# ---- pwm_breathe_controller ----
$ cat src/rtl/pwm_pkg.sv
// Shared definitions for the PWM breathing controller: state encodings and
// fixed PWM core configuration.
package pwm_pkg;
  typedef enum logic [2:0] {
    S_IDLE      = 3'd0,
    S_RAMP_UP   = 3'd1,
    S_HOLD_HIGH = 3'd2,
    S_RAMP_DOWN = 3'd3,
    S_HOLD_LOW  = 3'd4
  } state_t;

  localparam logic [7:0] PWM_TOP       = 8'hFF;
  localparam int         CLOCK_FREQ_HZ = 25_000_000;
endpackage

$ cat src/rtl/pwm_step_timer.sv
// Fade-step prescaler: counts 0..STEP_CYCLES-1 while running and flags the
// last count as a tick; held at zero whenever not running.
module pwm_step_timer #(
  parameter int STEP_CYCLES = 97_656
) (
  input  logic i_clk,
  input  logic i_rst,
  input  logic i_run,
  output logic o_tick
);
  localparam int             W    = $clog2(STEP_CYCLES);
  localparam logic [W-1:0]   LAST = W'(STEP_CYCLES - 1);

  logic [W-1:0] count;

  always_ff @(posedge i_clk or posedge i_rst) begin
    if (i_rst)                        count <= '0;
    else if (!i_run || count == LAST) count <= '0;
    else                              count <= count + 1'b1;
  end

  assign o_tick = i_run && (count == LAST);
endmodule

$ cat src/rtl/pwm_breathe_controller.sv
// Start/stop-controlled breathing sequencer: ramps the PWM compare value up,
// holds, ramps down, holds, and strobes every update to the PWM core.
module pwm_breathe_controller
  import pwm_pkg::*;
#(
  parameter int STEP_CYCLES = 97_656,
  parameter int HOLD_STEPS  = 64,
  parameter int MAX_COMPARE = 256
) (
  input  logic       i_clk,
  input  logic       i_rst,
  input  logic       i_start,
  input  logic       i_stop,
  input  logic       i_loop,
  output logic [7:0] o_top,
  output logic       o_top_valid,
  output logic [8:0] o_compare,
  output logic       o_compare_valid,
  output logic       o_busy,
  output logic [2:0] o_state
);
  if (STEP_CYCLES < 2) begin : g_bad_step
    $error("STEP_CYCLES must be >= 2");
  end
  if (HOLD_STEPS < 1) begin : g_bad_hold
    $error("HOLD_STEPS must be >= 1");
  end
  if (MAX_COMPARE < 1 || MAX_COMPARE > 511) begin : g_bad_max
    $error("MAX_COMPARE must be in 1..511");
  end

  localparam int              HW        = $clog2(HOLD_STEPS + 1);
  localparam logic [HW-1:0]   HOLD_LAST = HW'(HOLD_STEPS - 1);
  localparam logic [8:0]      CMP_MAX   = 9'(MAX_COMPARE);

  state_t        state, state_nx;
  logic [8:0]    cmp, cmp_nx;
  logic [HW-1:0] hold, hold_nx;
  logic          vld, vld_nx;
  logic          busy;
  logic          tick;

  pwm_step_timer #(.STEP_CYCLES(STEP_CYCLES)) u_timer (
    .i_clk  (i_clk),
    .i_rst  (i_rst),
    .i_run  (state != S_IDLE),
    .o_tick (tick)
  );

  always_ff @(posedge i_clk or posedge i_rst) begin
    if (i_rst) begin
      state <= S_IDLE;
      cmp   <= '0;
      hold  <= '0;
      vld   <= 1'b0;
      busy  <= 1'b0;
    end else begin
      state <= state_nx;
      cmp   <= cmp_nx;
      hold  <= hold_nx;
      vld   <= vld_nx;
      busy  <= (state_nx != S_IDLE);
    end
  end

  // Stop beats tick; start is only honoured from IDLE and never alongside stop.
  always_comb begin
    state_nx = state;
    cmp_nx   = cmp;
    hold_nx  = hold;
    vld_nx   = 1'b0;
    if (state != S_IDLE && i_stop) begin
      state_nx = S_IDLE;
      cmp_nx   = '0;
      hold_nx  = '0;
      vld_nx   = 1'b1;
    end else if (state == S_IDLE) begin
      if (i_start && !i_stop) begin
        state_nx = S_RAMP_UP;
        cmp_nx   = '0;
        hold_nx  = '0;
        vld_nx   = 1'b1;
      end
    end else if (tick) begin
      vld_nx = 1'b1;
      case (state)
        S_RAMP_UP: begin
          cmp_nx = cmp + 9'd1;
          if (cmp_nx == CMP_MAX) state_nx = S_HOLD_HIGH;
        end
        S_RAMP_DOWN: begin
          cmp_nx = cmp - 9'd1;
          if (cmp_nx == 9'd0) state_nx = S_HOLD_LOW;
        end
        S_HOLD_HIGH, S_HOLD_LOW: begin
          if (hold == HOLD_LAST) begin
            hold_nx = '0;
            if (state == S_HOLD_HIGH) state_nx = S_RAMP_DOWN;
            else                      state_nx = i_loop ? S_RAMP_UP : S_IDLE;
          end else begin
            hold_nx = hold + 1'b1;
          end
        end
        default: state_nx = S_IDLE;
      endcase
    end
  end

  always_comb begin
    o_top           = PWM_TOP;
    o_compare       = cmp;
    o_compare_valid = vld;
    o_top_valid     = vld;
    o_busy          = busy;
    o_state         = state;
  end
endmodule

$ cat config.mk
export PLATFORM = sky130hd
export DESIGN_NAME = pwm_breathe_controller
export DESIGN_NICKNAME = d
export VERILOG_FILES = /design/src/rtl/pwm_pkg.sv /design/src/rtl/pwm_step_timer.sv /design/src/rtl/pwm_breathe_controller.sv
export SDC_FILE = /design/constraint.sdc
export NUM_CORES = 1
export LEC_CHECK = 0
export ABC_AREA = 1
export CAP_MARGIN = 20
export CORE_MARGIN = 3
export CORE_UTILIZATION = 45
export CTS_BUF_LIST = sky130_fd_sc_hd__clkbuf_4
export DETAILED_ROUTE_END_ITERATION = 10
export HOLD_SLACK_MARGIN = 0.15
export PLACE_DENSITY_LB_ADDON = 0.2
export SLEW_MARGIN = 5
export SYNTH_ARGS = -nofsm -noshare
export SYNTH_HDL_FRONTEND = slang
export SYNTH_SLANG_ARGS = --single-unit
export TNS_END_PERCENT = 20
$ cat constraint.sdc
create_clock -name i_clk -period 1.7 [get_ports i_clk]
set_clock_uncertainty 0.1 [all_clocks]
set_input_delay 0.34 -clock i_clk [delete_from_list [all_inputs] [get_ports i_clk]]
set_output_delay 0.34 -clock i_clk [all_outputs]
set_load 0.02 [all_outputs]
# ---- alu_accumulator_flat ----
**src/rtl/alu_accumulator_if.sv**
```systemverilog
// alu_accumulator_if
//   Handshake and data bundle between the switch/key front end and the
//   accumulating ALU.
//   Signals:
//     start  request to execute op (driven by master)
//     op     3-bit operation select (driven by master)
//     a      WIDTH-bit operand A (driven by master)
//     acc    2*WIDTH-bit accumulator/result (driven by slave)
//     busy   multiply in progress (driven by slave)
//     done   one-cycle pulse after acc takes a new result (driven by slave)
//     zero   acc == 0 flag (driven by slave)
//   Modports: master = requester side, slave = ALU side.
interface alu_accumulator_if #(
  parameter int WIDTH = 4
);
  logic                 start;
  logic [2:0]           op;
  logic [WIDTH-1:0]     a;
  logic [2*WIDTH-1:0]   acc;
  logic                 busy;
  logic                 done;
  logic                 zero;

  modport master (
    output start, op, a,
    input  acc, busy, done, zero
  );

  modport slave (
    input  start, op, a,
    output acc, busy, done, zero
  );
endinterface

```
**src/rtl/alu_accumulator.sv**
```systemverilog
// alu_accumulator
//   Registered accumulating ALU. Operand A comes from the bus, operand B is
//   the low WIDTH bits of the accumulator, so results chain from one
//   operation to the next. Ops 000-110 finish in one edge; op 111 runs a
//   WIDTH-edge shift-add multiply while busy is high.
//   Ports:
//     clk    system clock, rising edge
//     reset  synchronous active-high reset
//     bus    alu_accumulator_if.slave (start/op/a in, acc/busy/done/zero out)
//   Parameter:
//     WIDTH  operand width (>= 2); acc is 2*WIDTH bits
module alu_accumulator #(
  parameter int WIDTH = 4
) (
  input  logic                 clk,
  input  logic                 reset,
  alu_accumulator_if.slave     bus
);

  localparam int RW = 2 * WIDTH;
  localparam int CW = (WIDTH > 2) ? $clog2(WIDTH) : 1;
  localparam logic [RW-1:0] SHIFT_LIMIT = RW'(RW);
  localparam logic [CW-1:0] LAST_STEP   = CW'(WIDTH - 1);

  typedef enum logic [0:0] {
    IDLE = 1'b0,
    MUL  = 1'b1
  } state_t;

  state_t            state_r;
  logic [RW-1:0]     acc_r;
  logic              busy_r;
  logic              done_r;
  logic              zero_r;
  logic [CW-1:0]     cnt_r;
  logic [RW-1:0]     prod_r;
  logic [RW-1:0]     mcand_r;
  logic [WIDTH-1:0]  mplier_r;

  logic [RW-1:0]     result_s;
  logic [RW-1:0]     addend_s;
  logic [RW-1:0]     prod_next_s;

  // Single-edge operations; op 111 is handled by the multiply sequencer.
  function automatic logic [RW-1:0] alu_result(
    input logic [2:0]       op_i,
    input logic [WIDTH-1:0] a_i,
    input logic [WIDTH-1:0] b_i
  );
    logic [RW-1:0] a_ext;
    logic [RW-1:0] b_ext;
    logic [RW-1:0] res;
    a_ext = {{WIDTH{1'b0}}, a_i};
    b_ext = {{WIDTH{1'b0}}, b_i};
    case (op_i)
      3'b000: res = a_ext + {{(RW-1){1'b0}}, 1'b1};
      3'b001: res = a_ext + b_ext;
      3'b010: res = a_ext - b_ext;
      3'b011: res = {a_i | b_i, a_i ^ b_i};
      3'b100: res = {{(RW-1){1'b0}}, (|a_i) | (|b_i)};
      // Shift distances of 2*WIDTH or more clear the whole result.
      3'b101: res = (a_ext >= SHIFT_LIMIT) ? {RW{1'b0}} : (b_ext << a_i);
      3'b110: res = (a_ext >= SHIFT_LIMIT) ? {RW{1'b0}} : (b_ext >> a_i);
      default: res = {RW{1'b0}};
    endcase
    return res;
  endfunction

  // Result of a single-edge op using the current accumulator as operand B.
  always_comb begin
    result_s = alu_result(bus.op, bus.a, acc_r[WIDTH-1:0]);
  end

  // One shift-add step: add the shifted multiplicand when the current multiplier bit is set.
  always_comb begin
    addend_s = {RW{1'b0}};
    if (mplier_r[cnt_r]) begin
      addend_s = mcand_r << cnt_r;
    end else begin
      addend_s = {RW{1'b0}};
    end
    prod_next_s = prod_r + addend_s;
  end

  // Control FSM and all architectural registers.
  always_ff @(posedge clk) begin
    if (reset) begin
      state_r  <= IDLE;
      acc_r    <= {RW{1'b0}};
      busy_r   <= 1'b0;
      done_r   <= 1'b0;
      zero_r   <= 1'b1;
      cnt_r    <= {CW{1'b0}};
      prod_r   <= {RW{1'b0}};
      mcand_r  <= {RW{1'b0}};
      mplier_r <= {WIDTH{1'b0}};
    end else begin
      done_r <= 1'b0;
      case (state_r)
        IDLE: begin
          if (bus.start) begin
            if (bus.op == 3'b111) begin
              // Operands are frozen here; later changes on op/a are ignored.
              state_r  <= MUL;
              busy_r   <= 1'b1;
              cnt_r    <= {CW{1'b0}};
              prod_r   <= {RW{1'b0}};
              mcand_r  <= {{WIDTH{1'b0}}, bus.a};
              mplier_r <= acc_r[WIDTH-1:0];
            end else begin
              acc_r  <= result_s;
              done_r <= 1'b1;
              zero_r <= (result_s == {RW{1'b0}});
            end
          end
        end
        MUL: begin
          prod_r <= prod_next_s;
          cnt_r  <= cnt_r + {{(CW-1){1'b0}}, 1'b1};
          if (cnt_r == LAST_STEP) begin
            acc_r   <= prod_next_s;
            zero_r  <= (prod_next_s == {RW{1'b0}});
            done_r  <= 1'b1;
            busy_r  <= 1'b0;
            state_r <= IDLE;
          end
        end
        default: begin
          state_r <= IDLE;
          busy_r  <= 1'b0;
        end
      endcase
    end
  end

  assign bus.acc  = acc_r;
  assign bus.busy = busy_r;
  assign bus.done = done_r;
  assign bus.zero = zero_r;

endmodule
```
**src/flat_wrapper.sv**
```systemverilog
// flat-port wrapper written by rule: the top's interface ports become plain ports
module alu_accumulator_flat 
#(
  parameter int WIDTH = 4
)
  (clk, reset, bus_start, bus_op, bus_a, bus_acc, bus_busy, bus_done, bus_zero);
  alu_accumulator_if #(.WIDTH(WIDTH)) bus_i ();
  input  logic clk;
  input  logic reset;
  input wire logic [$bits(bus_i.start)-1:0] bus_start;
  input wire logic [$bits(bus_i.op)-1:0] bus_op;
  input wire logic [$bits(bus_i.a)-1:0] bus_a;
  output wire logic [$bits(bus_i.acc)-1:0] bus_acc;
  output wire logic [$bits(bus_i.busy)-1:0] bus_busy;
  output wire logic [$bits(bus_i.done)-1:0] bus_done;
  output wire logic [$bits(bus_i.zero)-1:0] bus_zero;
  assign bus_i.start = bus_start;
  assign bus_i.op = bus_op;
  assign bus_i.a = bus_a;
  assign bus_acc = bus_i.acc;
  assign bus_busy = bus_i.busy;
  assign bus_done = bus_i.done;
  assign bus_zero = bus_i.zero;
  alu_accumulator #(.WIDTH(WIDTH)) u_core (.clk(clk), .reset(reset), .bus(bus_i));
endmodule
```
**config.mk**
```make
export PLATFORM = sky130hd
export DESIGN_NAME = alu_accumulator_flat
export DESIGN_NICKNAME = d
export VERILOG_FILES = /design/src/rtl/alu_accumulator_if.sv /design/src/rtl/alu_accumulator.sv /design/src/flat_wrapper.sv
export SDC_FILE = /design/constraint.sdc
export NUM_CORES = 1
export LEC_CHECK = 0
export ABC_CLOCK_PERIOD_IN_PS = 4200
export CORE_AREA = 2 2 75 77
export DETAILED_ROUTE_END_ITERATION = 8
export DIE_AREA = 0 0 77 79
export PLACE_DENSITY = 0.68
export SLEW_MARGIN = 20
export SYNTH_ARGS = -nofsm -noshare
export SYNTH_HDL_FRONTEND = slang
export SYNTH_SLANG_ARGS = --single-unit
```
**constraint.sdc**
```tcl
create_clock -name clk -period 4.2 [get_ports clk]
set_input_delay 0.84 -clock clk [delete_from_list [all_inputs] [get_ports clk]]
set_output_delay 0.84 -clock clk [all_outputs]
set_load 0.1 [all_outputs]
```
# ---- alu_writeback ----
### src/rtl/alu_writeback.sv
// alu_writeback: write-back stage behind the 32-bit ALU.
// ALU results wait in a two-entry FIFO, then commit to a 16-entry register
// file and a committed-flags register. Two read ports forward values that are
// still pending so that dependent operations do not have to wait for commit.
module alu_writeback #(
  parameter int DATA_W = 32,
  parameter int ADDR_W = 4,
  parameter int DEPTH  = 2
) (
  input  logic              clk,
  input  logic              rst_n,
  input  logic              in_valid,
  output logic              in_ready,
  input  logic [ADDR_W-1:0] in_rd,
  input  logic              in_we,
  input  logic              in_flag_we,
  input  logic [DATA_W-1:0] in_result,
  input  logic              in_carry,
  input  logic              in_zero,
  input  logic              in_negative,
  input  logic              in_overflow,
  input  logic              wb_en,
  input  logic [ADDR_W-1:0] rs1_addr,
  input  logic [ADDR_W-1:0] rs2_addr,
  output logic [DATA_W-1:0] rs1_data,
  output logic [DATA_W-1:0] rs2_data,
  output logic [3:0]        flags_q,
  output logic [15:0]       retire_cnt
);

  localparam int          NREGS = 2 ** ADDR_W;
  localparam logic [1:0]  FULL  = 2'(DEPTH);

  // One pending write: destination, enables, result and {c, z, n, v}.
  typedef struct packed {
    logic [ADDR_W-1:0] rd;
    logic              we;
    logic              flag_we;
    logic [DATA_W-1:0] result;
    logic [3:0]        flags;
  } entry_t;

  entry_t            fifo_q [DEPTH];
  logic              wr_ptr;
  logic              rd_ptr;
  logic              yng_idx;
  logic [1:0]        count;
  logic [DATA_W-1:0] regs [NREGS];
  logic              do_accept;
  logic              do_commit;
  entry_t            head;

  // NOTE: in_ready depends only on registered count, never on in_valid, so the
  // upstream handshake cannot form a combinational loop through this stage.
  assign in_ready  = (count != FULL);
  assign do_accept = in_valid && in_ready;
  // An empty FIFO never commits, so accept+commit on empty is just an accept.
  assign do_commit = wb_en && (count != 2'd0);
  assign head      = fifo_q[rd_ptr];
  // The most recently written slot sits one behind the write pointer.
  assign yng_idx   = ~wr_ptr;

  // FIFO payload storage; validity comes solely from count, so no reset needed.
  // NOTE: only the payload memory is left unreset; the register file below must
  // read zero after reset, so it is cleared explicitly.
  always_ff @(posedge clk) begin
    if (do_accept)
      fifo_q[wr_ptr] <= '{rd: in_rd, we: in_we, flag_we: in_flag_we, result: in_result,
                          flags: {in_carry, in_zero, in_negative, in_overflow}};
  end

  // FIFO pointers and occupancy; reset drops every pending entry at once.
  always_ff @(posedge clk or negedge rst_n) begin
    if (!rst_n) begin
      wr_ptr <= 1'b0;
      rd_ptr <= 1'b0;
      count  <= 2'd0;
    end else begin
      if (do_accept) wr_ptr <= ~wr_ptr;
      if (do_commit) rd_ptr <= ~rd_ptr;
      case ({do_accept, do_commit})
        2'b10:   count <= count + 2'd1;
        2'b01:   count <= count - 2'd1;
        default: count <= count;
      endcase
    end
  end

  // Commit the head entry into the register file, flags and retire counter.
  always_ff @(posedge clk or negedge rst_n) begin
    if (!rst_n) begin
      for (int i = 0; i < NREGS; i++) regs[i] <= '0;
      flags_q    <= '0;
      retire_cnt <= '0;
    end else if (do_commit) begin
      if (head.we && head.rd != '0) regs[head.rd] <= head.result;
      if (head.flag_we)             flags_q       <= head.flags;
      retire_cnt <= retire_cnt + 16'd1;
    end
  end

  // Forwarding read: r0 is zero, then youngest pending, then older, then regfile.
  function automatic logic [DATA_W-1:0] read_fwd(input logic [ADDR_W-1:0] addr);
    entry_t yng;
    entry_t old;
    yng = fifo_q[yng_idx];
    old = fifo_q[rd_ptr];
    if (addr == '0)                                return '0;
    if (count != 2'd0 && yng.we && yng.rd == addr) return yng.result;
    if (count == 2'd2 && old.we && old.rd == addr) return old.result;
    return regs[addr];
  endfunction

  // Both operand ports use the same forwarding priority.
  always_comb begin
    rs1_data = read_fwd(rs1_addr);
    rs2_data = read_fwd(rs2_addr);
  end

endmodule
### config.mk
export PLATFORM = sky130hd
export DESIGN_NAME = alu_writeback
export DESIGN_NICKNAME = d
export VERILOG_FILES = /design/src/rtl/alu_writeback.sv
export SDC_FILE = /design/constraint.sdc
export NUM_CORES = 1
export LEC_CHECK = 0
export ABC_AREA = 0
export CORE_AREA = 4 4 235 237
export CTS_BUF_LIST = sky130_fd_sc_hd__clkbuf_16
export DETAILED_ROUTE_END_ITERATION = 12
export DIE_AREA = 0 0 239 241
export PLACE_DENSITY = 0.79
export SYNTH_ARGS = -nofsm -noshare
export SYNTH_HDL_FRONTEND = slang
export SYNTH_SLANG_ARGS = --single-unit
### constraint.sdc
create_clock -name clk -period 3.7 [get_ports clk]
set_input_delay 0.555 -clock clk [delete_from_list [all_inputs] [get_ports clk]]
set_output_delay 0.555 -clock clk [all_outputs]
set_load 0.01 [all_outputs]
alu_writeback/wires.png
Two of the layers only.
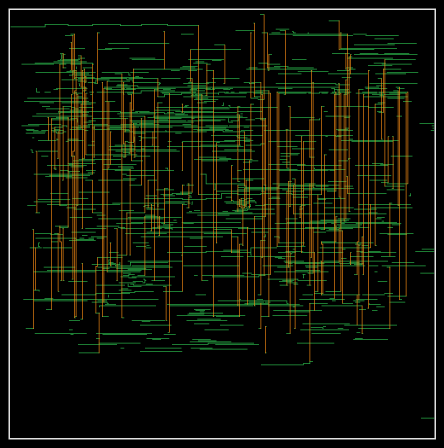
layer	color	wire length
metal 4	orange	7680 um
metal 3	green	10100 um

==> results.txt, alu_writeback <==
Results of the flow run.

The run finished with clean final reports. The global placement routability congestion stands at 0.9281. The longest incremental delay of any stage on the critical path is reported as 460 ps. The count of pins over their slew limit stands at 0. OpenSTA lists the critical path endpoint as rs2_data[17]. The number of failing setup endpoints in the final timing report stands at 0. In the synthesized netlist the dominant register cell turns out to be sky130_fd_sc_hd__dfrtp_1. For reference, the critical path is launched at rd_ptr. Per the detailed-route log, wirelength across all metal layers totals 96.75 mm. For the pin with the worst max-slew slack, the measured transition is 739.8 ps. The number of flops mapped to enable cells by yosys stands at 84.

The average footprint of a synthesized cell stands at 11.56 um2. At the worst endpoint, the required time is 3140 ps. STA classifies the critical path endpoint as an output pin.

The count of buffers from port buffering stands at 138. Summing internal, switching and leakage power gives 0.02654 W. The clock-pin transition on the worst setup and hold timing paths stands at 60 ps. The count of different cell masters after synthesis stands at 42. In the global route stage, met3 resource usage came out at 7.131%. The routed design shows a wire length per standard cell of 27.38 um. The minimum clock period after layout stands at 3625 ps. The post-synthesis sequential area ratio stands at 50.37%. The Yosys step of the flow raised 0 warnings. The clock latency at the later pin of the worst-skew pair stands at 640 ps. Per the final timing report, the hold violations number 0. The placed standard-cell area stands at 34270 um2. Final hold analysis gives a worst-case slack of 394.3 ps. Among the stages of the critical path, the cell type that occurs most often is sky130_fd_sc_hd__buf_4. Measured against its own limit, the worst slew margin works out to 50.68%. The final report gives the standard cell area, fillers excluded, as 36250 um2. The storage element area stands at 15940 um2.

The worst vdd rail ir drop stands at 599.4 uV. The number of buffers on the longest clock path stands at 3. The critical path in the final layout is reported with a setup slack of 74.75 ps. Global routing consumed, on the met2 layer, 52.42% of the routing resources.

The number of design rule violations left after detail routing stands at 0. The total standard cell area after synthesis stands at 31640 um2. Clock tree synthesis inserted a total of 60 buffers. The clock sink count stands at 620.
alu_writeback: where the power goes:
| group | internal, W | switching (W) | leakage [nW] |
|---|---|---|---|
| sequential | 0.00918 | 0.00182 | 7.78 |
| combinational | 0.00435 | 0.00501 | 6.73 |
| clock | 0.00349 | 0.00269 | 0.992 |
alu_writeback: final cells by class:
| type | instances | share of cell area (%) |
|---|---|---|
| timing repair buffer | 288 | 8.032 |
| clock buffer | 62 | 4.280 |
| tap | 696 | 2.402 |
| clock inverter | 46 | 1.067 |
| multi-input combinational | 1820 | 40.23 |
| inverter | 2 | 0.02071 |
| sequential | 620 | 43.97 |
alu_writeback: cell families (layout without fill, tap and decap cells):
| family | after synthesis | count (layout) | synth area share [%] |
|---|---|---|---|
| compound gates | 710 | 710 | 12.81 |
| xor+xnor | 36 | 36 | 0.9967 |
| fa+ha+maj | 2 | 2 | 0.07909 |
| buf+inv | 296 | 398 | 3.809 |
| flops | 620 | 620 | 50.37 |
| mux | 384 | 384 | 23.21 |
| simple gates | 688 | 688 | 8.721 |
pwm_breathe_controller/layer_met4.png
Scale bar: 20 um.
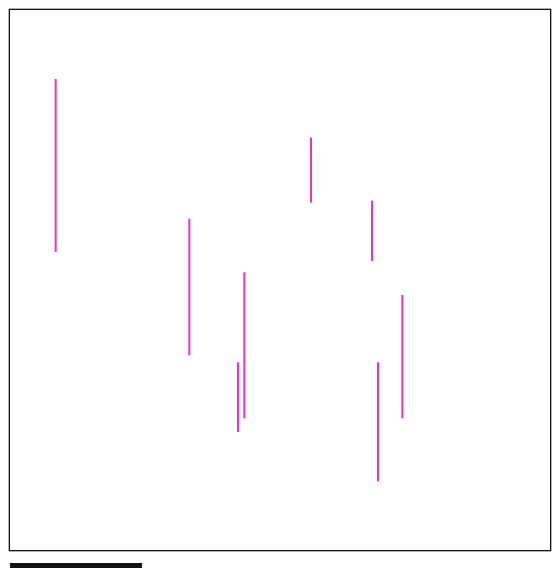
longest straight run	25.8 um
share of all routed wire	2.2%
main direction	vertical
nets with wire on the layer	7
wire length on this layer	133 um

==> results.txt, pwm_breathe_controller <==
Results of the flow run.

The flow ran to the end, but the final reports show violations. The final reports fail on setup timing. Per the synthesis report, the number of distinct cell types is 34. The most critical setup path has its endpoint at o_busy. For this design, the sink count on the clock tree is 38. The average footprint of a synthesized cell stands at 7.257 um2.

After global routing, the most crowded layer is met2. The global placement routability congestion stands at 0.9118. For reference, the most critical setup path is categorized as flip-flop to flip-flop.

Counting along the longest clock path gives a buffer depth of 2. The count of buffers from port buffering stands at 19. The highest cell delay on the worst timing path stands at 480 ps. The setup slack after layout stands at -124.5 ps. The iteration count recorded for the first detailed-route pass is 4. Per the layout report, the design carries 57 non-clock inverters.

The number of logic gates stands at 255. The most numerous cell type found on the critical path is sky130_fd_sc_hd__nand2_1. The total power stands at 0.001886 W. The count of pins over their slew limit stands at 0. Per the layout report, the design carries 75 non-clock buffers. The total setup buffers inserted after CTS stands at 5. The repair_antennas step left the layout with diodes totalling 0. The initial antenna violation count is 0. In the final report, the number of endpoints failing setup comes to 13.
==> pwm_breathe_controller: kinds of logic after synthesis <==
| logic type | Yosys count | share of synthesized area [%] |
|---|---|---|
| AND-OR/OR-AND | 51 | 11.12 |
| buffers and inverters | 69 | 11.51 |
| XOR/XNOR | 4 | 1.360 |
| AND/OR/NAND/NOR | 186 | 36.04 |
| adder cells (fa/ha/maj) | 6 | 2.914 |
| flip-flops | 38 | 36.91 |
| other | 1 | 0.1456 |
==> pwm_breathe_controller: synth_stat cells (all sizes together) <==
library cell,count
nand4,16
xnor2,1
xor2,3
nand2,85
ha,6
nand3,20
conb,1
a21boi,1
dfrtp,38
o21bai,1
a31oi,3
o21ai,24
o211a,1
inv,57
o22ai,8
a21oi,10
o211ai,1
buf,12
nor3,18
nor2,45
nor4,2
o21a,2
==> pwm_breathe_controller: flip-flops by register name (all words and copies together), names as in the netlist <==
name	count
u_timer.count	17
o_compare	9
hold	7
o_state	3
o_busy	1
o_compare_valid	1
==> pwm_breathe_controller: power breakdown <==
part	switching (W)	leakage [nW]	total, W	internal (W)
Combinational	0.000279	1.13	0.000469	0.000190
Sequential	0.0000233	0.516	0.000951	0.000928
Clock	0.000295	0.0331	0.000466	0.000172
alu_accumulator_flat/logic_types.png
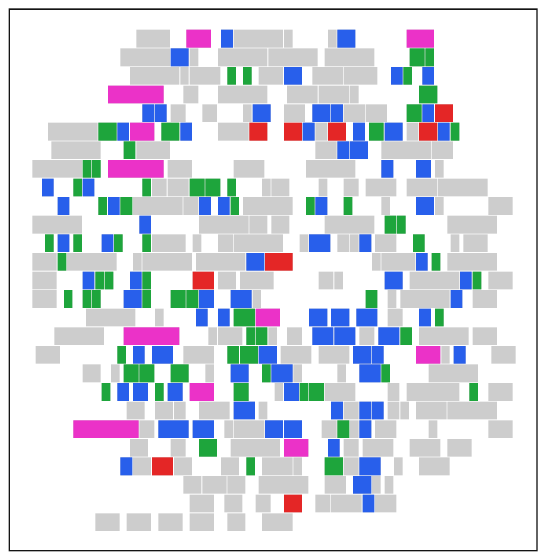
family	color	cells	most used
NAND gates	green	67	nand2_1
multiplexers	magenta	11	mux2i_1
AND-OR and OR-AND gates	red	9	a21o_1
inverting AOI/OAI gates	blue	81	a21oi_1

alu_accumulator_flat/wires.png
Two of the layers only.
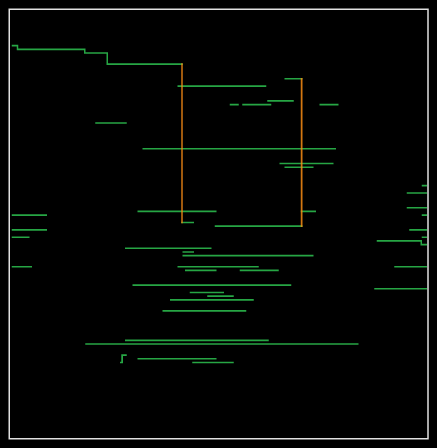
layer	color	wire length
metal 3	green	453 um
metal 4	orange	56.4 um

==> results.txt, alu_accumulator_flat <==
Results of the flow run.

The library cell used most frequently in the layout, excluding fill and tap cells, is sky130_fd_sc_hd__nand2_1. The flow ran to the end, and the final reports show no timing, DRC or antenna violations. The routed via count stands at 2397. Dividing the final minimum period by the clock period gives 81.34%. The largest fanout on the critical path stands at 4. The initial antenna violation count was 0. The total power stands at 0.0007483 W. The non-clock buffer area fraction after layout stands at 9.491%. Global routing used 22.91% of the available tracks across all layers. The endpoint identified for the worst register-to-register timing path is u_core.bus.acc[5]. The biggest slice of the total power is consumed by sequential cells. The number of synthesized register bits stands at 30. By instance count after routing, the leading logic cell types are 39 x sky130_fd_sc_hd__nand2_1, 35 x sky130_fd_sc_hd__a21oi_1, 30 x sky130_fd_sc_hd__dfxtp_1, 22 x sky130_fd_sc_hd__nor2_1, 21 x sky130_fd_sc_hd__ha_1. Adding up every negative setup slack in the final design gives 0 ps. The most critical setup path has its endpoint at u_core.bus.zero. Looking at the post-CTS report, the setup buffer insertion count equals 0. For reference, the clock transition at the flip-flops on the worst setup and hold paths is 70 ps. The number of buffers created by CTS stands at 5.
alu_accumulator_flat: worst min path at each step:
| stage | from | end | slack [ps] | cells after the start |
|---|---|---|---|---|
| 2_1_floorplan | u_core.prod_r[4] | u_core.prod_r[4] | 440 | 2 |
| 3_3_place_gp | u_core.bus.acc[6] | u_core.bus.acc[6] | 440 | 2 |
| 3_5_place_dp | u_core.bus.acc[5] | u_core.bus.acc[5] | 450 | 2 |
| 4_1_cts | u_core.bus.acc[5] | u_core.bus.acc[5] | 460 | 2 |
| 5_1_grt | u_core.prod_r[0] | u_core.prod_r[0] | 500 | 2 |
| 6_report | u_core.bus.acc[5] | u_core.bus.acc[5] | 460 | 2 |
alu_accumulator_flat: kinds of logic after synthesis:
kind of cell             share of synthesized area (%)
multiplexers                                     6.538
adder cells (fa/ha/maj)                          12.78
AND/OR/NAND/NOR                                  25.46
flip-flops                                       23.77
AND-OR/OR-AND                                    23.18
XOR/XNOR                                         2.774
buffers and inverters                            5.497
alu_accumulator_flat: metal layers:
| layer | share of wire [%] | track usage, % |
|---|---|---|
| met1 | 46 | 32.32 |
| met5 | 0 | 0 |
| met3 | 6.8 | 4.091 |
| met2 | 46 | 36.14 |
| met4 | 0.84 | 6.429 |

==> notes/layouts.md <==
Pictures saved along the way, in no particular order.

Routing congestion.
image #1
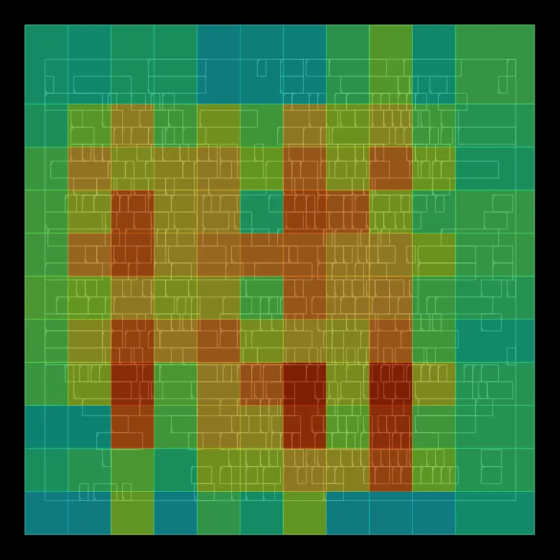
image #2
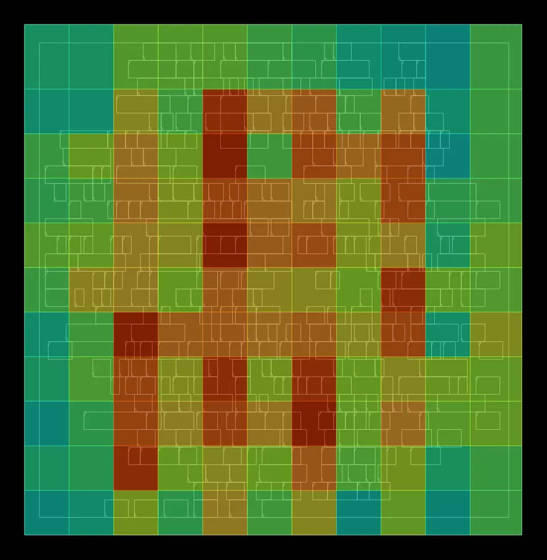
image #3
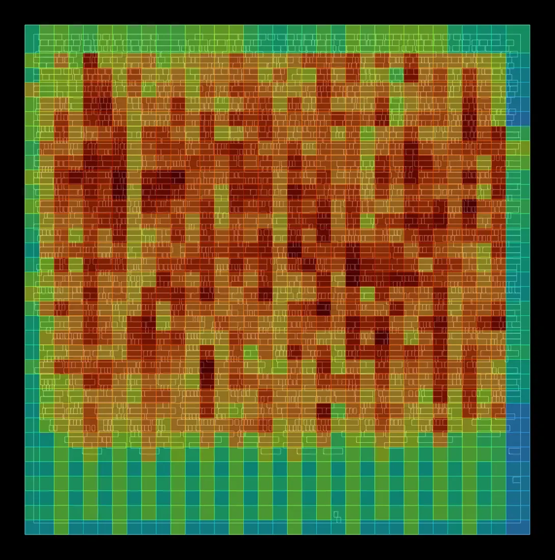
The one with the most wire per cell is image #3.
The one with the lowest utilization is image #2.
Image #1 comes from pwm_breathe_controller.
Image #2 comes from alu_accumulator_flat.
Image #3 comes from alu_writeback.


# ---- uart_rx_deserializer_flat ----
<file path="config.mk">
export PLATFORM = sky130hd
export DESIGN_NAME = uart_rx_deserializer_flat
export DESIGN_NICKNAME = d
export VERILOG_FILES = /design/src/rtl/uart_rx_deserializer_if.sv /design/src/rtl/uart_rx_deserializer.sv /design/src/flat_wrapper.sv
export SDC_FILE = /design/constraint.sdc
export NUM_CORES = 1
export LEC_CHECK = 0
export ABC_AREA = 1
export CAP_MARGIN = 20
export CORE_MARGIN = 1
export CORE_UTILIZATION = 35
export CTS_BUF_LIST = sky130_fd_sc_hd__clkbuf_8
export DETAILED_ROUTE_END_ITERATION = 10
export GPL_TIMING_DRIVEN = 0
export SYNTH_ARGS = -nofsm -noshare
export SYNTH_HDL_FRONTEND = slang
export SYNTH_SLANG_ARGS = --single-unit
</file>
<file path="constraint.sdc">
create_clock -name clk -period 1.5 [get_ports clk]
set_input_delay 0.225 -clock clk [delete_from_list [all_inputs] [get_ports clk]]
set_output_delay 0.225 -clock clk [all_outputs]
set_load 0.05 [all_outputs]
</file>
<file path="src/rtl/uart_rx_deserializer_if.sv">
// uart_rx_deserializer_if
//   Bundles the receive-side signals of the UART frame engine.
//   master : the deserializer (samples line/strobe, drives frame results)
//   slave  : upstream line/strobe source plus downstream consumer
//   Signals: serial_in_synced, sampling_strobe (to engine);
//            state, rx_busy, rx_data, rx_valid, parity_error,
//            framing_error, break_detected (only with RX_BREAK_DETECT_EN).
interface uart_rx_deserializer_if #(
  parameter int DATA_WIDTH  = 8,
  parameter int STATE_WIDTH = $clog2(DATA_WIDTH + 4)
);
  logic                   serial_in_synced;
  logic                   sampling_strobe;
  logic [STATE_WIDTH-1:0] state;
  logic                   rx_busy;
  logic [DATA_WIDTH-1:0]  rx_data;
  logic                   rx_valid;
  logic                   parity_error;
  logic                   framing_error;
`ifdef RX_BREAK_DETECT_EN
  logic                   break_detected;
`endif

  modport master (
    input  serial_in_synced, sampling_strobe,
`ifdef RX_BREAK_DETECT_EN
    output break_detected,
`endif
    output state, rx_busy, rx_data, rx_valid, parity_error, framing_error
  );

  modport slave (
    output serial_in_synced, sampling_strobe,
`ifdef RX_BREAK_DETECT_EN
    input  break_detected,
`endif
    input  state, rx_busy, rx_data, rx_valid, parity_error, framing_error
  );
endinterface

</file>
<file path="src/rtl/uart_rx_deserializer.sv">
// uart_rx_deserializer
//   UART receive frame engine. Steps a frame FSM on each sampling_strobe
//   (start, data LSB-first, optional parity, stop), assembles the data word
//   and emits a one-clk rx_valid with parity/framing status.
// Ports:
//   clk    - clock
//   reset  - synchronous, active-high reset
//   rx     - uart_rx_deserializer_if.master (line/strobe in, frame results out)
// State encoding: IDLE=0, START=1, DATA_k=2+k, PARITY=W+2, STOP=W+3; the
// state names the bit sampled at the most recent strobe.
// Optional feature macro: RX_BREAK_DETECT_EN adds break_detected; an all-zero
// frame (data, parity, stop) then pulses break_detected instead of rx_valid
// and the engine ignores the line until a strobe samples it high.
module uart_rx_deserializer #(
  parameter int INPUT_DATA_WIDTH = 8,
  parameter int PARITY_ENABLED   = 1,
  parameter int PARITY_ODD       = 0
) (
  input  logic                   clk,
  input  logic                   reset,
  uart_rx_deserializer_if.master rx
);
  localparam int W  = INPUT_DATA_WIDTH;
  localparam int SW = $clog2(W + 4);

  typedef enum logic [SW-1:0] {
    IDLE      = SW'(0),
    START     = SW'(1),
    DATA_0    = SW'(2),
    DATA_LAST = SW'(W + 1),
    PARITY    = SW'(W + 2),
    STOP      = SW'(W + 3)
  } state_t;

  state_t         state_q, state_d;
  logic [W-1:0]   shift_q, shift_d;
  logic           par_q, par_d;     // XOR of data bits and parity bit so far
  logic           pbit_q, pbit_d;   // captured parity bit (break qualification)
  logic [W-1:0]   rx_data_q;
  logic           rx_valid_q;
  logic           perr_q, ferr_q;
  logic           complete;         // stop bit sampled on this strobe, normal frame
  logic           line;
  logic           strobe;
  logic           hold;             // ignore start bits until line seen high

  assign line   = rx.serial_in_synced;
  assign strobe = rx.sampling_strobe;

`ifdef RX_BREAK_DETECT_EN
  logic hold_q, hold_d;
  logic brk_q, brk_d;
  assign hold = hold_q;
`else
  assign hold = 1'b0;
`endif

  always_ff @(posedge clk) begin
    if (reset) state_q <= IDLE;
    else       state_q <= state_d;
  end

  always_comb begin
    state_d  = state_q;
    shift_d  = shift_q;
    par_d    = par_q;
    pbit_d   = pbit_q;
    complete = 1'b0;
`ifdef RX_BREAK_DETECT_EN
    hold_d   = hold_q;
    brk_d    = 1'b0;
`endif
    case (state_q)
      IDLE: begin
        if (strobe) begin
          if (hold) begin
`ifdef RX_BREAK_DETECT_EN
            if (line) hold_d = 1'b0;
`endif
          end else if (!line) begin
            state_d = START;
            shift_d = '0;
            par_d   = 1'b0;
            pbit_d  = 1'b0;
          end
        end
      end
      START: begin
        if (strobe) begin
          state_d = DATA_0;
          shift_d = {line, shift_q[W-1:1]};
          par_d   = par_q ^ line;
        end
      end
      STOP: begin
        if (strobe) begin
          // Back-to-back frames: a low stop-slot follower is the next start bit.
          if (!line && !hold) begin
            state_d = START;
            shift_d = '0;
            par_d   = 1'b0;
            pbit_d  = 1'b0;
          end else begin
            state_d = IDLE;
          end
        end
      end
      default: begin
        if (state_q >= DATA_0 && state_q < DATA_LAST) begin
          if (strobe) begin
            state_d = state_t'(state_q + SW'(1));
            shift_d = {line, shift_q[W-1:1]};
            par_d   = par_q ^ line;
          end
        end else if (state_q == DATA_LAST && PARITY_ENABLED != 0) begin
          if (strobe) begin
            state_d = PARITY;
            par_d   = par_q ^ line;
            pbit_d  = line;
          end
        end else if (state_q == DATA_LAST ||
                     (state_q == PARITY && PARITY_ENABLED != 0)) begin
          // This strobe samples the stop bit.
          if (strobe) begin
            state_d  = STOP;
            complete = 1'b1;
`ifdef RX_BREAK_DETECT_EN
            if (shift_q == '0 && !pbit_q && !line) begin
              complete = 1'b0;
              brk_d    = 1'b1;
              hold_d   = 1'b1;
            end
`endif
          end
        end else begin
          // Unused encoding: recover without touching any output.
          state_d = IDLE;
        end
      end
    endcase
  end

  always_ff @(posedge clk) begin
    if (reset) begin
      shift_q    <= '0;
      par_q      <= 1'b0;
      pbit_q     <= 1'b0;
      rx_data_q  <= '0;
      rx_valid_q <= 1'b0;
      perr_q     <= 1'b0;
      ferr_q     <= 1'b0;
    end else begin
      shift_q    <= shift_d;
      par_q      <= par_d;
      pbit_q     <= pbit_d;
      rx_valid_q <= complete;
      if (complete) begin
        rx_data_q <= shift_q;
        ferr_q    <= !line;
        perr_q    <= (PARITY_ENABLED != 0) ? (par_q != 1'(PARITY_ODD)) : 1'b0;
      end
    end
  end

`ifdef RX_BREAK_DETECT_EN
  always_ff @(posedge clk) begin
    if (reset) begin
      hold_q <= 1'b0;
      brk_q  <= 1'b0;
    end else begin
      hold_q <= hold_d;
      brk_q  <= brk_d;
    end
  end
  assign rx.break_detected = brk_q;
`endif

  assign rx.state         = state_q;
  assign rx.rx_busy       = (state_q != IDLE);
  assign rx.rx_data       = rx_data_q;
  assign rx.rx_valid      = rx_valid_q;
  assign rx.parity_error  = perr_q;
  assign rx.framing_error = ferr_q;

endmodule

</file>
<file path="src/flat_wrapper.sv">
// flat-port wrapper written by rule: the top's interface ports become plain ports
module uart_rx_deserializer_flat 
#(
  parameter int INPUT_DATA_WIDTH = 8,
  parameter int PARITY_ENABLED   = 1,
  parameter int PARITY_ODD       = 0
)
  (clk, reset, rx_serial_in_synced, rx_sampling_strobe, rx_state, rx_rx_busy, rx_rx_data, rx_rx_valid, rx_parity_error, rx_framing_error);
  uart_rx_deserializer_if #(.DATA_WIDTH(8)) rx_i ();
  input  logic clk;
  input  logic reset;
  input wire logic [$bits(rx_i.serial_in_synced)-1:0] rx_serial_in_synced;
  input wire logic [$bits(rx_i.sampling_strobe)-1:0] rx_sampling_strobe;
  output wire logic [$bits(rx_i.state)-1:0] rx_state;
  output wire logic [$bits(rx_i.rx_busy)-1:0] rx_rx_busy;
  output wire logic [$bits(rx_i.rx_data)-1:0] rx_rx_data;
  output wire logic [$bits(rx_i.rx_valid)-1:0] rx_rx_valid;
  output wire logic [$bits(rx_i.parity_error)-1:0] rx_parity_error;
  output wire logic [$bits(rx_i.framing_error)-1:0] rx_framing_error;
  assign rx_i.serial_in_synced = rx_serial_in_synced;
  assign rx_i.sampling_strobe = rx_sampling_strobe;
  assign rx_state = rx_i.state;
  assign rx_rx_busy = rx_i.rx_busy;
  assign rx_rx_data = rx_i.rx_data;
  assign rx_rx_valid = rx_i.rx_valid;
  assign rx_parity_error = rx_i.parity_error;
  assign rx_framing_error = rx_i.framing_error;
  uart_rx_deserializer #(.INPUT_DATA_WIDTH(INPUT_DATA_WIDTH), .PARITY_ENABLED(PARITY_ENABLED), .PARITY_ODD(PARITY_ODD)) u_core (.clk(clk), .reset(reset), .rx(rx_i));
endmodule
</file>
# ---- rect_compositor ----
--- src/rtl/rect_compositor.sv ---
// rtl/rect_compositor.sv - rectangle compositor with double-buffered channel registers
//
// Composites up to N_RECT solid rectangles over a black background.
// Each channel has a shadow register set, written at any time. It also has an
// active register set, loaded from the shadow on i_frame_end, and the display
// path only ever reads the active set. Colour comes from the lowest-index
// channel whose rectangle strictly contains the pixel.
//
// Ports:
//   i_clk, i_rst                     clock, asynchronous active-high reset
//   i_pix_stb                        pixel strobe; the pipeline advances only when high
//   i_x[9:0], i_y[8:0]               pixel position from the timing generator
//   i_frame_end                      commit pulse: shadow -> active
//   i_wr_en, i_wr_idx[2:0]           shadow write strobe and channel index
//   i_wr_x1/x2/y1/y2[COORD_W-1:0]    rectangle bounds (exclusive)
//   i_wr_rgb[R_W+G_W+B_W-1:0]        channel colour {r,g,b}
//   i_wr_vis                         channel visible
//   o_r, o_g, o_b                    composited colour, 2 strobes after i_x/i_y
//   o_hit[N_RECT-1:0]                per-channel hit mask aligned with the colour
//   o_pending                        shadow holds uncommitted writes
//   o_collision                      previous frame had an overlapping pixel
//
// Build option: define RECT_COLLISION_EN to enable overlap tracking;
// otherwise o_collision is constant 0.

module rect_compositor #(
    parameter int N_RECT  = 3,
    parameter int COORD_W = 12,
    parameter int R_W     = 2,
    parameter int G_W     = 3,
    parameter int B_W     = 3
) (
    input  logic                     i_clk,
    input  logic                     i_rst,
    input  logic                     i_pix_stb,
    input  logic [9:0]               i_x,
    input  logic [8:0]               i_y,
    input  logic                     i_frame_end,
    input  logic                     i_wr_en,
    input  logic [2:0]               i_wr_idx,
    input  logic [COORD_W-1:0]       i_wr_x1,
    input  logic [COORD_W-1:0]       i_wr_x2,
    input  logic [COORD_W-1:0]       i_wr_y1,
    input  logic [COORD_W-1:0]       i_wr_y2,
    input  logic [R_W+G_W+B_W-1:0]   i_wr_rgb,
    input  logic                     i_wr_vis,
    output logic [R_W-1:0]           o_r,
    output logic [G_W-1:0]           o_g,
    output logic [B_W-1:0]           o_b,
    output logic [N_RECT-1:0]        o_hit,
    output logic                     o_pending,
    output logic                     o_collision
);

    localparam int RGB_W = R_W + G_W + B_W;
    // Pixel coordinates and bounds are compared at a common width so that a
    // narrow COORD_W never truncates the pixel position.
    localparam int CMP_W = (COORD_W > 10) ? COORD_W : 10;

    typedef struct packed {
        logic [COORD_W-1:0] x1;
        logic [COORD_W-1:0] x2;
        logic [COORD_W-1:0] y1;
        logic [COORD_W-1:0] y2;
        logic [RGB_W-1:0]   rgb;
        logic               vis;
    } rect_t;

    rect_t             shadow_q [N_RECT];
    rect_t             shadow_d [N_RECT];
    rect_t             active_q [N_RECT];
    rect_t             wr_rect;
    logic              wr_valid;
    logic [CMP_W-1:0]  x_c;
    logic [CMP_W-1:0]  y_c;
    logic [N_RECT-1:0] hit_d;
    logic [N_RECT-1:0] hit_s1;
    logic [RGB_W-1:0]  pix_rgb;

    assign wr_valid = i_wr_en && ({1'b0, i_wr_idx} < 4'(N_RECT));
    assign wr_rect  = {i_wr_x1, i_wr_x2, i_wr_y1, i_wr_y2, i_wr_rgb, i_wr_vis};

    // Shadow contents after this cycle's write. The commit copies from this
    // rather than from shadow_q, so a write coincident with i_frame_end is
    // committed with its new value.
    always_comb begin
        for (int i = 0; i < N_RECT; i++) begin
            shadow_d[i] = shadow_q[i];
            if (wr_valid && (i_wr_idx == 3'(i))) begin
                shadow_d[i] = wr_rect;
            end
        end
    end

    always_ff @(posedge i_clk or posedge i_rst) begin
        if (i_rst) begin
            for (int i = 0; i < N_RECT; i++) begin
                shadow_q[i] <= '0;
                active_q[i] <= '0;
            end
            o_pending <= 1'b0;
        end else begin
            for (int i = 0; i < N_RECT; i++) begin
                shadow_q[i] <= shadow_d[i];
                if (i_frame_end) begin
                    active_q[i] <= shadow_d[i];
                end
            end
            // The commit takes priority, so a coincident write never leaves
            // pending set.
            if (i_frame_end) begin
                o_pending <= 1'b0;
            end else if (wr_valid) begin
                o_pending <= 1'b1;
            end
        end
    end

    assign x_c = CMP_W'(i_x);
    assign y_c = CMP_W'(i_y);

    // Strict bounds: degenerate rectangles (x2 <= x1+1 or y2 <= y1+1) have
    // no interior pixel and so never hit, with no extra logic.
    always_comb begin
        hit_d = '0;
        for (int i = 0; i < N_RECT; i++) begin
            hit_d[i] = active_q[i].vis
                     && (x_c > CMP_W'(active_q[i].x1))
                     && (x_c < CMP_W'(active_q[i].x2))
                     && (y_c > CMP_W'(active_q[i].y1))
                     && (y_c < CMP_W'(active_q[i].y2));
        end
    end

    // Priority select: scan from the top so the lowest-index hit is written last.
    always_comb begin
        pix_rgb = '0;
        for (int i = N_RECT - 1; i >= 0; i--) begin
            if (hit_s1[i]) begin
                pix_rgb = active_q[i].rgb;
            end
        end
    end

    always_ff @(posedge i_clk or posedge i_rst) begin
        if (i_rst) begin
            hit_s1 <= '0;
            o_hit  <= '0;
            o_r    <= '0;
            o_g    <= '0;
            o_b    <= '0;
        end else if (i_pix_stb) begin
            hit_s1 <= hit_d;
            o_hit  <= hit_s1;
            o_r    <= pix_rgb[RGB_W-1 -: R_W];
            o_g    <= pix_rgb[G_W+B_W-1 -: G_W];
            o_b    <= pix_rgb[B_W-1:0];
        end
    end

`ifdef RECT_COLLISION_EN
    logic sticky_q;
    logic overlap_now;

    // Two or more bits set: clearing the lowest set bit leaves something.
    assign overlap_now = i_pix_stb && ((hit_s1 & (hit_s1 - N_RECT'(1))) != '0);

    always_ff @(posedge i_clk or posedge i_rst) begin
        if (i_rst) begin
            sticky_q    <= 1'b0;
            o_collision <= 1'b0;
        end else if (i_frame_end) begin
            o_collision <= sticky_q | overlap_now;
            sticky_q    <= 1'b0;
        end else if (overlap_now) begin
            sticky_q    <= 1'b1;
        end
    end
`else
    assign o_collision = 1'b0;
`endif

endmodule

--- config.mk ---
export PLATFORM = sky130hd
export DESIGN_NAME = rect_compositor
export DESIGN_NICKNAME = d
export VERILOG_FILES = /design/src/rtl/rect_compositor.sv
export SDC_FILE = /design/constraint.sdc
export NUM_CORES = 1
export LEC_CHECK = 0
export CORE_ASPECT_RATIO = 0.8
export CORE_MARGIN = 2
export CORE_UTILIZATION = 50
export DETAILED_ROUTE_END_ITERATION = 6
export PLACE_DENSITY = 0.68
export REMOVE_ABC_BUFFERS = 1
export SLEW_MARGIN = 20
export SYNTH_ARGS = -nofsm -noshare
export SYNTH_HDL_FRONTEND = slang
export SYNTH_SLANG_ARGS = --single-unit
--- constraint.sdc ---
create_clock -name i_clk -period 14.75 [get_ports i_clk]
set_input_delay 2.95 -clock i_clk [delete_from_list [all_inputs] [get_ports i_clk]]
set_output_delay 2.95 -clock i_clk [all_outputs]
set_load 0.02 [all_outputs]
# ---- spi_target ----
### src/rtl/spi_target.sv
// spi_target -- SPI target (slave) endpoint, fully oversampled in the clk domain.
//
// Receives MSB-first 8- or 16-bit frames from an external SPI controller and
// returns the word held in tx_buf on MISO. SS_n, SCLK and MOSI are brought into
// the clk domain through SYNC_STAGES-deep synchronizers. SCLK edges are then
// detected as single-cycle pulses, so there are no SPI-clocked flops.
//
// Ports:
//   clk, rst_n        system clock (rising edge), asynchronous active-low reset
//   SS_n, SCLK, MOSI  controller-driven SPI pins (asynchronous to clk)
//   MISO              registered serial response to the controller
//   pos_edge          1: sample MOSI on rising SCLK, shift on falling; 0: reverse
//   width8            1: 8-bit frames; 0: 16-bit frames
//   tx_data, tx_load  response word and its write strobe into tx_buf
//   rx_data           last completed frame (upper byte 0 in 8-bit mode)
//   rx_valid, rx_ack  frame-available level and its consumer acknowledge
//   overrun           sticky: a frame completed while rx_valid was still set
//   busy              FSM is outside IDLE
module spi_target #(
  parameter int SYNC_STAGES = 2
) (
  input  logic        clk,
  input  logic        rst_n,
  input  logic        SS_n,
  input  logic        SCLK,
  input  logic        MOSI,
  output logic        MISO,
  input  logic        pos_edge,
  input  logic        width8,
  input  logic [15:0] tx_data,
  input  logic        tx_load,
  output logic [15:0] rx_data,
  output logic        rx_valid,
  input  logic        rx_ack,
  output logic        overrun,
  output logic        busy
);

  typedef enum logic [1:0] {
    ST_IDLE    = 2'd0,
    ST_SHIFT   = 2'd1,
    ST_WAIT_SS = 2'd2
  } state_e;

  // Synchronizer chains; the MSB of each chain is the synchronized value.
  logic [SYNC_STAGES-1:0] ss_sync_q,   ss_sync_d;
  logic [SYNC_STAGES-1:0] sclk_sync_q, sclk_sync_d;
  logic [SYNC_STAGES-1:0] mosi_sync_q, mosi_sync_d;
  logic                   sclk_d_q;

  logic ss_s, sclk_s, mosi_s;
  logic rise_s, fall_s, sample_edge_s, shift_edge_s;

  state_e      state_q,    state_d;
  logic [15:0] tx_buf_q,   tx_buf_d;
  logic [15:0] tx_sr_q,    tx_sr_d;
  logic [15:0] rx_sr_q,    rx_sr_d;
  logic [15:0] rx_data_q,  rx_data_d;
  logic [4:0]  bit_cnt_q,  bit_cnt_d;
  logic        armed_q,    armed_d;
  logic        miso_q,     miso_d;
  logic        rx_valid_q, rx_valid_d;
  logic        overrun_q,  overrun_d;
  logic        busy_q,     busy_d;
  logic        frame_done_s;
  logic [4:0]  term_cnt_s;

  assign ss_s   = ss_sync_q[SYNC_STAGES-1];
  assign sclk_s = sclk_sync_q[SYNC_STAGES-1];
  assign mosi_s = mosi_sync_q[SYNC_STAGES-1];

  assign rise_s        = sclk_s & ~sclk_d_q;
  assign fall_s        = ~sclk_s & sclk_d_q;
  assign sample_edge_s = pos_edge ? rise_s : fall_s;
  assign shift_edge_s  = pos_edge ? fall_s : rise_s;
  assign term_cnt_s    = width8 ? 5'd8 : 5'd16;

  assign sclk_sync_d = {sclk_sync_q[SYNC_STAGES-2:0], SCLK};
  assign ss_sync_d   = {ss_sync_q[SYNC_STAGES-2:0], SS_n};
  assign mosi_sync_d = {mosi_sync_q[SYNC_STAGES-2:0], MOSI};

  // Pin synchronizers and the SCLK edge-detect delay flop.
  // They reset to all ones so an idle-high bus produces no edge after reset.
  always_ff @(posedge clk or negedge rst_n) begin
    if (!rst_n) begin
      ss_sync_q   <= {SYNC_STAGES{1'b1}};
      sclk_sync_q <= {SYNC_STAGES{1'b1}};
      mosi_sync_q <= {SYNC_STAGES{1'b1}};
      sclk_d_q    <= 1'b1;
    end else begin
      ss_sync_q   <= ss_sync_d;
      sclk_sync_q <= sclk_sync_d;
      mosi_sync_q <= mosi_sync_d;
      sclk_d_q    <= sclk_s;
    end
  end

  // Next-state and datapath logic for the frame FSM.
  always_comb begin
    state_d      = state_q;
    tx_sr_d      = tx_sr_q;
    rx_sr_d      = rx_sr_q;
    rx_data_d    = rx_data_q;
    bit_cnt_d    = bit_cnt_q;
    armed_d      = armed_q;
    frame_done_s = 1'b0;

    // tx_buf only reaches the wire at the next frame start.
    if (tx_load) begin
      tx_buf_d = tx_data;
    end else begin
      tx_buf_d = tx_buf_q;
    end

    case (state_q)
      ST_IDLE: begin
        if (!ss_s) begin
          state_d   = ST_SHIFT;
          tx_sr_d   = width8 ? {tx_buf_q[7:0], 8'h00} : tx_buf_q;
          rx_sr_d   = 16'h0000;
          bit_cnt_d = 5'd0;
          armed_d   = 1'b0;
        end else begin
          state_d = ST_IDLE;
        end
      end
      ST_SHIFT: begin
        if (ss_s) begin
          // Aborted frame: partial data is dropped, rx_data/rx_valid untouched.
          state_d = ST_IDLE;
        end else if (sample_edge_s) begin
          rx_sr_d   = {rx_sr_q[14:0], mosi_s};
          bit_cnt_d = bit_cnt_q + 5'd1;
          armed_d   = 1'b1;
          if (bit_cnt_d == term_cnt_s) begin
            frame_done_s = 1'b1;
            state_d      = ST_WAIT_SS;
            rx_data_d    = width8 ? {8'h00, rx_sr_d[7:0]} : rx_sr_d;
          end else begin
            state_d = ST_SHIFT;
          end
        end else if (shift_edge_s && armed_q) begin
          // Unarmed shift edges are the leading idle-to-active transition.
          tx_sr_d = {tx_sr_q[14:0], 1'b0};
        end else begin
          state_d = ST_SHIFT;
        end
      end
      ST_WAIT_SS: begin
        if (ss_s) begin
          state_d = ST_IDLE;
        end else begin
          state_d = ST_WAIT_SS;
        end
      end
      default: begin
        state_d = ST_IDLE;
      end
    endcase

    // Completion has priority over rx_ack; a completion coinciding with an
    // acknowledge neither raises nor clears overrun.
    if (frame_done_s) begin
      rx_valid_d = 1'b1;
      if (rx_ack) begin
        overrun_d = overrun_q;
      end else begin
        overrun_d = overrun_q | rx_valid_q;
      end
    end else if (rx_ack) begin
      rx_valid_d = 1'b0;
      overrun_d  = 1'b0;
    end else begin
      rx_valid_d = rx_valid_q;
      overrun_d  = overrun_q;
    end

    // MISO is registered from the next-cycle state so it tracks tx_sr[15].
    case (state_d)
      ST_IDLE:    miso_d = 1'b0;
      ST_SHIFT:   miso_d = tx_sr_d[15];
      ST_WAIT_SS: miso_d = miso_q;
      default:    miso_d = 1'b0;
    endcase

    busy_d = (state_d != ST_IDLE);
  end

  // Frame FSM state, shift registers and registered outputs.
  always_ff @(posedge clk or negedge rst_n) begin
    if (!rst_n) begin
      state_q    <= ST_IDLE;
      tx_buf_q   <= 16'h0000;
      tx_sr_q    <= 16'h0000;
      rx_sr_q    <= 16'h0000;
      rx_data_q  <= 16'h0000;
      bit_cnt_q  <= 5'd0;
      armed_q    <= 1'b0;
      miso_q     <= 1'b0;
      rx_valid_q <= 1'b0;
      overrun_q  <= 1'b0;
      busy_q     <= 1'b0;
    end else begin
      state_q    <= state_d;
      tx_buf_q   <= tx_buf_d;
      tx_sr_q    <= tx_sr_d;
      rx_sr_q    <= rx_sr_d;
      rx_data_q  <= rx_data_d;
      bit_cnt_q  <= bit_cnt_d;
      armed_q    <= armed_d;
      miso_q     <= miso_d;
      rx_valid_q <= rx_valid_d;
      overrun_q  <= overrun_d;
      busy_q     <= busy_d;
    end
  end

  assign MISO     = miso_q;
  assign rx_data  = rx_data_q;
  assign rx_valid = rx_valid_q;
  assign overrun  = overrun_q;
  assign busy     = busy_q;

endmodule

### config.mk
export PLATFORM = sky130hd
export DESIGN_NAME = spi_target
export DESIGN_NICKNAME = d
export VERILOG_FILES = /design/src/rtl/spi_target.sv
export SDC_FILE = /design/constraint.sdc
export NUM_CORES = 1
export LEC_CHECK = 0
export CORE_MARGIN = 10
export CORE_UTILIZATION = 55
export CTS_BUF_LIST = sky130_fd_sc_hd__clkbuf_2 sky130_fd_sc_hd__clkbuf_4 sky130_fd_sc_hd__clkbuf_8
export CTS_CLUSTER_DIAMETER = 80
export DETAILED_ROUTE_END_ITERATION = 8
export GPL_TIMING_DRIVEN = 0
export PLACE_DENSITY = 0.77
export SYNTH_ARGS = -nofsm -noshare
export SYNTH_HDL_FRONTEND = slang
export SYNTH_SLANG_ARGS = --single-unit
### constraint.sdc
create_clock -name clk -period 4.55 [get_ports clk]
set_input_delay 1.365 -clock clk [delete_from_list [all_inputs] [get_ports clk]]
set_output_delay 1.365 -clock clk [all_outputs]
set_load 0.02 [all_outputs]
# ---- fetch_sequencer ----
`config.mk`:
```
export PLATFORM = sky130hd
export DESIGN_NAME = fetch_sequencer
export DESIGN_NICKNAME = d
export VERILOG_FILES = /design/src/rtl/fetch_sequencer.sv
export SDC_FILE = /design/constraint.sdc
export NUM_CORES = 1
export LEC_CHECK = 0
export ABC_AREA = 1
export CAP_MARGIN = 20
export CORE_ASPECT_RATIO = 1.1
export CORE_MARGIN = 3
export CORE_UTILIZATION = 52
export CTS_BUF_LIST = sky130_fd_sc_hd__clkbuf_16
export DETAILED_ROUTE_END_ITERATION = 8
export GPL_TIMING_DRIVEN = 0
export PLACE_DENSITY = 0.89
export REMOVE_ABC_BUFFERS = 1
export SLEW_MARGIN = 20
export SYNTH_ARGS = -nofsm -noshare
export SYNTH_HDL_FRONTEND = slang
export SYNTH_SLANG_ARGS = --single-unit
```
`constraint.sdc`:
```
create_clock -name Clk -period 6 [get_ports Clk]
set_clock_uncertainty 0.2 [all_clocks]
set_input_delay 0.9 -clock Clk [delete_from_list [all_inputs] [get_ports Clk]]
set_output_delay 0.9 -clock Clk [all_outputs]
set_load 0.01 [all_outputs]
```
`src/rtl/fetch_sequencer.sv`:
```
`default_nettype none
// ============================================================================
// Module   : fetch_sequencer
// Brief    : MIPS instruction-fetch controller. Owns the PC, sequences the
//            combinational-read instruction memory and registers the IF/ID
//            boundary. Handles stall, branch redirect, halt and fetch faults.
// Revision : 1.0
// ============================================================================
module fetch_sequencer #(
    parameter logic [31:0] RESET_PC  = 32'h0000_0000,
    parameter int unsigned MEM_WORDS = 1024,
    parameter logic [31:0] HALT_WORD = 32'h0000_000C
) (
    input  logic        Clk,
    input  logic        Reset,
    input  logic        Start,
    input  logic        Stall,
    input  logic        BranchTaken,
    input  logic [31:0] BranchTarget,
    output logic [31:0] MemAddress,
    input  logic [31:0] MemInstruction,
    output logic [31:0] InstrOut,
    output logic [31:0] PCOut,
    output logic [31:0] PCPlus4Out,
    output logic        InstrValid,
    output logic        Halted,
    output logic        Fault,
    output logic [31:0] FetchCount
);

    typedef enum logic [1:0] {
        S_IDLE   = 2'd0,
        S_RUN    = 2'd1,
        S_HALTED = 2'd2,
        S_FAULT  = 2'd3
    } state_t;

    localparam logic [31:0] c_mem_words = 32'(MEM_WORDS);
    localparam logic [31:0] c_count_max = 32'hFFFF_FFFF;

    state_t      r_state;
    logic [31:0] r_pc;
    logic [31:0] r_instr;
    logic [31:0] r_pc_out;
    logic [31:0] r_pc4_out;
    logic        r_valid;
    logic [31:0] r_count;

    state_t      w_state_nxt;
    logic [31:0] w_pc_nxt;
    logic [31:0] w_instr_nxt;
    logic [31:0] w_pc_out_nxt;
    logic [31:0] w_pc4_out_nxt;
    logic        w_valid_nxt;
    logic [31:0] w_count_nxt;

    logic [31:0] w_pc_plus4;
    logic [31:0] w_word_idx;
    logic        w_out_of_range;
    logic [31:0] w_count_inc;

    assign w_pc_plus4     = r_pc + 32'd4;
    assign w_word_idx     = {2'b00, r_pc[31:2]};
    assign w_out_of_range = (w_word_idx >= c_mem_words);
    assign w_count_inc    = (r_count == c_count_max) ? r_count : r_count + 32'd1;

    always_ff @(posedge Clk or negedge Reset) begin
        if (!Reset) begin
            r_state   <= S_IDLE;
            r_pc      <= RESET_PC;
            r_instr   <= 32'd0;
            r_pc_out  <= 32'd0;
            r_pc4_out <= 32'd0;
            r_valid   <= 1'b0;
            r_count   <= 32'd0;
        end else begin
            r_state   <= w_state_nxt;
            r_pc      <= w_pc_nxt;
            r_instr   <= w_instr_nxt;
            r_pc_out  <= w_pc_out_nxt;
            r_pc4_out <= w_pc4_out_nxt;
            r_valid   <= w_valid_nxt;
            r_count   <= w_count_nxt;
        end
    end

    always_comb begin
        w_state_nxt   = r_state;
        w_pc_nxt      = r_pc;
        w_instr_nxt   = r_instr;
        w_pc_out_nxt  = r_pc_out;
        w_pc4_out_nxt = r_pc4_out;
        w_valid_nxt   = r_valid;
        w_count_nxt   = r_count;

        case (r_state)
            S_IDLE: begin
                w_pc_nxt    = RESET_PC;
                w_valid_nxt = 1'b0;
                if (Start) begin
                    w_state_nxt = S_RUN;
                end
            end

            S_RUN: begin
                // Redirect outranks every other condition, including stall and halt.
                if (BranchTaken) begin
                    w_valid_nxt = 1'b0;
                    if (BranchTarget[1:0] != 2'b00) begin
                        w_state_nxt = S_FAULT;
                    end else begin
                        w_pc_nxt = BranchTarget;
                    end
                end else if (w_out_of_range) begin
                    w_state_nxt = S_FAULT;
                    w_valid_nxt = 1'b0;
                end else if (Stall) begin
                    w_state_nxt = S_RUN;
                end else if (MemInstruction == HALT_WORD) begin
                    // PC stays parked on the halt word; it is never issued.
                    w_state_nxt = S_HALTED;
                    w_valid_nxt = 1'b0;
                end else begin
                    w_instr_nxt   = MemInstruction;
                    w_pc_out_nxt  = r_pc;
                    w_pc4_out_nxt = w_pc_plus4;
                    w_valid_nxt   = 1'b1;
                    w_pc_nxt      = w_pc_plus4;
                    w_count_nxt   = w_count_inc;
                end
            end

            S_HALTED, S_FAULT: begin
                w_valid_nxt = 1'b0;
            end

            default: begin
                w_state_nxt = S_IDLE;
                w_valid_nxt = 1'b0;
            end
        endcase
    end

    assign MemAddress = r_pc;
    assign InstrOut   = r_instr;
    assign PCOut      = r_pc_out;
    assign PCPlus4Out = r_pc4_out;
    assign InstrValid = r_valid;
    assign FetchCount = r_count;
    assign Halted     = (r_state == S_HALTED);
    assign Fault      = (r_state == S_FAULT);

endmodule
`default_nettype wire

```

==> layout pictures side by side <==
Where the registers sit.
panel A
Scale bar: 20 um.
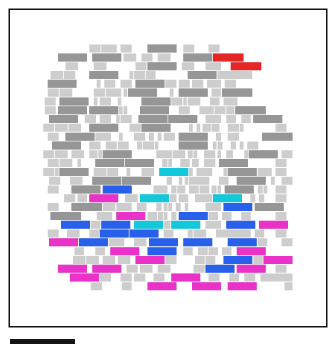
panel B
Scale bar: 50 um.
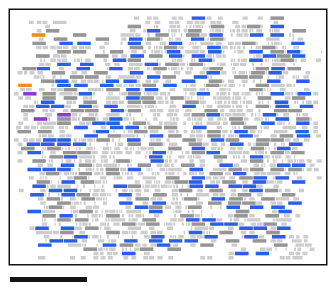
panel C
Scale bar: 20 um.
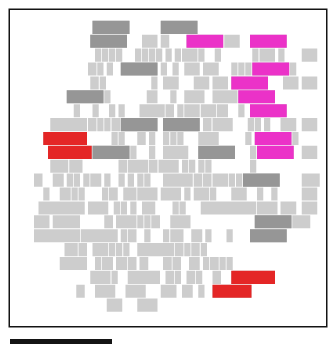
panel D
Scale bar: 50 um.
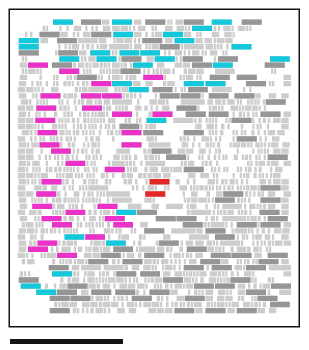
- spi_target = panel A
- rect_compositor = panel B
- uart_rx_deserializer_flat = panel C
- fetch_sequencer = panel D
- most sequential cells: panel B
- largest die: panel B

rect_compositor/layer_met4.png
Scale bar: 50 um.
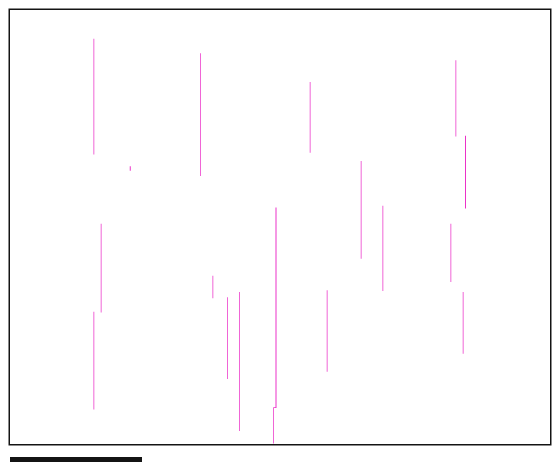
longest straight run	75.6 um
share of all routed wire	1.7%
wire length on this layer	569 um
nets with wire on the layer	8
main direction	vertical

rect_compositor/logic_types.png
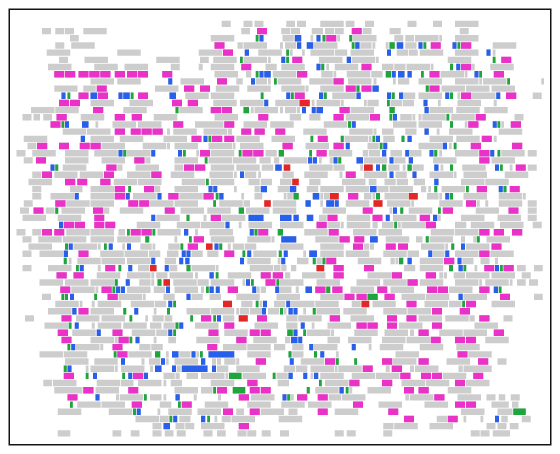
family	color	cells	where
multiplexers	magenta	251	widely spread
NAND gates	green	155	widely spread
AND-OR and OR-AND gates	red	15	center
inverting AOI/OAI gates	blue	196	widely spread

==> results.txt, rect_compositor <==
Results of the flow run.

The number of fill cells in the layout stands at 2626. The signed area change from the synthesized netlist to the final layout stands at 15.89%. The post-placement setup slack stands at 8658 ps. The switching component of the power was reported as 0.0007098 W. The total wire length after detailed routing stands at 33.18 mm. The clock sink count stands at 357.

The portion of the layout cell area used by clock cells stands at 6.668%. Before any placement, the netlist area is recorded as 16080 um2. The area of all placed cells without fillers stands at 18630 um2.

The floorplan core density stands at 50.94%. The routed layout has 9874 vias. The most used flip-flop cell after synthesis is sky130_fd_sc_hd__dfrtp_1. The post-route netlist has 22.51% of its cells at a drive strength greater than 1. The number of antenna diodes in the final layout is 0. The run finished with clean final reports.

As logged by OpenROAD, the buffers inserted on ports number 95. The number of OpenROAD warnings stands at 29.
rect_compositor: layer usage:
metal,GRT usage (%),up-vias,wire length (um)
met1,31.67,4963,16810
met3,2.743,44,1165
li1,-,4717,-
met2,30.97,148,14610
met5,0,-,16
met4,5.204,2,568
rect_compositor: worst paths after layout:
check / end / depth (start not counted) / from / slack, ps
min reg2reg: shadow_q[67] / 1 / shadow_q[67] / 480
max: o_b[1] / 4 / i_rst / 9400
max in group i_clk: active_q[58] / 5 / i_wr_idx[0] / 9820
max reg2reg: hit_s1[1] / 7 / active_q[68] / 12640
min in group asynchronous: active_q[20] / 2 / i_rst / 3020
min: shadow_q[67] / 1 / shadow_q[67] / 480
rect_compositor: registers in the layout (all words and copies together), names as in the netlist:
signal     flops
o_g            3
o_b            3
o_pending      1
active_q     171
hit_s1         3
o_r            2
o_hit          3
shadow_q     171
rect_compositor: worst max-delay path, stage by stage:
cell and delay (ps):
sky130_fd_sc_hd__clkdlybuf4s50_1 490, sky130_fd_sc_hd__inv_8 650, sky130_fd_sc_hd__buf_4 790, sky130_fd_sc_hd__buf_4 840
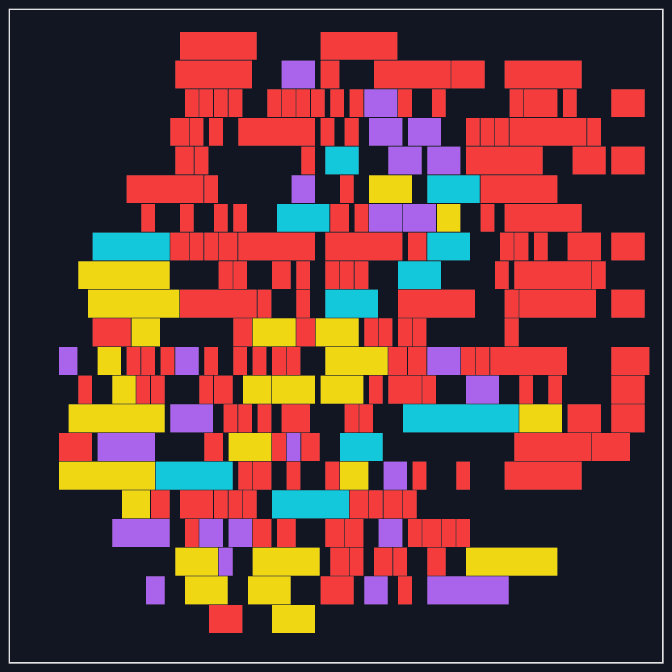
uart_rx_deserializer_flat/sizes.png
size	color	cells	share
_3 and _4 cells	yellow	25	11%
_2 cells	purple	25	11%
_0 and _1 cells	red	161	73%
_6 and larger	cyan	11	5.0%

==> results.txt, uart_rx_deserializer_flat <==
Results of the flow run.

The wire length of the first global-routing pass stands at 4.885 mm. Setup slack on the critical path of the routed design comes to -129.1 ps. Summing the areas of all compound-gate instances in the mapped netlist gives 11.07% of the synthesized area. After synthesis, the share of cell area in mux cells is 0%. Of all flip-flops after synthesis, the portion carrying an async set or reset was 0%. met3 track demand over resource after global routing is 3.934%. The number of instances on the worst hold path stands at 2. The clock buffer count stands at 3.

The data required time of the critical path stands at 1660 ps. From the final report, the count of setup violators was given as 23. For the pin with the worst max-slew slack, the measured transition is 558.5 ps. The count of different cell masters after synthesis stands at 20.

On the reported timing paths, the clock transition at the registers reads 90 ps. The initial antenna violation count is 0. The worst register-to-register path begins at u_core.rx.state[1]. The post-route utilization of the core is recorded as 54.19%. The flow ran to the end, but the final reports show violations. The cell sitting at the root of the clock tree is a sky130_fd_sc_hd__clkbuf_8.

The DRC violation total left in the routed layout is recorded as 0. The checks that failed: setup timing. The minimum clock period after layout stands at 1629 ps.
[uart_rx_deserializer_flat: registers in the layout (all words and copies together), names as in the netlist]
register / cells
u_core.rx.state: 4
u_core.rx.framing_error: 1
u_core.par_q: 1
u_core.rx.parity_error: 1
u_core.rx.rx_data: 8
u_core.rx.rx_valid: 1
u_core.shift_q: 8
[uart_rx_deserializer_flat: worst max-delay path, cell delays in order (launching register included)]
cell and delay (ps):
sky130_fd_sc_hd__dfxtp_4 370, sky130_fd_sc_hd__buf_12 130, sky130_fd_sc_hd__ha_4 170, sky130_fd_sc_hd__nor2_4 90
sky130_fd_sc_hd__nand2_4 80, sky130_fd_sc_hd__nand2_4 90, sky130_fd_sc_hd__nand2_4 50, sky130_fd_sc_hd__nor2_4 140
sky130_fd_sc_hd__nand2_4 90, sky130_fd_sc_hd__buf_6 140, sky130_fd_sc_hd__o21ai_2 130, sky130_fd_sc_hd__nor2_1 50
[uart_rx_deserializer_flat: stage by stage]
stage                     hold WS (ps)  total power (W)  setup TNS [ps]
after floorplan                  286.7         0.002071           -1357
after global placement           462.3         0.002376           -2369
after detailed placement         473.0         0.002399           -2698
after CTS                        489.7         0.003161           -2218
after global routing             523.0         0.003571           -3391
final                            484.9         0.003335           -1387
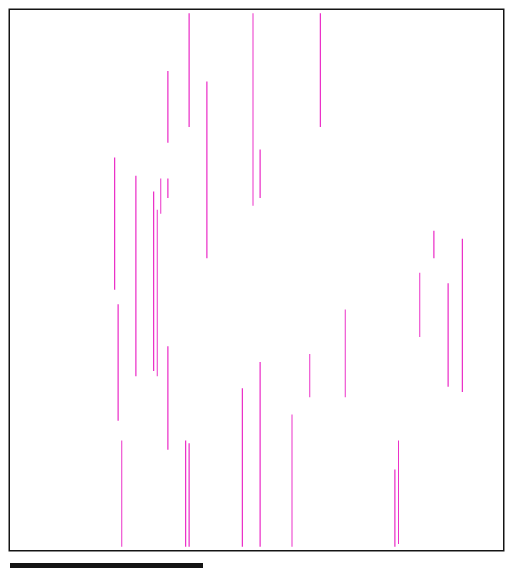
fetch_sequencer/layer_met4.png
Scale bar: 50 um.
wire length on this layer	801 um
nets with wire on the layer	25
main direction	vertical
longest straight run	51.7 um

==> results.txt, fetch_sequencer <==
Results of the flow run.

The run finished with clean final reports. The capture point of the critical path was reported as MemAddress[16]. The share of cell area taken by multi-input logic gates stands at 32.48%. Global routing finished with a remaining overflow of 0. The tap cell instance count stands at 200. Along the worst path, the maximum fanout reaches 35. Per STA, the startpoint of the critical path is BranchTaken. The stat command in Yosys gives a chip area of 8493 um2. The data arrival time at the worst-slack endpoint stands at 4410 ps.

For reference, the top cells by area after synthesis are sky130_fd_sc_hd__dfrtp_1 47%, sky130_fd_sc_hd__nand2_1 20%, sky130_fd_sc_hd__inv_1 5.6%. The tree is rooted in a sky130_fd_sc_hd__clkbuf_16. The number of design rule violations left after detail routing stands at 0. The initial antenna violation count stands at 2. Non-clock buffering takes up 20.78% of total cell area after layout.

The worst register-to-register path ends at MemAddress[16]. The signed area change from the synthesized netlist to the final layout stands at 35.30%. Logged for this run, the post-placement worst setup slack is 930.5 ps. Final hold analysis gives a worst-case slack of 204.7 ps. The area fraction of the largest cell type after synthesis is 47.44%. The transition time of the tightest slew-check pin stands at 978.4 ps. The data required time of the critical path stands at 6160 ps. TritonCTS built the clock tree.

The maximum number of pins on one net before global-route repair stands at 99. The portion of the layout cell area used by clock cells stands at 5.183%. Per the timing report, the most critical flop-to-flop path originates at MemAddress[27].

The post-layout instance count excluding filler cells stands at 1567. The HPWL after detailed placement stands at 17.13 mm. The top cell types in the final layout, fill and taps aside, are 459 x sky130_fd_sc_hd__nand2_1, 229 x sky130_fd_sc_hd__clkdlybuf4s50_1, 161 x sky130_fd_sc_hd__dfrtp_1, 128 x sky130_fd_sc_hd__inv_1, 99 x sky130_fd_sc_hd__nor2_1.

The number of cells on the worst reg-to-reg path is 9. The total standard cell area after synthesis stands at 8493 um2. The global placement routability congestion stands at 0.9342.
fetch_sequencer: per-layer routing:
layer  track usage [%]  up-vias  part of all wire (%)
met4             11.56        0                   3.4
met2             45.26      338                    50
met5                 0        -                     0
li1                  -     3950                     -
met3             4.996       57                   6.1
met1             33.20     3638                    40
fetch_sequencer: critical path: stages:
cell	delay [ps]
sky130_fd_sc_hd__buf_2	520
sky130_fd_sc_hd__inv_1	640
sky130_fd_sc_hd__nor3_1	480
sky130_fd_sc_hd__nor2_1	170
sky130_fd_sc_hd__nand2_1	130
sky130_fd_sc_hd__nand2_2	370
sky130_fd_sc_hd__nor2_2	900
sky130_fd_sc_hd__nand2_1	150
sky130_fd_sc_hd__nand2_1	110
fetch_sequencer: cell families after synthesis:
kind of cell / Yosys count / synth area share (%)
and+or+nand+nor: 682 / 34.43
buffers and inverters: 171 / 8.736
DFF: 161 / 47.44
AOI/OAI and AO/OA: 96 / 5.966
xor gates and xnor gates: 29 / 2.991
adders and majority gates: 3 / 0.4420
fetch_sequencer: power by group:
part,internal (W),switching (W)
Clock,0.000686,0.000432
Combinational,0.0000863,0.0000767
Sequential,0.00110,0.00000987
Total,0.00187,0.000519
spi_target/logic_types.png
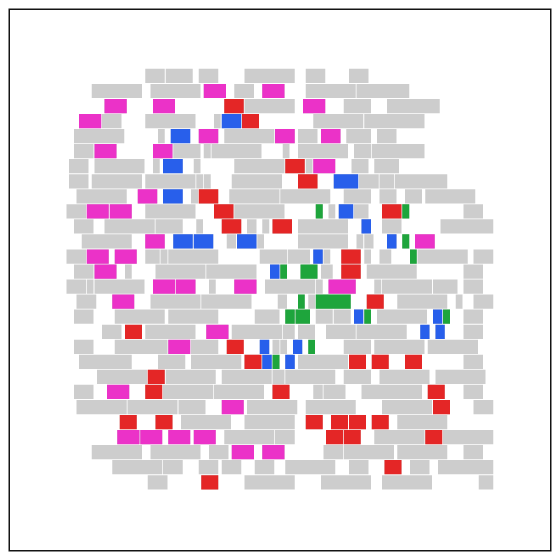
family	color	cells
multiplexers	magenta	35
inverting AOI/OAI gates	blue	21
AND-OR and OR-AND gates	red	34
NAND gates	green	14

==> results.txt, spi_target <==
Results of the flow run.

The flow ran to the end, and the final reports show no timing, DRC or antenna violations. Hold is met by 349.6 ps. The largest fanout on the critical path stands at 10.

In the post-synthesis netlist, the cell with the most instances is sky130_fd_sc_hd__dfrtp_1. The yosys cell count stands at 239. Setup repair after global routing left no endpoint under its margin.

Per the detail_route log, met2 wirelength is 2.975 mm. Summing the areas of all compound-gate instances in the mapped netlist gives 13.90% of the synthesized area. Per the synthesis report, the dominant area consumer among library cells is sky130_fd_sc_hd__dfrtp_1. In this run, the synthesized area fraction spent on xor and xnor cells is recorded as 0.7934%. Global routing consumed, over all layers together, 14.44% of the routing resources.

Summing all non-filler instances in the final layout gives an area of 4088 um2. The number of instances on the worst hold path stands at 0. VDD sags by at most 217.6 uV. By instance count after routing, the leading logic cell types are 75 x sky130_fd_sc_hd__dfrtp_1, 42 x sky130_fd_sc_hd__clkdlybuf4s50_1, 26 x sky130_fd_sc_hd__mux2_2, 24 x sky130_fd_sc_hd__a22o_1, 14 x sky130_fd_sc_hd__nor2_1. The share of synthesized area in the top cell type comes to 56.67%.

The total setup buffers inserted after CTS stands at 0. Headroom to the max-slew limit came out at 49.84%.
[spi_target: state kept, by name (all words and copies together) (netlist names)]
name	cells
tx_sr_q	16
bit_cnt_q	5
armed_q	1
sclk_sync_q	2
MISO	1
ss_sync_q	2
sclk_d_q	1
tx_buf_q	16
overrun	1
state_q	2
mosi_sync_q	2
rx_valid	1
busy	1
rx_data	16
rx_sr_q	15
[spi_target: worst max-delay path, cell delays in order]
cell and delay [ps]:
sky130_fd_sc_hd__clkdlybuf4s50_1 560, sky130_fd_sc_hd__and3b_1 220, sky130_fd_sc_hd__or2_4 150, sky130_fd_sc_hd__and3_1 180, sky130_fd_sc_hd__buf_6 160, sky130_fd_sc_hd__nand3_4 180, sky130_fd_sc_hd__buf_6 200, sky130_fd_sc_hd__ha_1 290
sky130_fd_sc_hd__a21oi_1 150, sky130_fd_sc_hd__a21oi_1 50
[spi_target: power by group through the flow]
stage | registers [W] | clock network (W) | logic (W)
global route | 0.000816 | 0.000630 | 0.000145
CTS | 0.000809 | 0.000603 | 0.000131
global placement | 0.000820 | 0 | 0.000123
detailed placement | 0.000822 | 0 | 0.000131
finish | 0.000809 | 0.000595 | 0.000129
floorplan | 0.000813 | 0 | 0.0000738

# ---- usart_rx ----
usart_rx/wires.png
Two of the layers only.
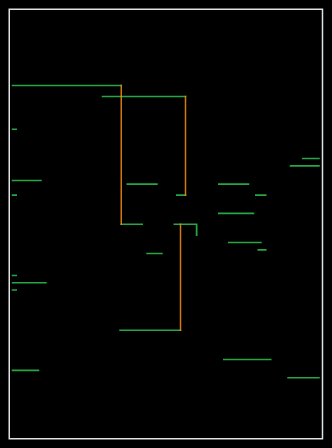

## src/rtl/uart_pkg.sv

```systemverilog
// Shared definitions for the UART receiver and transmitter on the serial link.
`timescale 1ns / 1ps
package uart_pkg;

  // Payload width of one 8N1 frame.
  localparam int unsigned DATA_BITS = 8;

  // Receiver state encoding.
  typedef enum logic [2:0] {
    StIdle,
    StStart,
    StData,
    StStop,
    StBreak
  } rx_state_e;

  // Clock cycles per bit, rounded to the nearest integer.
  function automatic int unsigned baud_div(input int unsigned clk, input int unsigned baud);
    return (clk + baud / 2) / baud;
  endfunction

endpackage

```

## src/rtl/uart_sync2.sv

```systemverilog
// Two-flop synchronizer for an asynchronous pin; resets to 1 (idle level of a UART line).
`timescale 1ns / 1ps
module uart_sync2 (
  input  logic clk_i,
  input  logic rst_ni,
  input  logic d_i,
  output logic q_o
);

  logic [1:0] sync_q;

  // Shift the pin through two flops to settle metastability.
  always_ff @(posedge clk_i or negedge rst_ni) begin
    if (!rst_ni) begin
      sync_q <= 2'b11;
    end else begin
      sync_q <= {sync_q[0], d_i};
    end
  end

  assign q_o = sync_q[1];

endmodule

```

## src/rtl/usart_rx.sv

```systemverilog
// 8N1 asynchronous serial receiver: oversampled bit timer, 3-tap majority vote,
// LSB-first shift register, one-cycle valid / framing-error strobes.
`timescale 1ns / 1ps
module usart_rx
  import uart_pkg::*;
#(
  parameter int unsigned CLK_FREQ = 40_000_000,
  parameter int unsigned BAUD     = 115_200
) (
  input  logic                 clkH,
  input  logic                 rst_n,
  input  logic                 RXD,
  output logic [DATA_BITS-1:0] Dout,
  output logic                 rx_valid,
  output logic                 frame_err,
  output logic                 busy
);

  localparam int unsigned DIV = baud_div(CLK_FREQ, BAUD);
  localparam int unsigned MID = DIV / 2;
  localparam int unsigned CW  = $clog2(DIV);

  localparam logic [CW-1:0] CntMax   = CW'(DIV - 1);
  localparam logic [CW-1:0] CntMidM1 = CW'(MID - 1);
  localparam logic [CW-1:0] CntMid   = CW'(MID);
  localparam logic [CW-1:0] CntVote  = CW'(MID + 1);
  localparam logic [2:0]    LastBit  = 3'(DATA_BITS - 1);

  logic rxs;
  logic rxs_prev_q;
  logic [1:0] settle_q;

  rx_state_e state_q, state_d;
  logic [CW-1:0] bit_cnt_q, bit_cnt_d;
  logic [2:0] bit_idx_q, bit_idx_d;
  logic [DATA_BITS-1:0] shift_q, shift_d;
  logic [1:0] samp_q, samp_d;
  logic [DATA_BITS-1:0] dout_q, dout_d;
  logic rx_valid_q, rx_valid_d;
  logic frame_err_q, frame_err_d;

  logic fall_edge;
  logic at_vote;
  logic cnt_wrap;
  logic vote;
  logic [CW-1:0] bit_cnt_inc;

  uart_sync2 u_sync (
    .clk_i  (clkH),
    .rst_ni (rst_n),
    .d_i    (RXD),
    .q_o    (rxs)
  );

  // Edge-detect history and a short settle counter: the synchronizer resets to 1, so a line
  // already low at release would otherwise look like a fresh 1->0 edge.
  always_ff @(posedge clkH or negedge rst_n) begin
    if (!rst_n) begin
      rxs_prev_q <= 1'b1;
      settle_q   <= 2'd0;
    end else begin
      rxs_prev_q <= rxs;
      if (settle_q != 2'd3) begin
        settle_q <= settle_q + 2'd1;
      end
    end
  end

  // Timing and vote helpers.
  always_comb begin
    fall_edge   = (settle_q == 2'd3) && rxs_prev_q && !rxs;
    at_vote     = (bit_cnt_q == CntVote);
    cnt_wrap    = (bit_cnt_q == CntMax);
    bit_cnt_inc = cnt_wrap ? '0 : bit_cnt_q + CW'(1);
    // samp_q[1] taken at mid-1, samp_q[0] at mid, rxs is the mid+1 tap.
    vote        = (samp_q[1] & samp_q[0]) | (samp_q[1] & rxs) | (samp_q[0] & rxs);
  end

  // Receiver state register and datapath registers.
  always_ff @(posedge clkH or negedge rst_n) begin
    if (!rst_n) begin
      state_q     <= StIdle;
      bit_cnt_q   <= '0;
      bit_idx_q   <= '0;
      shift_q     <= '0;
      samp_q      <= '0;
      dout_q      <= '0;
      rx_valid_q  <= 1'b0;
      frame_err_q <= 1'b0;
    end else begin
      state_q     <= state_d;
      bit_cnt_q   <= bit_cnt_d;
      bit_idx_q   <= bit_idx_d;
      shift_q     <= shift_d;
      samp_q      <= samp_d;
      dout_q      <= dout_d;
      rx_valid_q  <= rx_valid_d;
      frame_err_q <= frame_err_d;
    end
  end

  // Next-state logic: decisions are taken at mid+1, once all three vote taps are in.
  always_comb begin
    state_d     = state_q;
    bit_cnt_d   = bit_cnt_inc;
    bit_idx_d   = bit_idx_q;
    shift_d     = shift_q;
    samp_d      = samp_q;
    dout_d      = dout_q;
    rx_valid_d  = 1'b0;
    frame_err_d = 1'b0;

    if (bit_cnt_q == CntMidM1) begin
      samp_d[1] = rxs;
    end
    if (bit_cnt_q == CntMid) begin
      samp_d[0] = rxs;
    end

    unique case (state_q)
      StIdle: begin
        bit_cnt_d = '0;
        bit_idx_d = '0;
        if (fall_edge) begin
          // The edge cycle itself is tick 0 of the start bit.
          bit_cnt_d = CW'(1);
          state_d   = StStart;
        end
      end

      StStart: begin
        if (at_vote) begin
          // Counter keeps running, so the next vote lands exactly DIV cycles later.
          state_d = vote ? StIdle : StData;
        end
      end

      StData: begin
        if (at_vote) begin
          shift_d   = {vote, shift_q[DATA_BITS-1:1]};
          bit_idx_d = bit_idx_q + 3'd1;
          if (bit_idx_q == LastBit) begin
            state_d = StStop;
          end
        end
      end

      StStop: begin
        if (at_vote) begin
          if (vote) begin
            dout_d     = shift_q;
            rx_valid_d = 1'b1;
            state_d    = StIdle;
          end else begin
            frame_err_d = 1'b1;
            bit_cnt_d   = '0;
            state_d     = StBreak;
          end
        end
      end

      StBreak: begin
        // Require a full bit period of continuous idle before re-arming.
        if (!rxs) begin
          bit_cnt_d = '0;
        end else if (cnt_wrap) begin
          state_d = StIdle;
        end
      end

      default: begin
        state_d = StIdle;
      end
    endcase
  end

  assign Dout      = dout_q;
  assign rx_valid  = rx_valid_q;
  assign frame_err = frame_err_q;
  assign busy      = (state_q != StIdle);

endmodule

```

## config.mk

```make
export PLATFORM = sky130hd
export DESIGN_NAME = usart_rx
export DESIGN_NICKNAME = d
export VERILOG_FILES = /design/src/rtl/uart_pkg.sv /design/src/rtl/uart_sync2.sv /design/src/rtl/usart_rx.sv
export SDC_FILE = /design/constraint.sdc
export NUM_CORES = 1
export LEC_CHECK = 0
export CAP_MARGIN = 20
export CORE_ASPECT_RATIO = 1.4
export CORE_MARGIN = 2
export CORE_UTILIZATION = 45
export DETAILED_ROUTE_END_ITERATION = 16
export PLACE_DENSITY = 0.64
export SLEW_MARGIN = 20
export SYNTH_ARGS = -nofsm -noshare
export SYNTH_HDL_FRONTEND = slang
export SYNTH_SLANG_ARGS = --single-unit
```

## constraint.sdc

```tcl
create_clock -name clkH -period 1.9 [get_ports clkH]
set_input_delay 0.38 -clock clkH [delete_from_list [all_inputs] [get_ports clkH]]
set_output_delay 0.38 -clock clkH [all_outputs]
set_load 0.02 [all_outputs]
```

# ---- fifo_wr_arb ----
==> config.mk <==
export PLATFORM = sky130hd
export DESIGN_NAME = fifo_wr_arb
export DESIGN_NICKNAME = d
export VERILOG_FILES = /design/src/rtl/fifo_wr_arb.sv
export SDC_FILE = /design/constraint.sdc
export NUM_CORES = 1
export LEC_CHECK = 0
export CORE_MARGIN = 2
export CORE_UTILIZATION = 43
export CTS_BUF_LIST = sky130_fd_sc_hd__clkbuf_16
export CTS_CLUSTER_DIAMETER = 200
export DETAILED_ROUTE_END_ITERATION = 6
export PLACE_DENSITY = 0.77
export SYNTH_ARGS = -nofsm -noshare
export SYNTH_HDL_FRONTEND = slang
export SYNTH_SLANG_ARGS = --single-unit
export TNS_END_PERCENT = 30
==> constraint.sdc <==
create_clock -name clk -period 5.1 [get_ports clk]
set_clock_uncertainty 0.15 [all_clocks]
set_input_delay 1.02 -clock clk [delete_from_list [all_inputs] [get_ports clk]]
set_output_delay 1.02 -clock clk [all_outputs]
set_load 0.02 [all_outputs]
==> src/rtl/fifo_wr_arb.sv <==
// Two-producer write arbiter in front of a single FIFO write port.
// Round-robin ownership with bounded bursts and a one-cycle arbitration gap.
module fifo_wr_arb #(
    parameter int DATA_W    = 8,
    parameter int BURST_LEN = 4
) (
    input  logic              clk,
    input  logic              rst,
    input  logic              req0,
    input  logic [DATA_W-1:0] data0,
    output logic              ack0,
    input  logic              req1,
    input  logic [DATA_W-1:0] data1,
    output logic              ack1,
    input  logic              full,
    output logic              WREN,
    output logic [DATA_W-1:0] data_in,
    output logic [1:0]        grant,
    output logic [15:0]       wr_count
);

    typedef enum logic [1:0] {
        IDLE = 2'd0,
        OWN0 = 2'd1,
        OWN1 = 2'd2
    } state_t;

    localparam logic [3:0] BURST_LAST = 4'(BURST_LEN - 1);

    state_t     state, state_nxt;
    logic       last, last_nxt;
    logic [3:0] burst_cnt, burst_nxt;
    logic       xfer;

    always_ff @(posedge clk or negedge rst) begin
        if (!rst) begin
            state     <= IDLE;
            last      <= 1'b1;
            burst_cnt <= 4'd0;
            wr_count  <= 16'd0;
        end else begin
            state     <= state_nxt;
            last      <= last_nxt;
            burst_cnt <= burst_nxt;
            if (xfer)
                wr_count <= wr_count + 16'd1;
        end
    end

    // Outputs decode from the registered state, so the async reset clears them at once.
    always_comb begin
        state_nxt = state;
        last_nxt  = last;
        burst_nxt = burst_cnt;
        grant     = 2'b00;
        ack0      = 1'b0;
        ack1      = 1'b0;
        data_in   = '0;
        xfer      = 1'b0;
        case (state)
            IDLE: begin
                burst_nxt = 4'd0;
                if (req0 && req1)
                    state_nxt = last ? OWN0 : OWN1;
                else if (req0)
                    state_nxt = OWN0;
                else if (req1)
                    state_nxt = OWN1;
            end
            OWN0: begin
                grant   = 2'b01;
                data_in = data0;
                ack0    = req0 && !full;
                xfer    = ack0;
                if (!req0 || (xfer && burst_cnt == BURST_LAST)) begin
                    state_nxt = IDLE;
                    last_nxt  = 1'b0;
                    burst_nxt = 4'd0;
                end else if (xfer) begin
                    burst_nxt = burst_cnt + 4'd1;
                end
            end
            OWN1: begin
                grant   = 2'b10;
                data_in = data1;
                ack1    = req1 && !full;
                xfer    = ack1;
                if (!req1 || (xfer && burst_cnt == BURST_LAST)) begin
                    state_nxt = IDLE;
                    last_nxt  = 1'b1;
                    burst_nxt = 4'd0;
                end else if (xfer) begin
                    burst_nxt = burst_cnt + 4'd1;
                end
            end
            default: begin
                state_nxt = IDLE;
                burst_nxt = 4'd0;
            end
        endcase
    end

    assign WREN = xfer;

endmodule
# ---- uart_tx_sched ----
<file path="config.mk">
export PLATFORM = sky130hd
export DESIGN_NAME = uart_tx_sched
export DESIGN_NICKNAME = d
export VERILOG_FILES = /design/src/rtl/uart_tx_sched_pkg.sv /design/src/rtl/uart_tx_rr_arb.sv /design/src/rtl/uart_tx_sched.sv
export SDC_FILE = /design/constraint.sdc
export NUM_CORES = 1
export LEC_CHECK = 0
export ABC_AREA = 0
export ABC_CLOCK_PERIOD_IN_PS = 3600
export CAP_MARGIN = 20
export CORE_UTILIZATION = 52
export CTS_BUF_LIST = sky130_fd_sc_hd__clkbuf_8
export CTS_CLUSTER_DIAMETER = 120
export CTS_CLUSTER_SIZE = 25
export DETAILED_ROUTE_END_ITERATION = 10
export PLACE_DENSITY = 0.84
export SLEW_MARGIN = 20
export SYNTH_ARGS = -nofsm -noshare
export SYNTH_HDL_FRONTEND = slang
export SYNTH_SLANG_ARGS = --single-unit
</file>
<file path="constraint.sdc">
create_clock -name clk -period 3.6 [get_ports clk]
set_input_delay 0.54 -clock clk [delete_from_list [all_inputs] [get_ports clk]]
set_output_delay 0.54 -clock clk [all_outputs]
set_load 0.02 [all_outputs]
</file>
<file path="src/rtl/uart_tx_sched_pkg.sv">
// Shared constants for the UART transmit scheduler.
//   - 3-bit scheduler state encoding
//   - WAIT_HI timeout (cycles spent waiting for tx_busy to rise)
//   - byte width presented to the UART
package uart_tx_sched_pkg;

  localparam logic [2:0] StIdle   = 3'd0;
  localparam logic [2:0] StGrant  = 3'd1;
  localparam logic [2:0] StStart  = 3'd2;
  localparam logic [2:0] StWaitHi = 3'd3;
  localparam logic [2:0] StWaitLo = 3'd4;

  localparam int unsigned WaitHiTimeout = 4;
  localparam int unsigned ByteW         = 8;

endpackage

</file>
<file path="src/rtl/uart_tx_rr_arb.sv">
// Two-input round-robin arbiter.
//   req0, req1   : request inputs
//   last_src     : index of the previously granted requester
//   grant_idx    : winning requester index (valid only with grant_valid)
//   grant_valid  : at least one request is present
module uart_tx_rr_arb (
  input  logic req0,
  input  logic req1,
  input  logic last_src,
  output logic grant_idx,
  output logic grant_valid
);

  assign grant_valid = req0 | req1;
  // On a tie the requester that did not win last time goes next.
  assign grant_idx   = (req0 && req1) ? ~last_src : req1;

endmodule

</file>
<file path="src/rtl/uart_tx_sched.sv">
// Schedules words from two requesters onto a byte-serial UART transmitter.
//   clk, reset        : clock, asynchronous active-low reset
//   req0/req1         : word-valid from each requester (held until ack)
//   data0/data1       : N-bit word of each requester
//   ack0/ack1         : one-cycle capture acknowledge
//   tx_data, tx_start : byte and start pulse to the UART
//   tx_busy           : UART is shifting a frame
//   sched_busy        : scheduler not idle
//   last_src          : most recently granted requester
//   words_sent        : wrapping count of completed words
module uart_tx_sched
  import uart_tx_sched_pkg::*;
#(
  parameter int unsigned N = 16
) (
  input  logic         clk,
  input  logic         reset,
  input  logic         req0,
  input  logic         req1,
  input  logic [N-1:0] data0,
  input  logic [N-1:0] data1,
  output logic         ack0,
  output logic         ack1,
  output logic [7:0]   tx_data,
  output logic         tx_start,
  input  logic         tx_busy,
  output logic         sched_busy,
  output logic         last_src,
  output logic [15:0]  words_sent
);

  localparam int unsigned NB = N / ByteW;

  logic [2:0]   state_q, state_d;
  logic [N-1:0] sreg_q, sreg_d;
  logic [1:0]   bcnt_q, bcnt_d;
  logic [1:0]   tmo_q, tmo_d;
  logic         last_src_q, last_src_d;
  logic [15:0]  words_sent_q, words_sent_d;

  logic grant_idx;
  logic grant_valid;

  uart_tx_rr_arb u_arb (
    .req0        (req0),
    .req1        (req1),
    .last_src    (last_src_q),
    .grant_idx   (grant_idx),
    .grant_valid (grant_valid)
  );

  always_comb begin
    state_d      = state_q;
    sreg_d       = sreg_q;
    bcnt_d       = bcnt_q;
    tmo_d        = tmo_q;
    last_src_d   = last_src_q;
    words_sent_d = words_sent_q;
    case (state_q)
      StIdle: begin
        if (req0 || req1) state_d = StGrant;
      end
      StGrant: begin
        if (grant_valid) begin
          sreg_d     = grant_idx ? data1 : data0;
          last_src_d = grant_idx;
          bcnt_d     = 2'(NB - 1);
          state_d    = StStart;
        end else begin
          state_d = StIdle;
        end
      end
      StStart: begin
        tmo_d   = '0;
        state_d = StWaitHi;
      end
      StWaitHi: begin
        // Don't hang if the UART never reports busy.
        if (tx_busy || (tmo_q == 2'(WaitHiTimeout - 1))) begin
          state_d = StWaitLo;
        end else begin
          tmo_d = tmo_q + 2'd1;
        end
      end
      StWaitLo: begin
        if (!tx_busy) begin
          if (bcnt_q != '0) begin
            sreg_d  = sreg_q << ByteW;
            bcnt_d  = bcnt_q - 2'd1;
            state_d = StStart;
          end else begin
            words_sent_d = words_sent_q + 16'd1;
            state_d      = StIdle;
          end
        end
      end
      default: state_d = StIdle;
    endcase
  end

  always_ff @(posedge clk or negedge reset) begin
    if (!reset) begin
      state_q      <= StIdle;
      sreg_q       <= '0;
      bcnt_q       <= '0;
      tmo_q        <= '0;
      last_src_q   <= 1'b1;
      words_sent_q <= '0;
    end else begin
      state_q      <= state_d;
      sreg_q       <= sreg_d;
      bcnt_q       <= bcnt_d;
      tmo_q        <= tmo_d;
      last_src_q   <= last_src_d;
      words_sent_q <= words_sent_d;
    end
  end

  // Outputs decode from registered state so reset clears them immediately.
  // The shift register only moves on entry to START, so its top byte holds
  // from one START to the next.
  assign ack0       = (state_q == StGrant) && grant_valid && !grant_idx;
  assign ack1       = (state_q == StGrant) && grant_valid && grant_idx;
  assign tx_start   = (state_q == StStart);
  assign tx_data    = sreg_q[N-1 -: ByteW];
  assign sched_busy = (state_q != StIdle);
  assign last_src   = last_src_q;
  assign words_sent = words_sent_q;

endmodule

</file>
# ---- mode_debounce ----
### config.mk
export PLATFORM = sky130hd
export DESIGN_NAME = mode_debounce
export DESIGN_NICKNAME = d
export VERILOG_FILES = /design/src/rtl/mode_debounce.sv
export SDC_FILE = /design/constraint.sdc
export NUM_CORES = 1
export LEC_CHECK = 0
export CELL_PAD_IN_SITES_DETAIL_PLACEMENT = 1
export CELL_PAD_IN_SITES_GLOBAL_PLACEMENT = 1
export CORE_MARGIN = 4
export CORE_UTILIZATION = 40
export CTS_BUF_LIST = sky130_fd_sc_hd__clkbuf_4 sky130_fd_sc_hd__clkbuf_8 sky130_fd_sc_hd__clkbuf_16
export CTS_CLUSTER_DIAMETER = 100
export DETAILED_ROUTE_END_ITERATION = 16
export PLACE_DENSITY = 0.8
export SLEW_MARGIN = 20
export SYNTH_ARGS = -nofsm -noshare
export SYNTH_HDL_FRONTEND = slang
export SYNTH_SLANG_ARGS = --single-unit
### constraint.sdc
create_clock -name clk -period 1.6 [get_ports clk]
set_input_delay 0.4 -clock clk [delete_from_list [all_inputs] [get_ports clk]]
set_output_delay 0.4 -clock clk [all_outputs]
set_load 0.005 [all_outputs]
### src/rtl/mode_debounce.sv
// Slide-switch conditioner: two-flop synchronizer plus a per-bit restartable
// stability counter, with registered change/rise/fall strobes.
module mode_debounce #(
    parameter int WIDTH           = 2,
    parameter int DEBOUNCE_CYCLES = 500_000
) (
    input  logic             clk,
    input  logic             reset,
    input  logic [WIDTH-1:0] sw_in,
    output logic [WIDTH-1:0] mode_out,
    output logic             changed,
    output logic [WIDTH-1:0] rise,
    output logic [WIDTH-1:0] fall
);

    localparam int              CNT_W    = $clog2(DEBOUNCE_CYCLES);
    localparam logic [CNT_W-1:0] CNT_ZERO = CNT_W'(0);
    localparam logic [CNT_W-1:0] CNT_ONE  = CNT_W'(1);
    localparam logic [CNT_W-1:0] CNT_MAX  = CNT_W'(DEBOUNCE_CYCLES - 1);

    typedef enum logic {
        ST_STABLE  = 1'b0,
        ST_PENDING = 1'b1
    } state_t;

    logic [WIDTH-1:0] sync1_q, sync1_d;
    logic [WIDTH-1:0] sync2_q, sync2_d;
    logic [WIDTH-1:0] stable_q, stable_d;
    logic [WIDTH-1:0] rise_q, rise_d;
    logic [WIDTH-1:0] fall_q, fall_d;
    logic             changed_q, changed_d;
    state_t           state_q [WIDTH];
    state_t           state_d [WIDTH];
    logic [CNT_W-1:0] cnt_q   [WIDTH];
    logic [CNT_W-1:0] cnt_d   [WIDTH];

    // Next-state logic: each bit runs its own STABLE/PENDING machine on sync2.
    always_comb begin
        sync1_d  = sw_in;
        sync2_d  = sync1_q;
        stable_d = stable_q;
        rise_d   = '0;
        fall_d   = '0;
        for (int i = 0; i < WIDTH; i++) begin
            state_d[i] = state_q[i];
            cnt_d[i]   = cnt_q[i];
            case (state_q[i])
                ST_STABLE: begin
                    if (sync2_q[i] != stable_q[i]) begin
                        cnt_d[i]   = CNT_ONE;
                        state_d[i] = ST_PENDING;
                    end else begin
                        cnt_d[i]   = CNT_ZERO;
                    end
                end
                ST_PENDING: begin
                    if (sync2_q[i] == stable_q[i]) begin
                        // Bounced back before the level was trusted: restart.
                        cnt_d[i]   = CNT_ZERO;
                        state_d[i] = ST_STABLE;
                    end else if (cnt_q[i] < CNT_MAX) begin
                        cnt_d[i]   = cnt_q[i] + CNT_ONE;
                    end else begin
                        stable_d[i] = sync2_q[i];
                        rise_d[i]   = sync2_q[i];
                        fall_d[i]   = ~sync2_q[i];
                        cnt_d[i]    = CNT_ZERO;
                        state_d[i]  = ST_STABLE;
                    end
                end
                default: begin
                    cnt_d[i]   = CNT_ZERO;
                    state_d[i] = ST_STABLE;
                end
            endcase
        end
        changed_d = |(rise_d | fall_d);
    end

    // State and output registers with asynchronous reset.
    always_ff @(posedge clk or posedge reset) begin
        if (reset) begin
            sync1_q   <= '0;
            sync2_q   <= '0;
            stable_q  <= '0;
            rise_q    <= '0;
            fall_q    <= '0;
            changed_q <= 1'b0;
            for (int i = 0; i < WIDTH; i++) begin
                state_q[i] <= ST_STABLE;
                cnt_q[i]   <= CNT_ZERO;
            end
        end else begin
            sync1_q   <= sync1_d;
            sync2_q   <= sync2_d;
            stable_q  <= stable_d;
            rise_q    <= rise_d;
            fall_q    <= fall_d;
            changed_q <= changed_d;
            for (int i = 0; i < WIDTH; i++) begin
                state_q[i] <= state_d[i];
                cnt_q[i]   <= cnt_d[i];
            end
        end
    end

    assign mode_out = stable_q;
    assign rise     = rise_q;
    assign fall     = fall_q;
    assign changed  = changed_q;

endmodule
uart_tx_sched/wires.png
Two of the layers only.
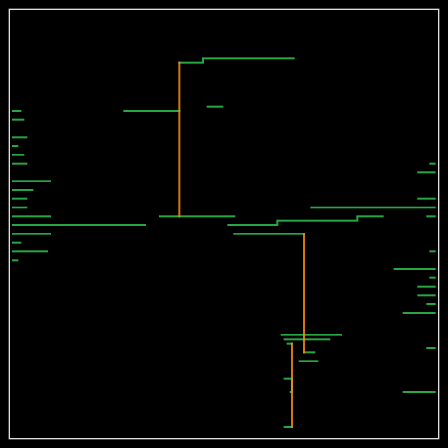
layer	color	wire length
metal 3	green	214 um
metal 4	orange	55.1 um

==> results.txt, uart_tx_sched <==
Results of the flow run.

The final reports fail on DRC. For reference, the final report shows the max-slew violation count at 0. In this run the vertical extent of the chip is 66.30 um. The internal cell power stands at 0.001176 W.

The count of different cell masters after synthesis stands at 43. The wire length on met2 stands at 2.231 mm. The flow ran to the end, but the final reports show violations. After layout, the worst setup slack is 684.6 ps. The net count entering floorplan stands at 246. Post-synth the commonest register cell is sky130_fd_sc_hd__dfrtp_1.

The number of global-route vias before repair stands at 1591. The initial antenna violation count stands at 0. The met2 demand-to-capacity share in global routing stands at 34.69%. TritonCTS built the clock tree. The minimum clock period after layout stands at 2915 ps.

The average footprint of a synthesized cell stands at 10.43 um2. The core region is 3971 um2. The number of design rule violations left after detail routing stands at 2. Static timing analysis puts the maximum clock frequency at 343.0 MHz.

At the end of routability-driven placement, the weighted congestion stood at 0.8273. The xor/xnor share of the synthesized area stands at 6.112%. Of the total synthesized cell area, the portion taken by AND-OR and OR-AND cells is 11.76%. The number of buffers on the longest clock path stands at 2. The global route total overflow stands at 0. The run reported a max-capacitance violation count of 0.

In the post-route report, total wirelength is listed as 4.410 mm. The signed area change from the synthesized netlist to the final layout stands at 32.65%. The total clock network power stands at 0.000363 W. The clock H-tree reported by CTS has 2 levels.
==> uart_tx_sched: flip-flops by register name (all words and copies together) (netlist names) <==
register	flops
bcnt_q	2
last_src	1
sreg_q	16
state_q	3
tmo_q	2
words_sent	16
==> uart_tx_sched: critical path, cell delays in order <==
cell and delay, ps:
sky130_fd_sc_hd__clkdlybuf4s50_1 530, sky130_fd_sc_hd__a21boi_1 630, sky130_fd_sc_hd__nor2_1 110, sky130_fd_sc_hd__clkdlybuf4s50_1 570
==> uart_tx_sched: final cells by class <==
type / count / area [um2]
sequential: 40 / 1002
inverter: 5 / 18.77
multi-input combinational: 145 / 1007
timing repair buffer: 66 / 653.1
tap: 50 / 62.56
clock buffer: 5 / 68.82
fill: 305 / 1120
clock inverter: 3 / 38.79
==> uart_tx_sched: layout by cell type, fill, tap and decap left out, drive strengths merged, types with 2 or more instances in the layout <==
cell            n
o21ai           3
clkbuf          5
xnor2           5
ha              3
nand2          22
mux2           11
buf             2
nand4           5
xor2           10
mux2i           8
nor2           20
o2bb2ai         8
nor3            8
nand2b          4
nor4            2
a21oi          19
clkdlybuf4s50  64
inv             6
dfrtp          39
nor3b           2
usart_rx/sizes.png
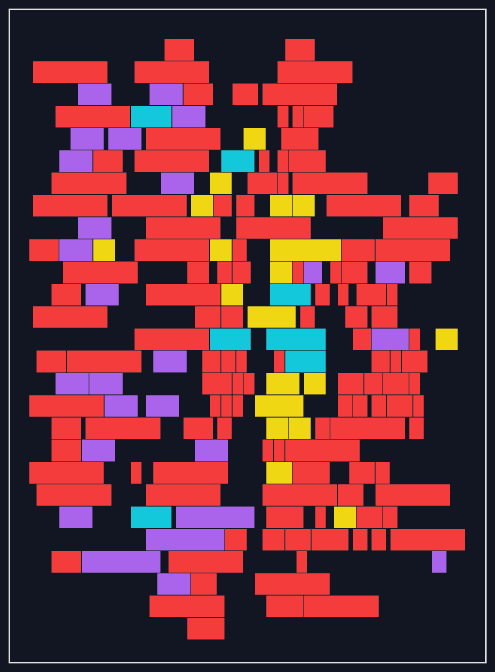
size	color	cells	share
_3 and _4 cells	yellow	19	11%
_2 cells	purple	26	14%
_0 and _1 cells	red	128	71%
_6 and larger	cyan	7	3.9%

usart_rx/logic_types.png
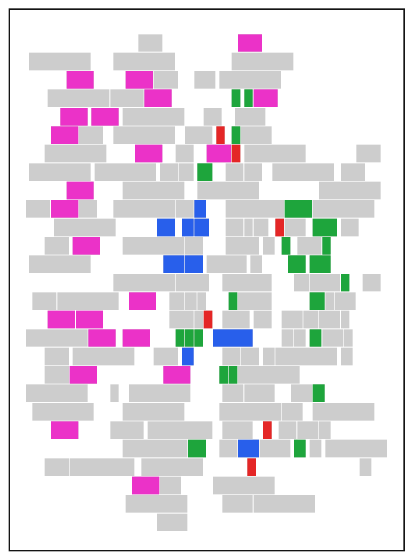
family	color	cells	most used
NAND gates	green	22	nand2_1
multiplexers	magenta	22	mux2_2
inverting AOI/OAI gates	blue	9	a21oi_1
inverters	red	6	inv_1

Notes on usart_rx/wires.png above:
layer	color	wire length
metal 3	green	130 um
metal 4	orange	63.9 um

==> results.txt, usart_rx <==
Results of the flow run.

The number of cells upsized or downsized after cts stands at 1. The gate-level netlist out of Yosys references 40 unique cell types. The post-synthesis sequential area ratio stands at 54.59%. For reference, the top cells by area after synthesis are sky130_fd_sc_hd__dfrtp_1 50%, sky130_fd_sc_hd__mux2_2 12%, sky130_fd_sc_hd__ha_1 4.8%. The clock skew stands at 6.346 ps. The number of logic gates stands at 98.

The run finished with clean final reports. Per the OpenROAD floorplan log, the area of the die is 4625 um2. The initial antenna violation count came to 0. The non-clock buffer area fraction after layout stands at 11.34%. The number of maximum-capacitance violations recorded for the run is 0. Looking at the post-CTS report, the setup buffer insertion count equals 0. Yosys instantiated no cell more often than sky130_fd_sc_hd__dfrtp_1.

The post-route setup TNS stands at 0 ps. The total power divided by cell area stands at 865.2 nW/um2. The all-layer global routing usage stands at 16.59%. In this run, the synthesized area fraction spent on and/or/nand/nor cells is recorded as 16.45%. The post-cts hold-fix buffer tally stands at 0.

Setup repair after global routing left no endpoint under its margin. For this run, the top clock speed supported by timing is 557.7 MHz.
-- usart_rx: cell families (layout without fill, tap and decap cells) --
kind of cell | Yosys count | count (layout)
and+or+nand+nor | 50 | 50
DFF | 40 | 40
muxes | 22 | 22
AOI/OAI and AO/OA | 10 | 10
buffers and inverters | 10 | 42
adders and majority gates | 8 | 8
xor gates and xnor gates | 8 | 8
-- usart_rx: metal layers --
metal	up-vias	global-route usage [%]
li1	581	-
met3	6	3.404
met4	0	8.372
met5	-	0
met2	33	28.07
met1	599	19.62
-- usart_rx: metrics by stage --
step	area, um2	util (%)	total power [W]	std cells	worst slack (ps)
CTS	2193	55.97	0.001942	222	62.47
global placement	2106	53.74	0.001356	214	80.61
global route	2228	56.86	0.002025	223	25.38
detailed placement	2106	53.74	0.001380	214	72.45
floorplan	1841	-	0.001244	148	194.5
finish	2228	56.86	0.001928	223	107.0
-- usart_rx: state kept, by name (all words and copies together) (netlist names) --
signal,count
bit_cnt_q,9
Dout,8
shift_q,8
bit_idx_q,3
state_q,3
samp_q,2
settle_q,2
u_sync.sync_q,2
frame_err,1
rx_valid,1
rxs_prev_q,1
fifo_wr_arb/congestion.png
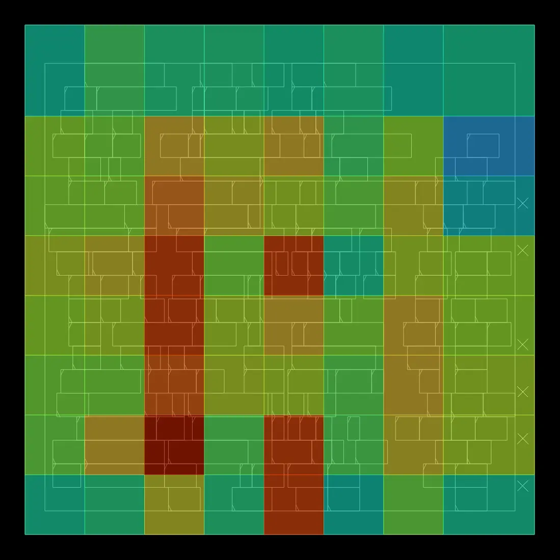
met3 track demand over resource: 3.736%
mean routed wirelength per cell: 15.44 um

==> results.txt, fifo_wr_arb <==
Results of the flow run.

The run finished, with violations left. The checks that failed: DRC. The normalized max-slew margin stands at 33.01%. The placed standard-cell area stands at 1805 um2. Setup repair after global routing left no endpoint under its margin.

For this run, design rule violations remaining after detail routing come to 6. The boundary pin count stands at 50. The synthesized design spends more area on one cell type than any other, namely sky130_fd_sc_hd__dfrtp_1. For this design, Yosys synthesis ends with a cell count of 128. The flow reports that sequential cells draw 31.1% of the design power. The signed area change from the synthesized netlist to the final layout stands at 45.89%. The fraction of the mapped netlist area in compound gates stands at 12.10%.

The storage element area stands at 576.8 um2. After synthesis, flip-flops and latches occupy 44.63% of the total area. The number of global-route vias before repair was 1182. The worst register-to-register path begins at state[1].

After the last flow step, the layout net total stands at 206. Looking at the clock tree report, the H-tree level count equals 1. The worst setup path is of the input port to output pin kind. The site row count stands at 19.

The flop-to-flop setup slack stands at 2620 ps.
## fifo_wr_arb: per-layer routing
layer	vias to the layer above	global-route usage, %	share of wire, %
li1	548	-	-
met1	567	25.25	45
met2	50	33.65	46
met3	7	3.736	7.3
met4	0	7.143	1.6
met5	-	0	0
## fifo_wr_arb: cell families after synthesis
kind of cell / after synthesis
buffers and inverters: 7
AND-OR/OR-AND: 22
flip-flops: 23
adder cells (fa/ha/maj): 7
AND/OR/NAND/NOR: 52
multiplexers: 2
XOR/XNOR: 15
## fifo_wr_arb: final cells by class
type                            count  share of cell area [%]
Multi-Input combinational cell     98                   36.50
Sequential cell                    23                   30.59
Timing Repair Buffer               49                   26.01
Clock buffer                        3                   3.981
Tap cell                           31                   2.057
Inverter                            3                  0.5972
Clock inverter                      1                  0.2654
## fifo_wr_arb: sequential cells by signal, indices dropped and copies added (netlist names)
name,cells
state,2
wr_count,16
last,1
burst_cnt,4
## fifo_wr_arb: worst max-delay path: cells and delay by family
kind	cells	cell delay, ps
buffers and inverters	2	1290
and+or+nand+nor	2	680
mode_debounce/logic_types.png
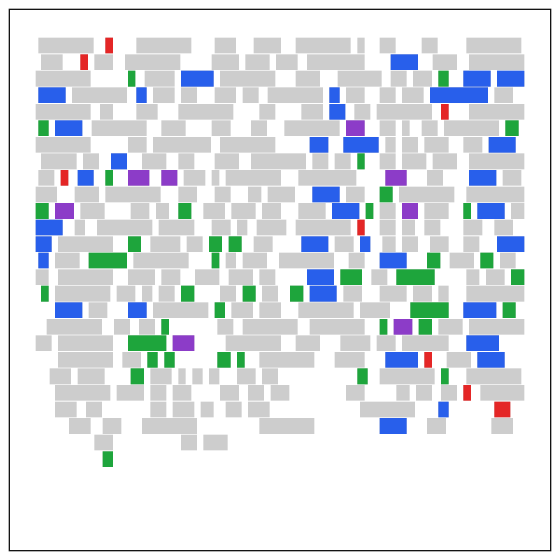
family	color	cells
AND-OR and OR-AND gates	purple	8
inverters	red	8
NAND gates	green	40
inverting AOI/OAI gates	blue	36

mode_debounce/layer_met4.png
Scale bar: 20 um.
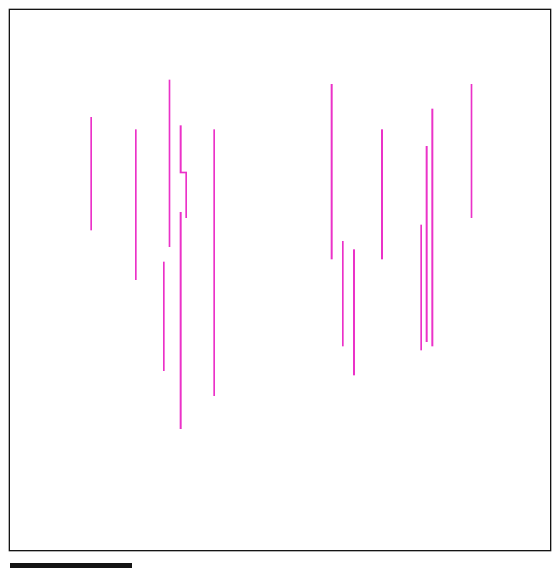
main direction	vertical
nets with wire on the layer	14
wire length on this layer	382 um
longest straight run	43.5 um

==> results.txt, mode_debounce <==
Results of the flow run.

The flow ran to the end, but the final reports show violations. The checks that failed: setup timing. The total setup buffers inserted after CTS stands at 4. The final core utilization stands at 57.79%.

Before placement the cells fill 41.14% of the core. Setup repair after global routing could not meet its margin everywhere. A synthesized cell averages 10.66 um2. The global-route track usage on met3 stands at 2.886%. The final timing report counts setup violations totalling 31. The normalized max-slew margin stands at 58.91%. The CTS report gives the tree buffer count as 5. The count of pins over their slew limit stands at 0. Entering global routing, the biggest net connects 52 pins. sky130_fd_sc_hd__dfrtp_1 takes more of the synthesized area than any other cell. The layer flagged by global routing as most heavily used is met2. According to the report, the first pass of detailed routing completed in 4 iterations. The commonest register cell is sky130_fd_sc_hd__dfrtp_1. In the post-route analysis, the smallest setup slack over all paths is -167.2 ps.
==> mode_debounce: path summary, 6_finish.rpt <==
path                               to  slack, ps  depth (start not counted)
max in group asynchronous   cnt_q[19]        820                          3
hold reg to reg            sync2_q[0]        360                          0
min in group asynchronous   cnt_q[31]        500                          3
setup / recovery            cnt_q[36]       -170                          7
hold / removal             sync2_q[0]        360                          0
setup reg to reg            cnt_q[36]       -170                          7
==> mode_debounce: worst register-to-register path, stage by stage, from the launching register on <==
cell and delay (ps):
sky130_fd_sc_hd__dfrtp_1 450, sky130_fd_sc_hd__buf_6 140, sky130_fd_sc_hd__buf_6 90, sky130_fd_sc_hd__nand4_1 150, sky130_fd_sc_hd__nor4_2 290, sky130_fd_sc_hd__buf_4 200
sky130_fd_sc_hd__nand4_1 140, sky130_fd_sc_hd__a211oi_2 230
==> mode_debounce: where the power goes <==
part	switching [W]	internal, W
clock network	0.000427	0.000341
logic	0.0000748	0.0000397
registers	0.0000199	0.00130
total	0.000522	0.00168
==> mode_debounce: final cells by class <==
type	count	area, um2
multi-input combinational	172	1539
inverter	8	33.78
sequential	51	1282
tap	77	96.34
fill	640	2680
clock buffer	6	82.58
clock inverter	1	5.005
timing repair buffer	69	630.6

==> screenshots <==
Where the registers sit.
Scale bar: 20 um.
(a)
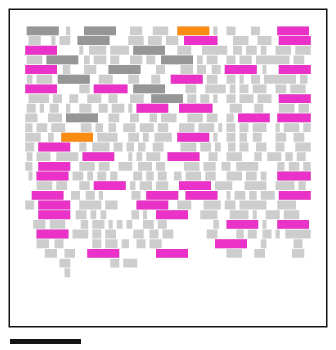
(b)
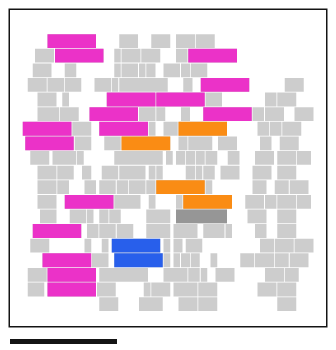
(c)
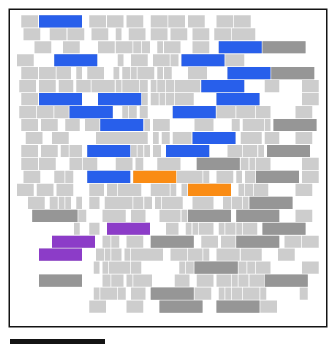
(d)
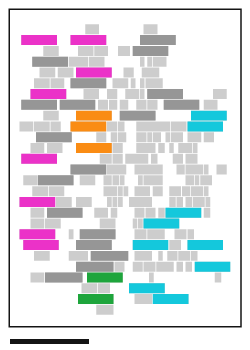
uart_tx_sched -> (c)
fifo_wr_arb -> (b)
usart_rx -> (d)
mode_debounce -> (a)
The one with the most cells is (a).
The one with the largest die is (a).

Key to (c):
name in the netlist	color	sequential cells
bcnt_q	orange	2
state_q	purple	3
sreg_q	blue	16
not colored	19



==> notes/layouts.md <==
Pictures saved along the way, in no particular order.

Cell sizes after repair.
shot_01.png
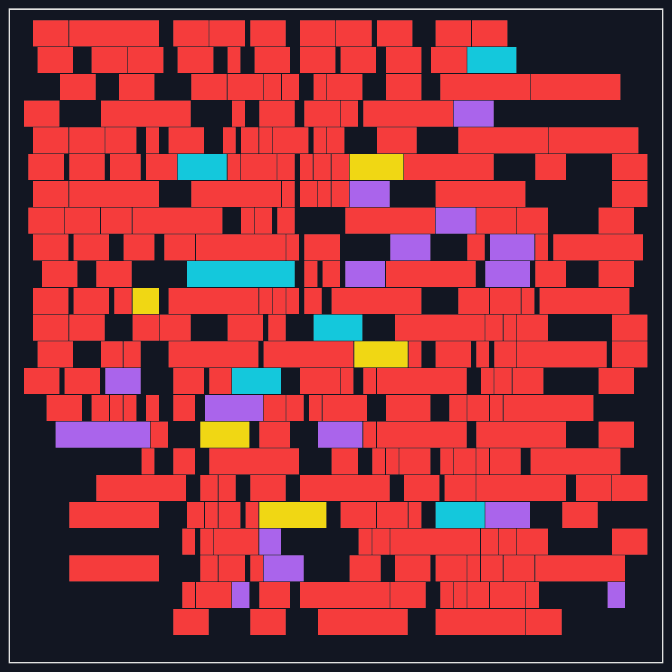
shot_02.png
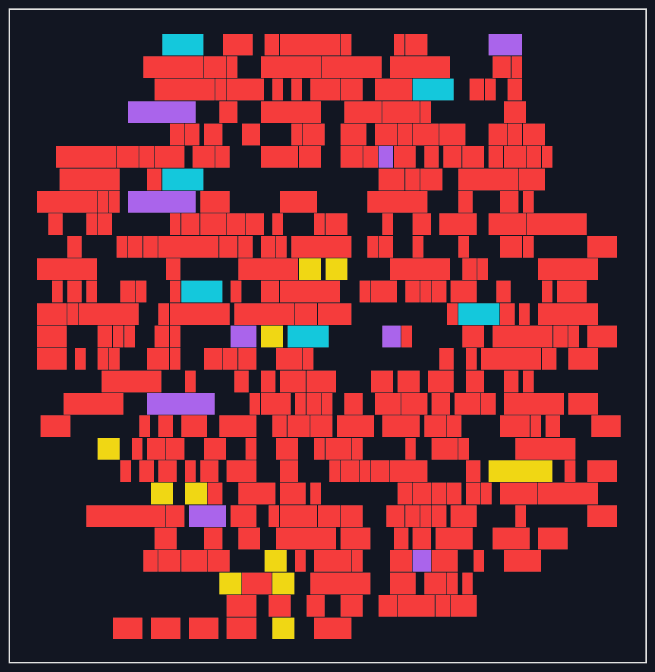
shot_03.png
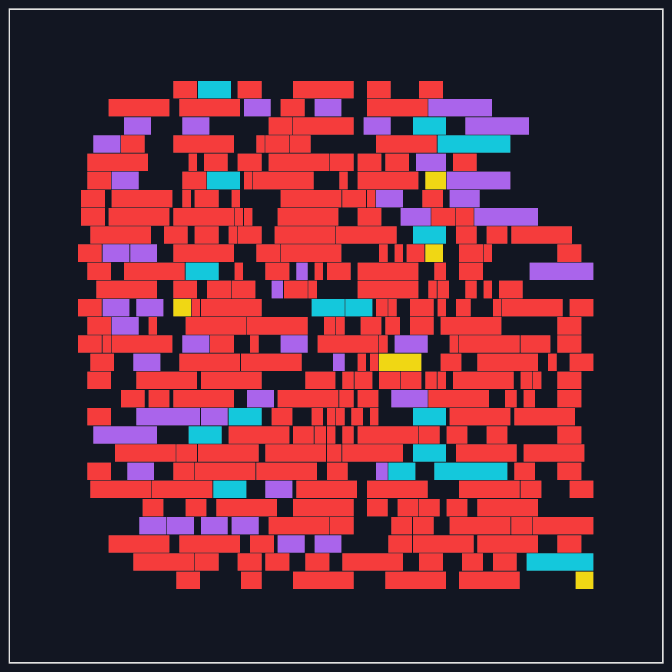
shot_04.png
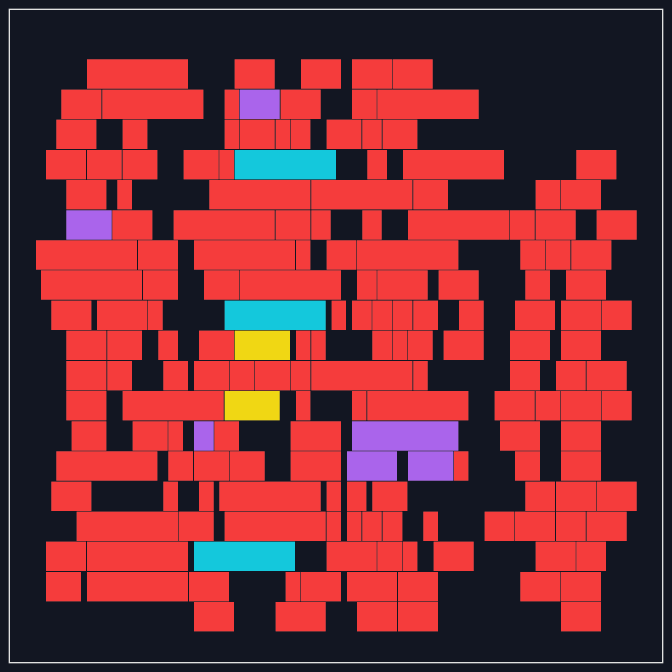
| from | picture |
|---|---|
| alu_accumulator_flat | shot_02.png |
| spi_target | shot_03.png |
| uart_tx_sched | shot_01.png |
| fifo_wr_arb | shot_04.png |
Of these, fewest cells: shot_04.png


==> layout pictures side by side <==
Where the registers sit.
Plate I
Scale bar: 20 um.
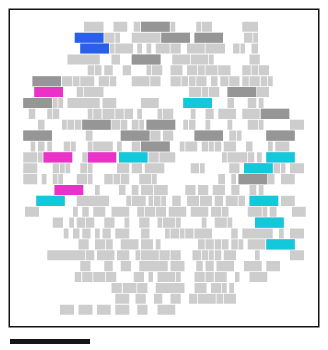
Plate II
Scale bar: 20 um.
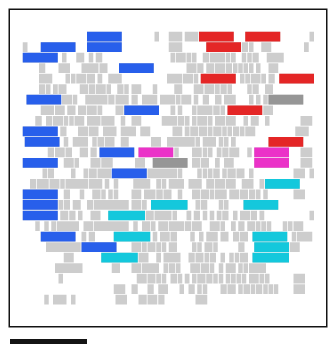
Plate III
Scale bar: 50 um.
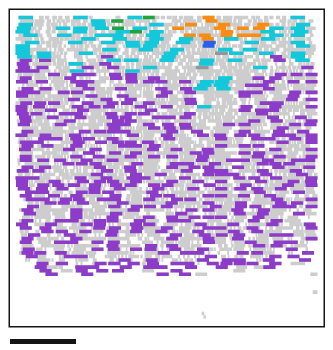
The one with the fewest sequential cells is Plate I.
The one with the most cells is Plate III.
- Plate I = alu_accumulator_flat
- Plate II = pwm_breathe_controller
- Plate III = alu_writeback

Key to Plate III:
name in the netlist	color	sequential cells
flags_q	green	4
count	blue	2
regs	purple	512
retire_cnt	orange	16
fifo_q	cyan	84

Power and IR drop assume default switching activity.
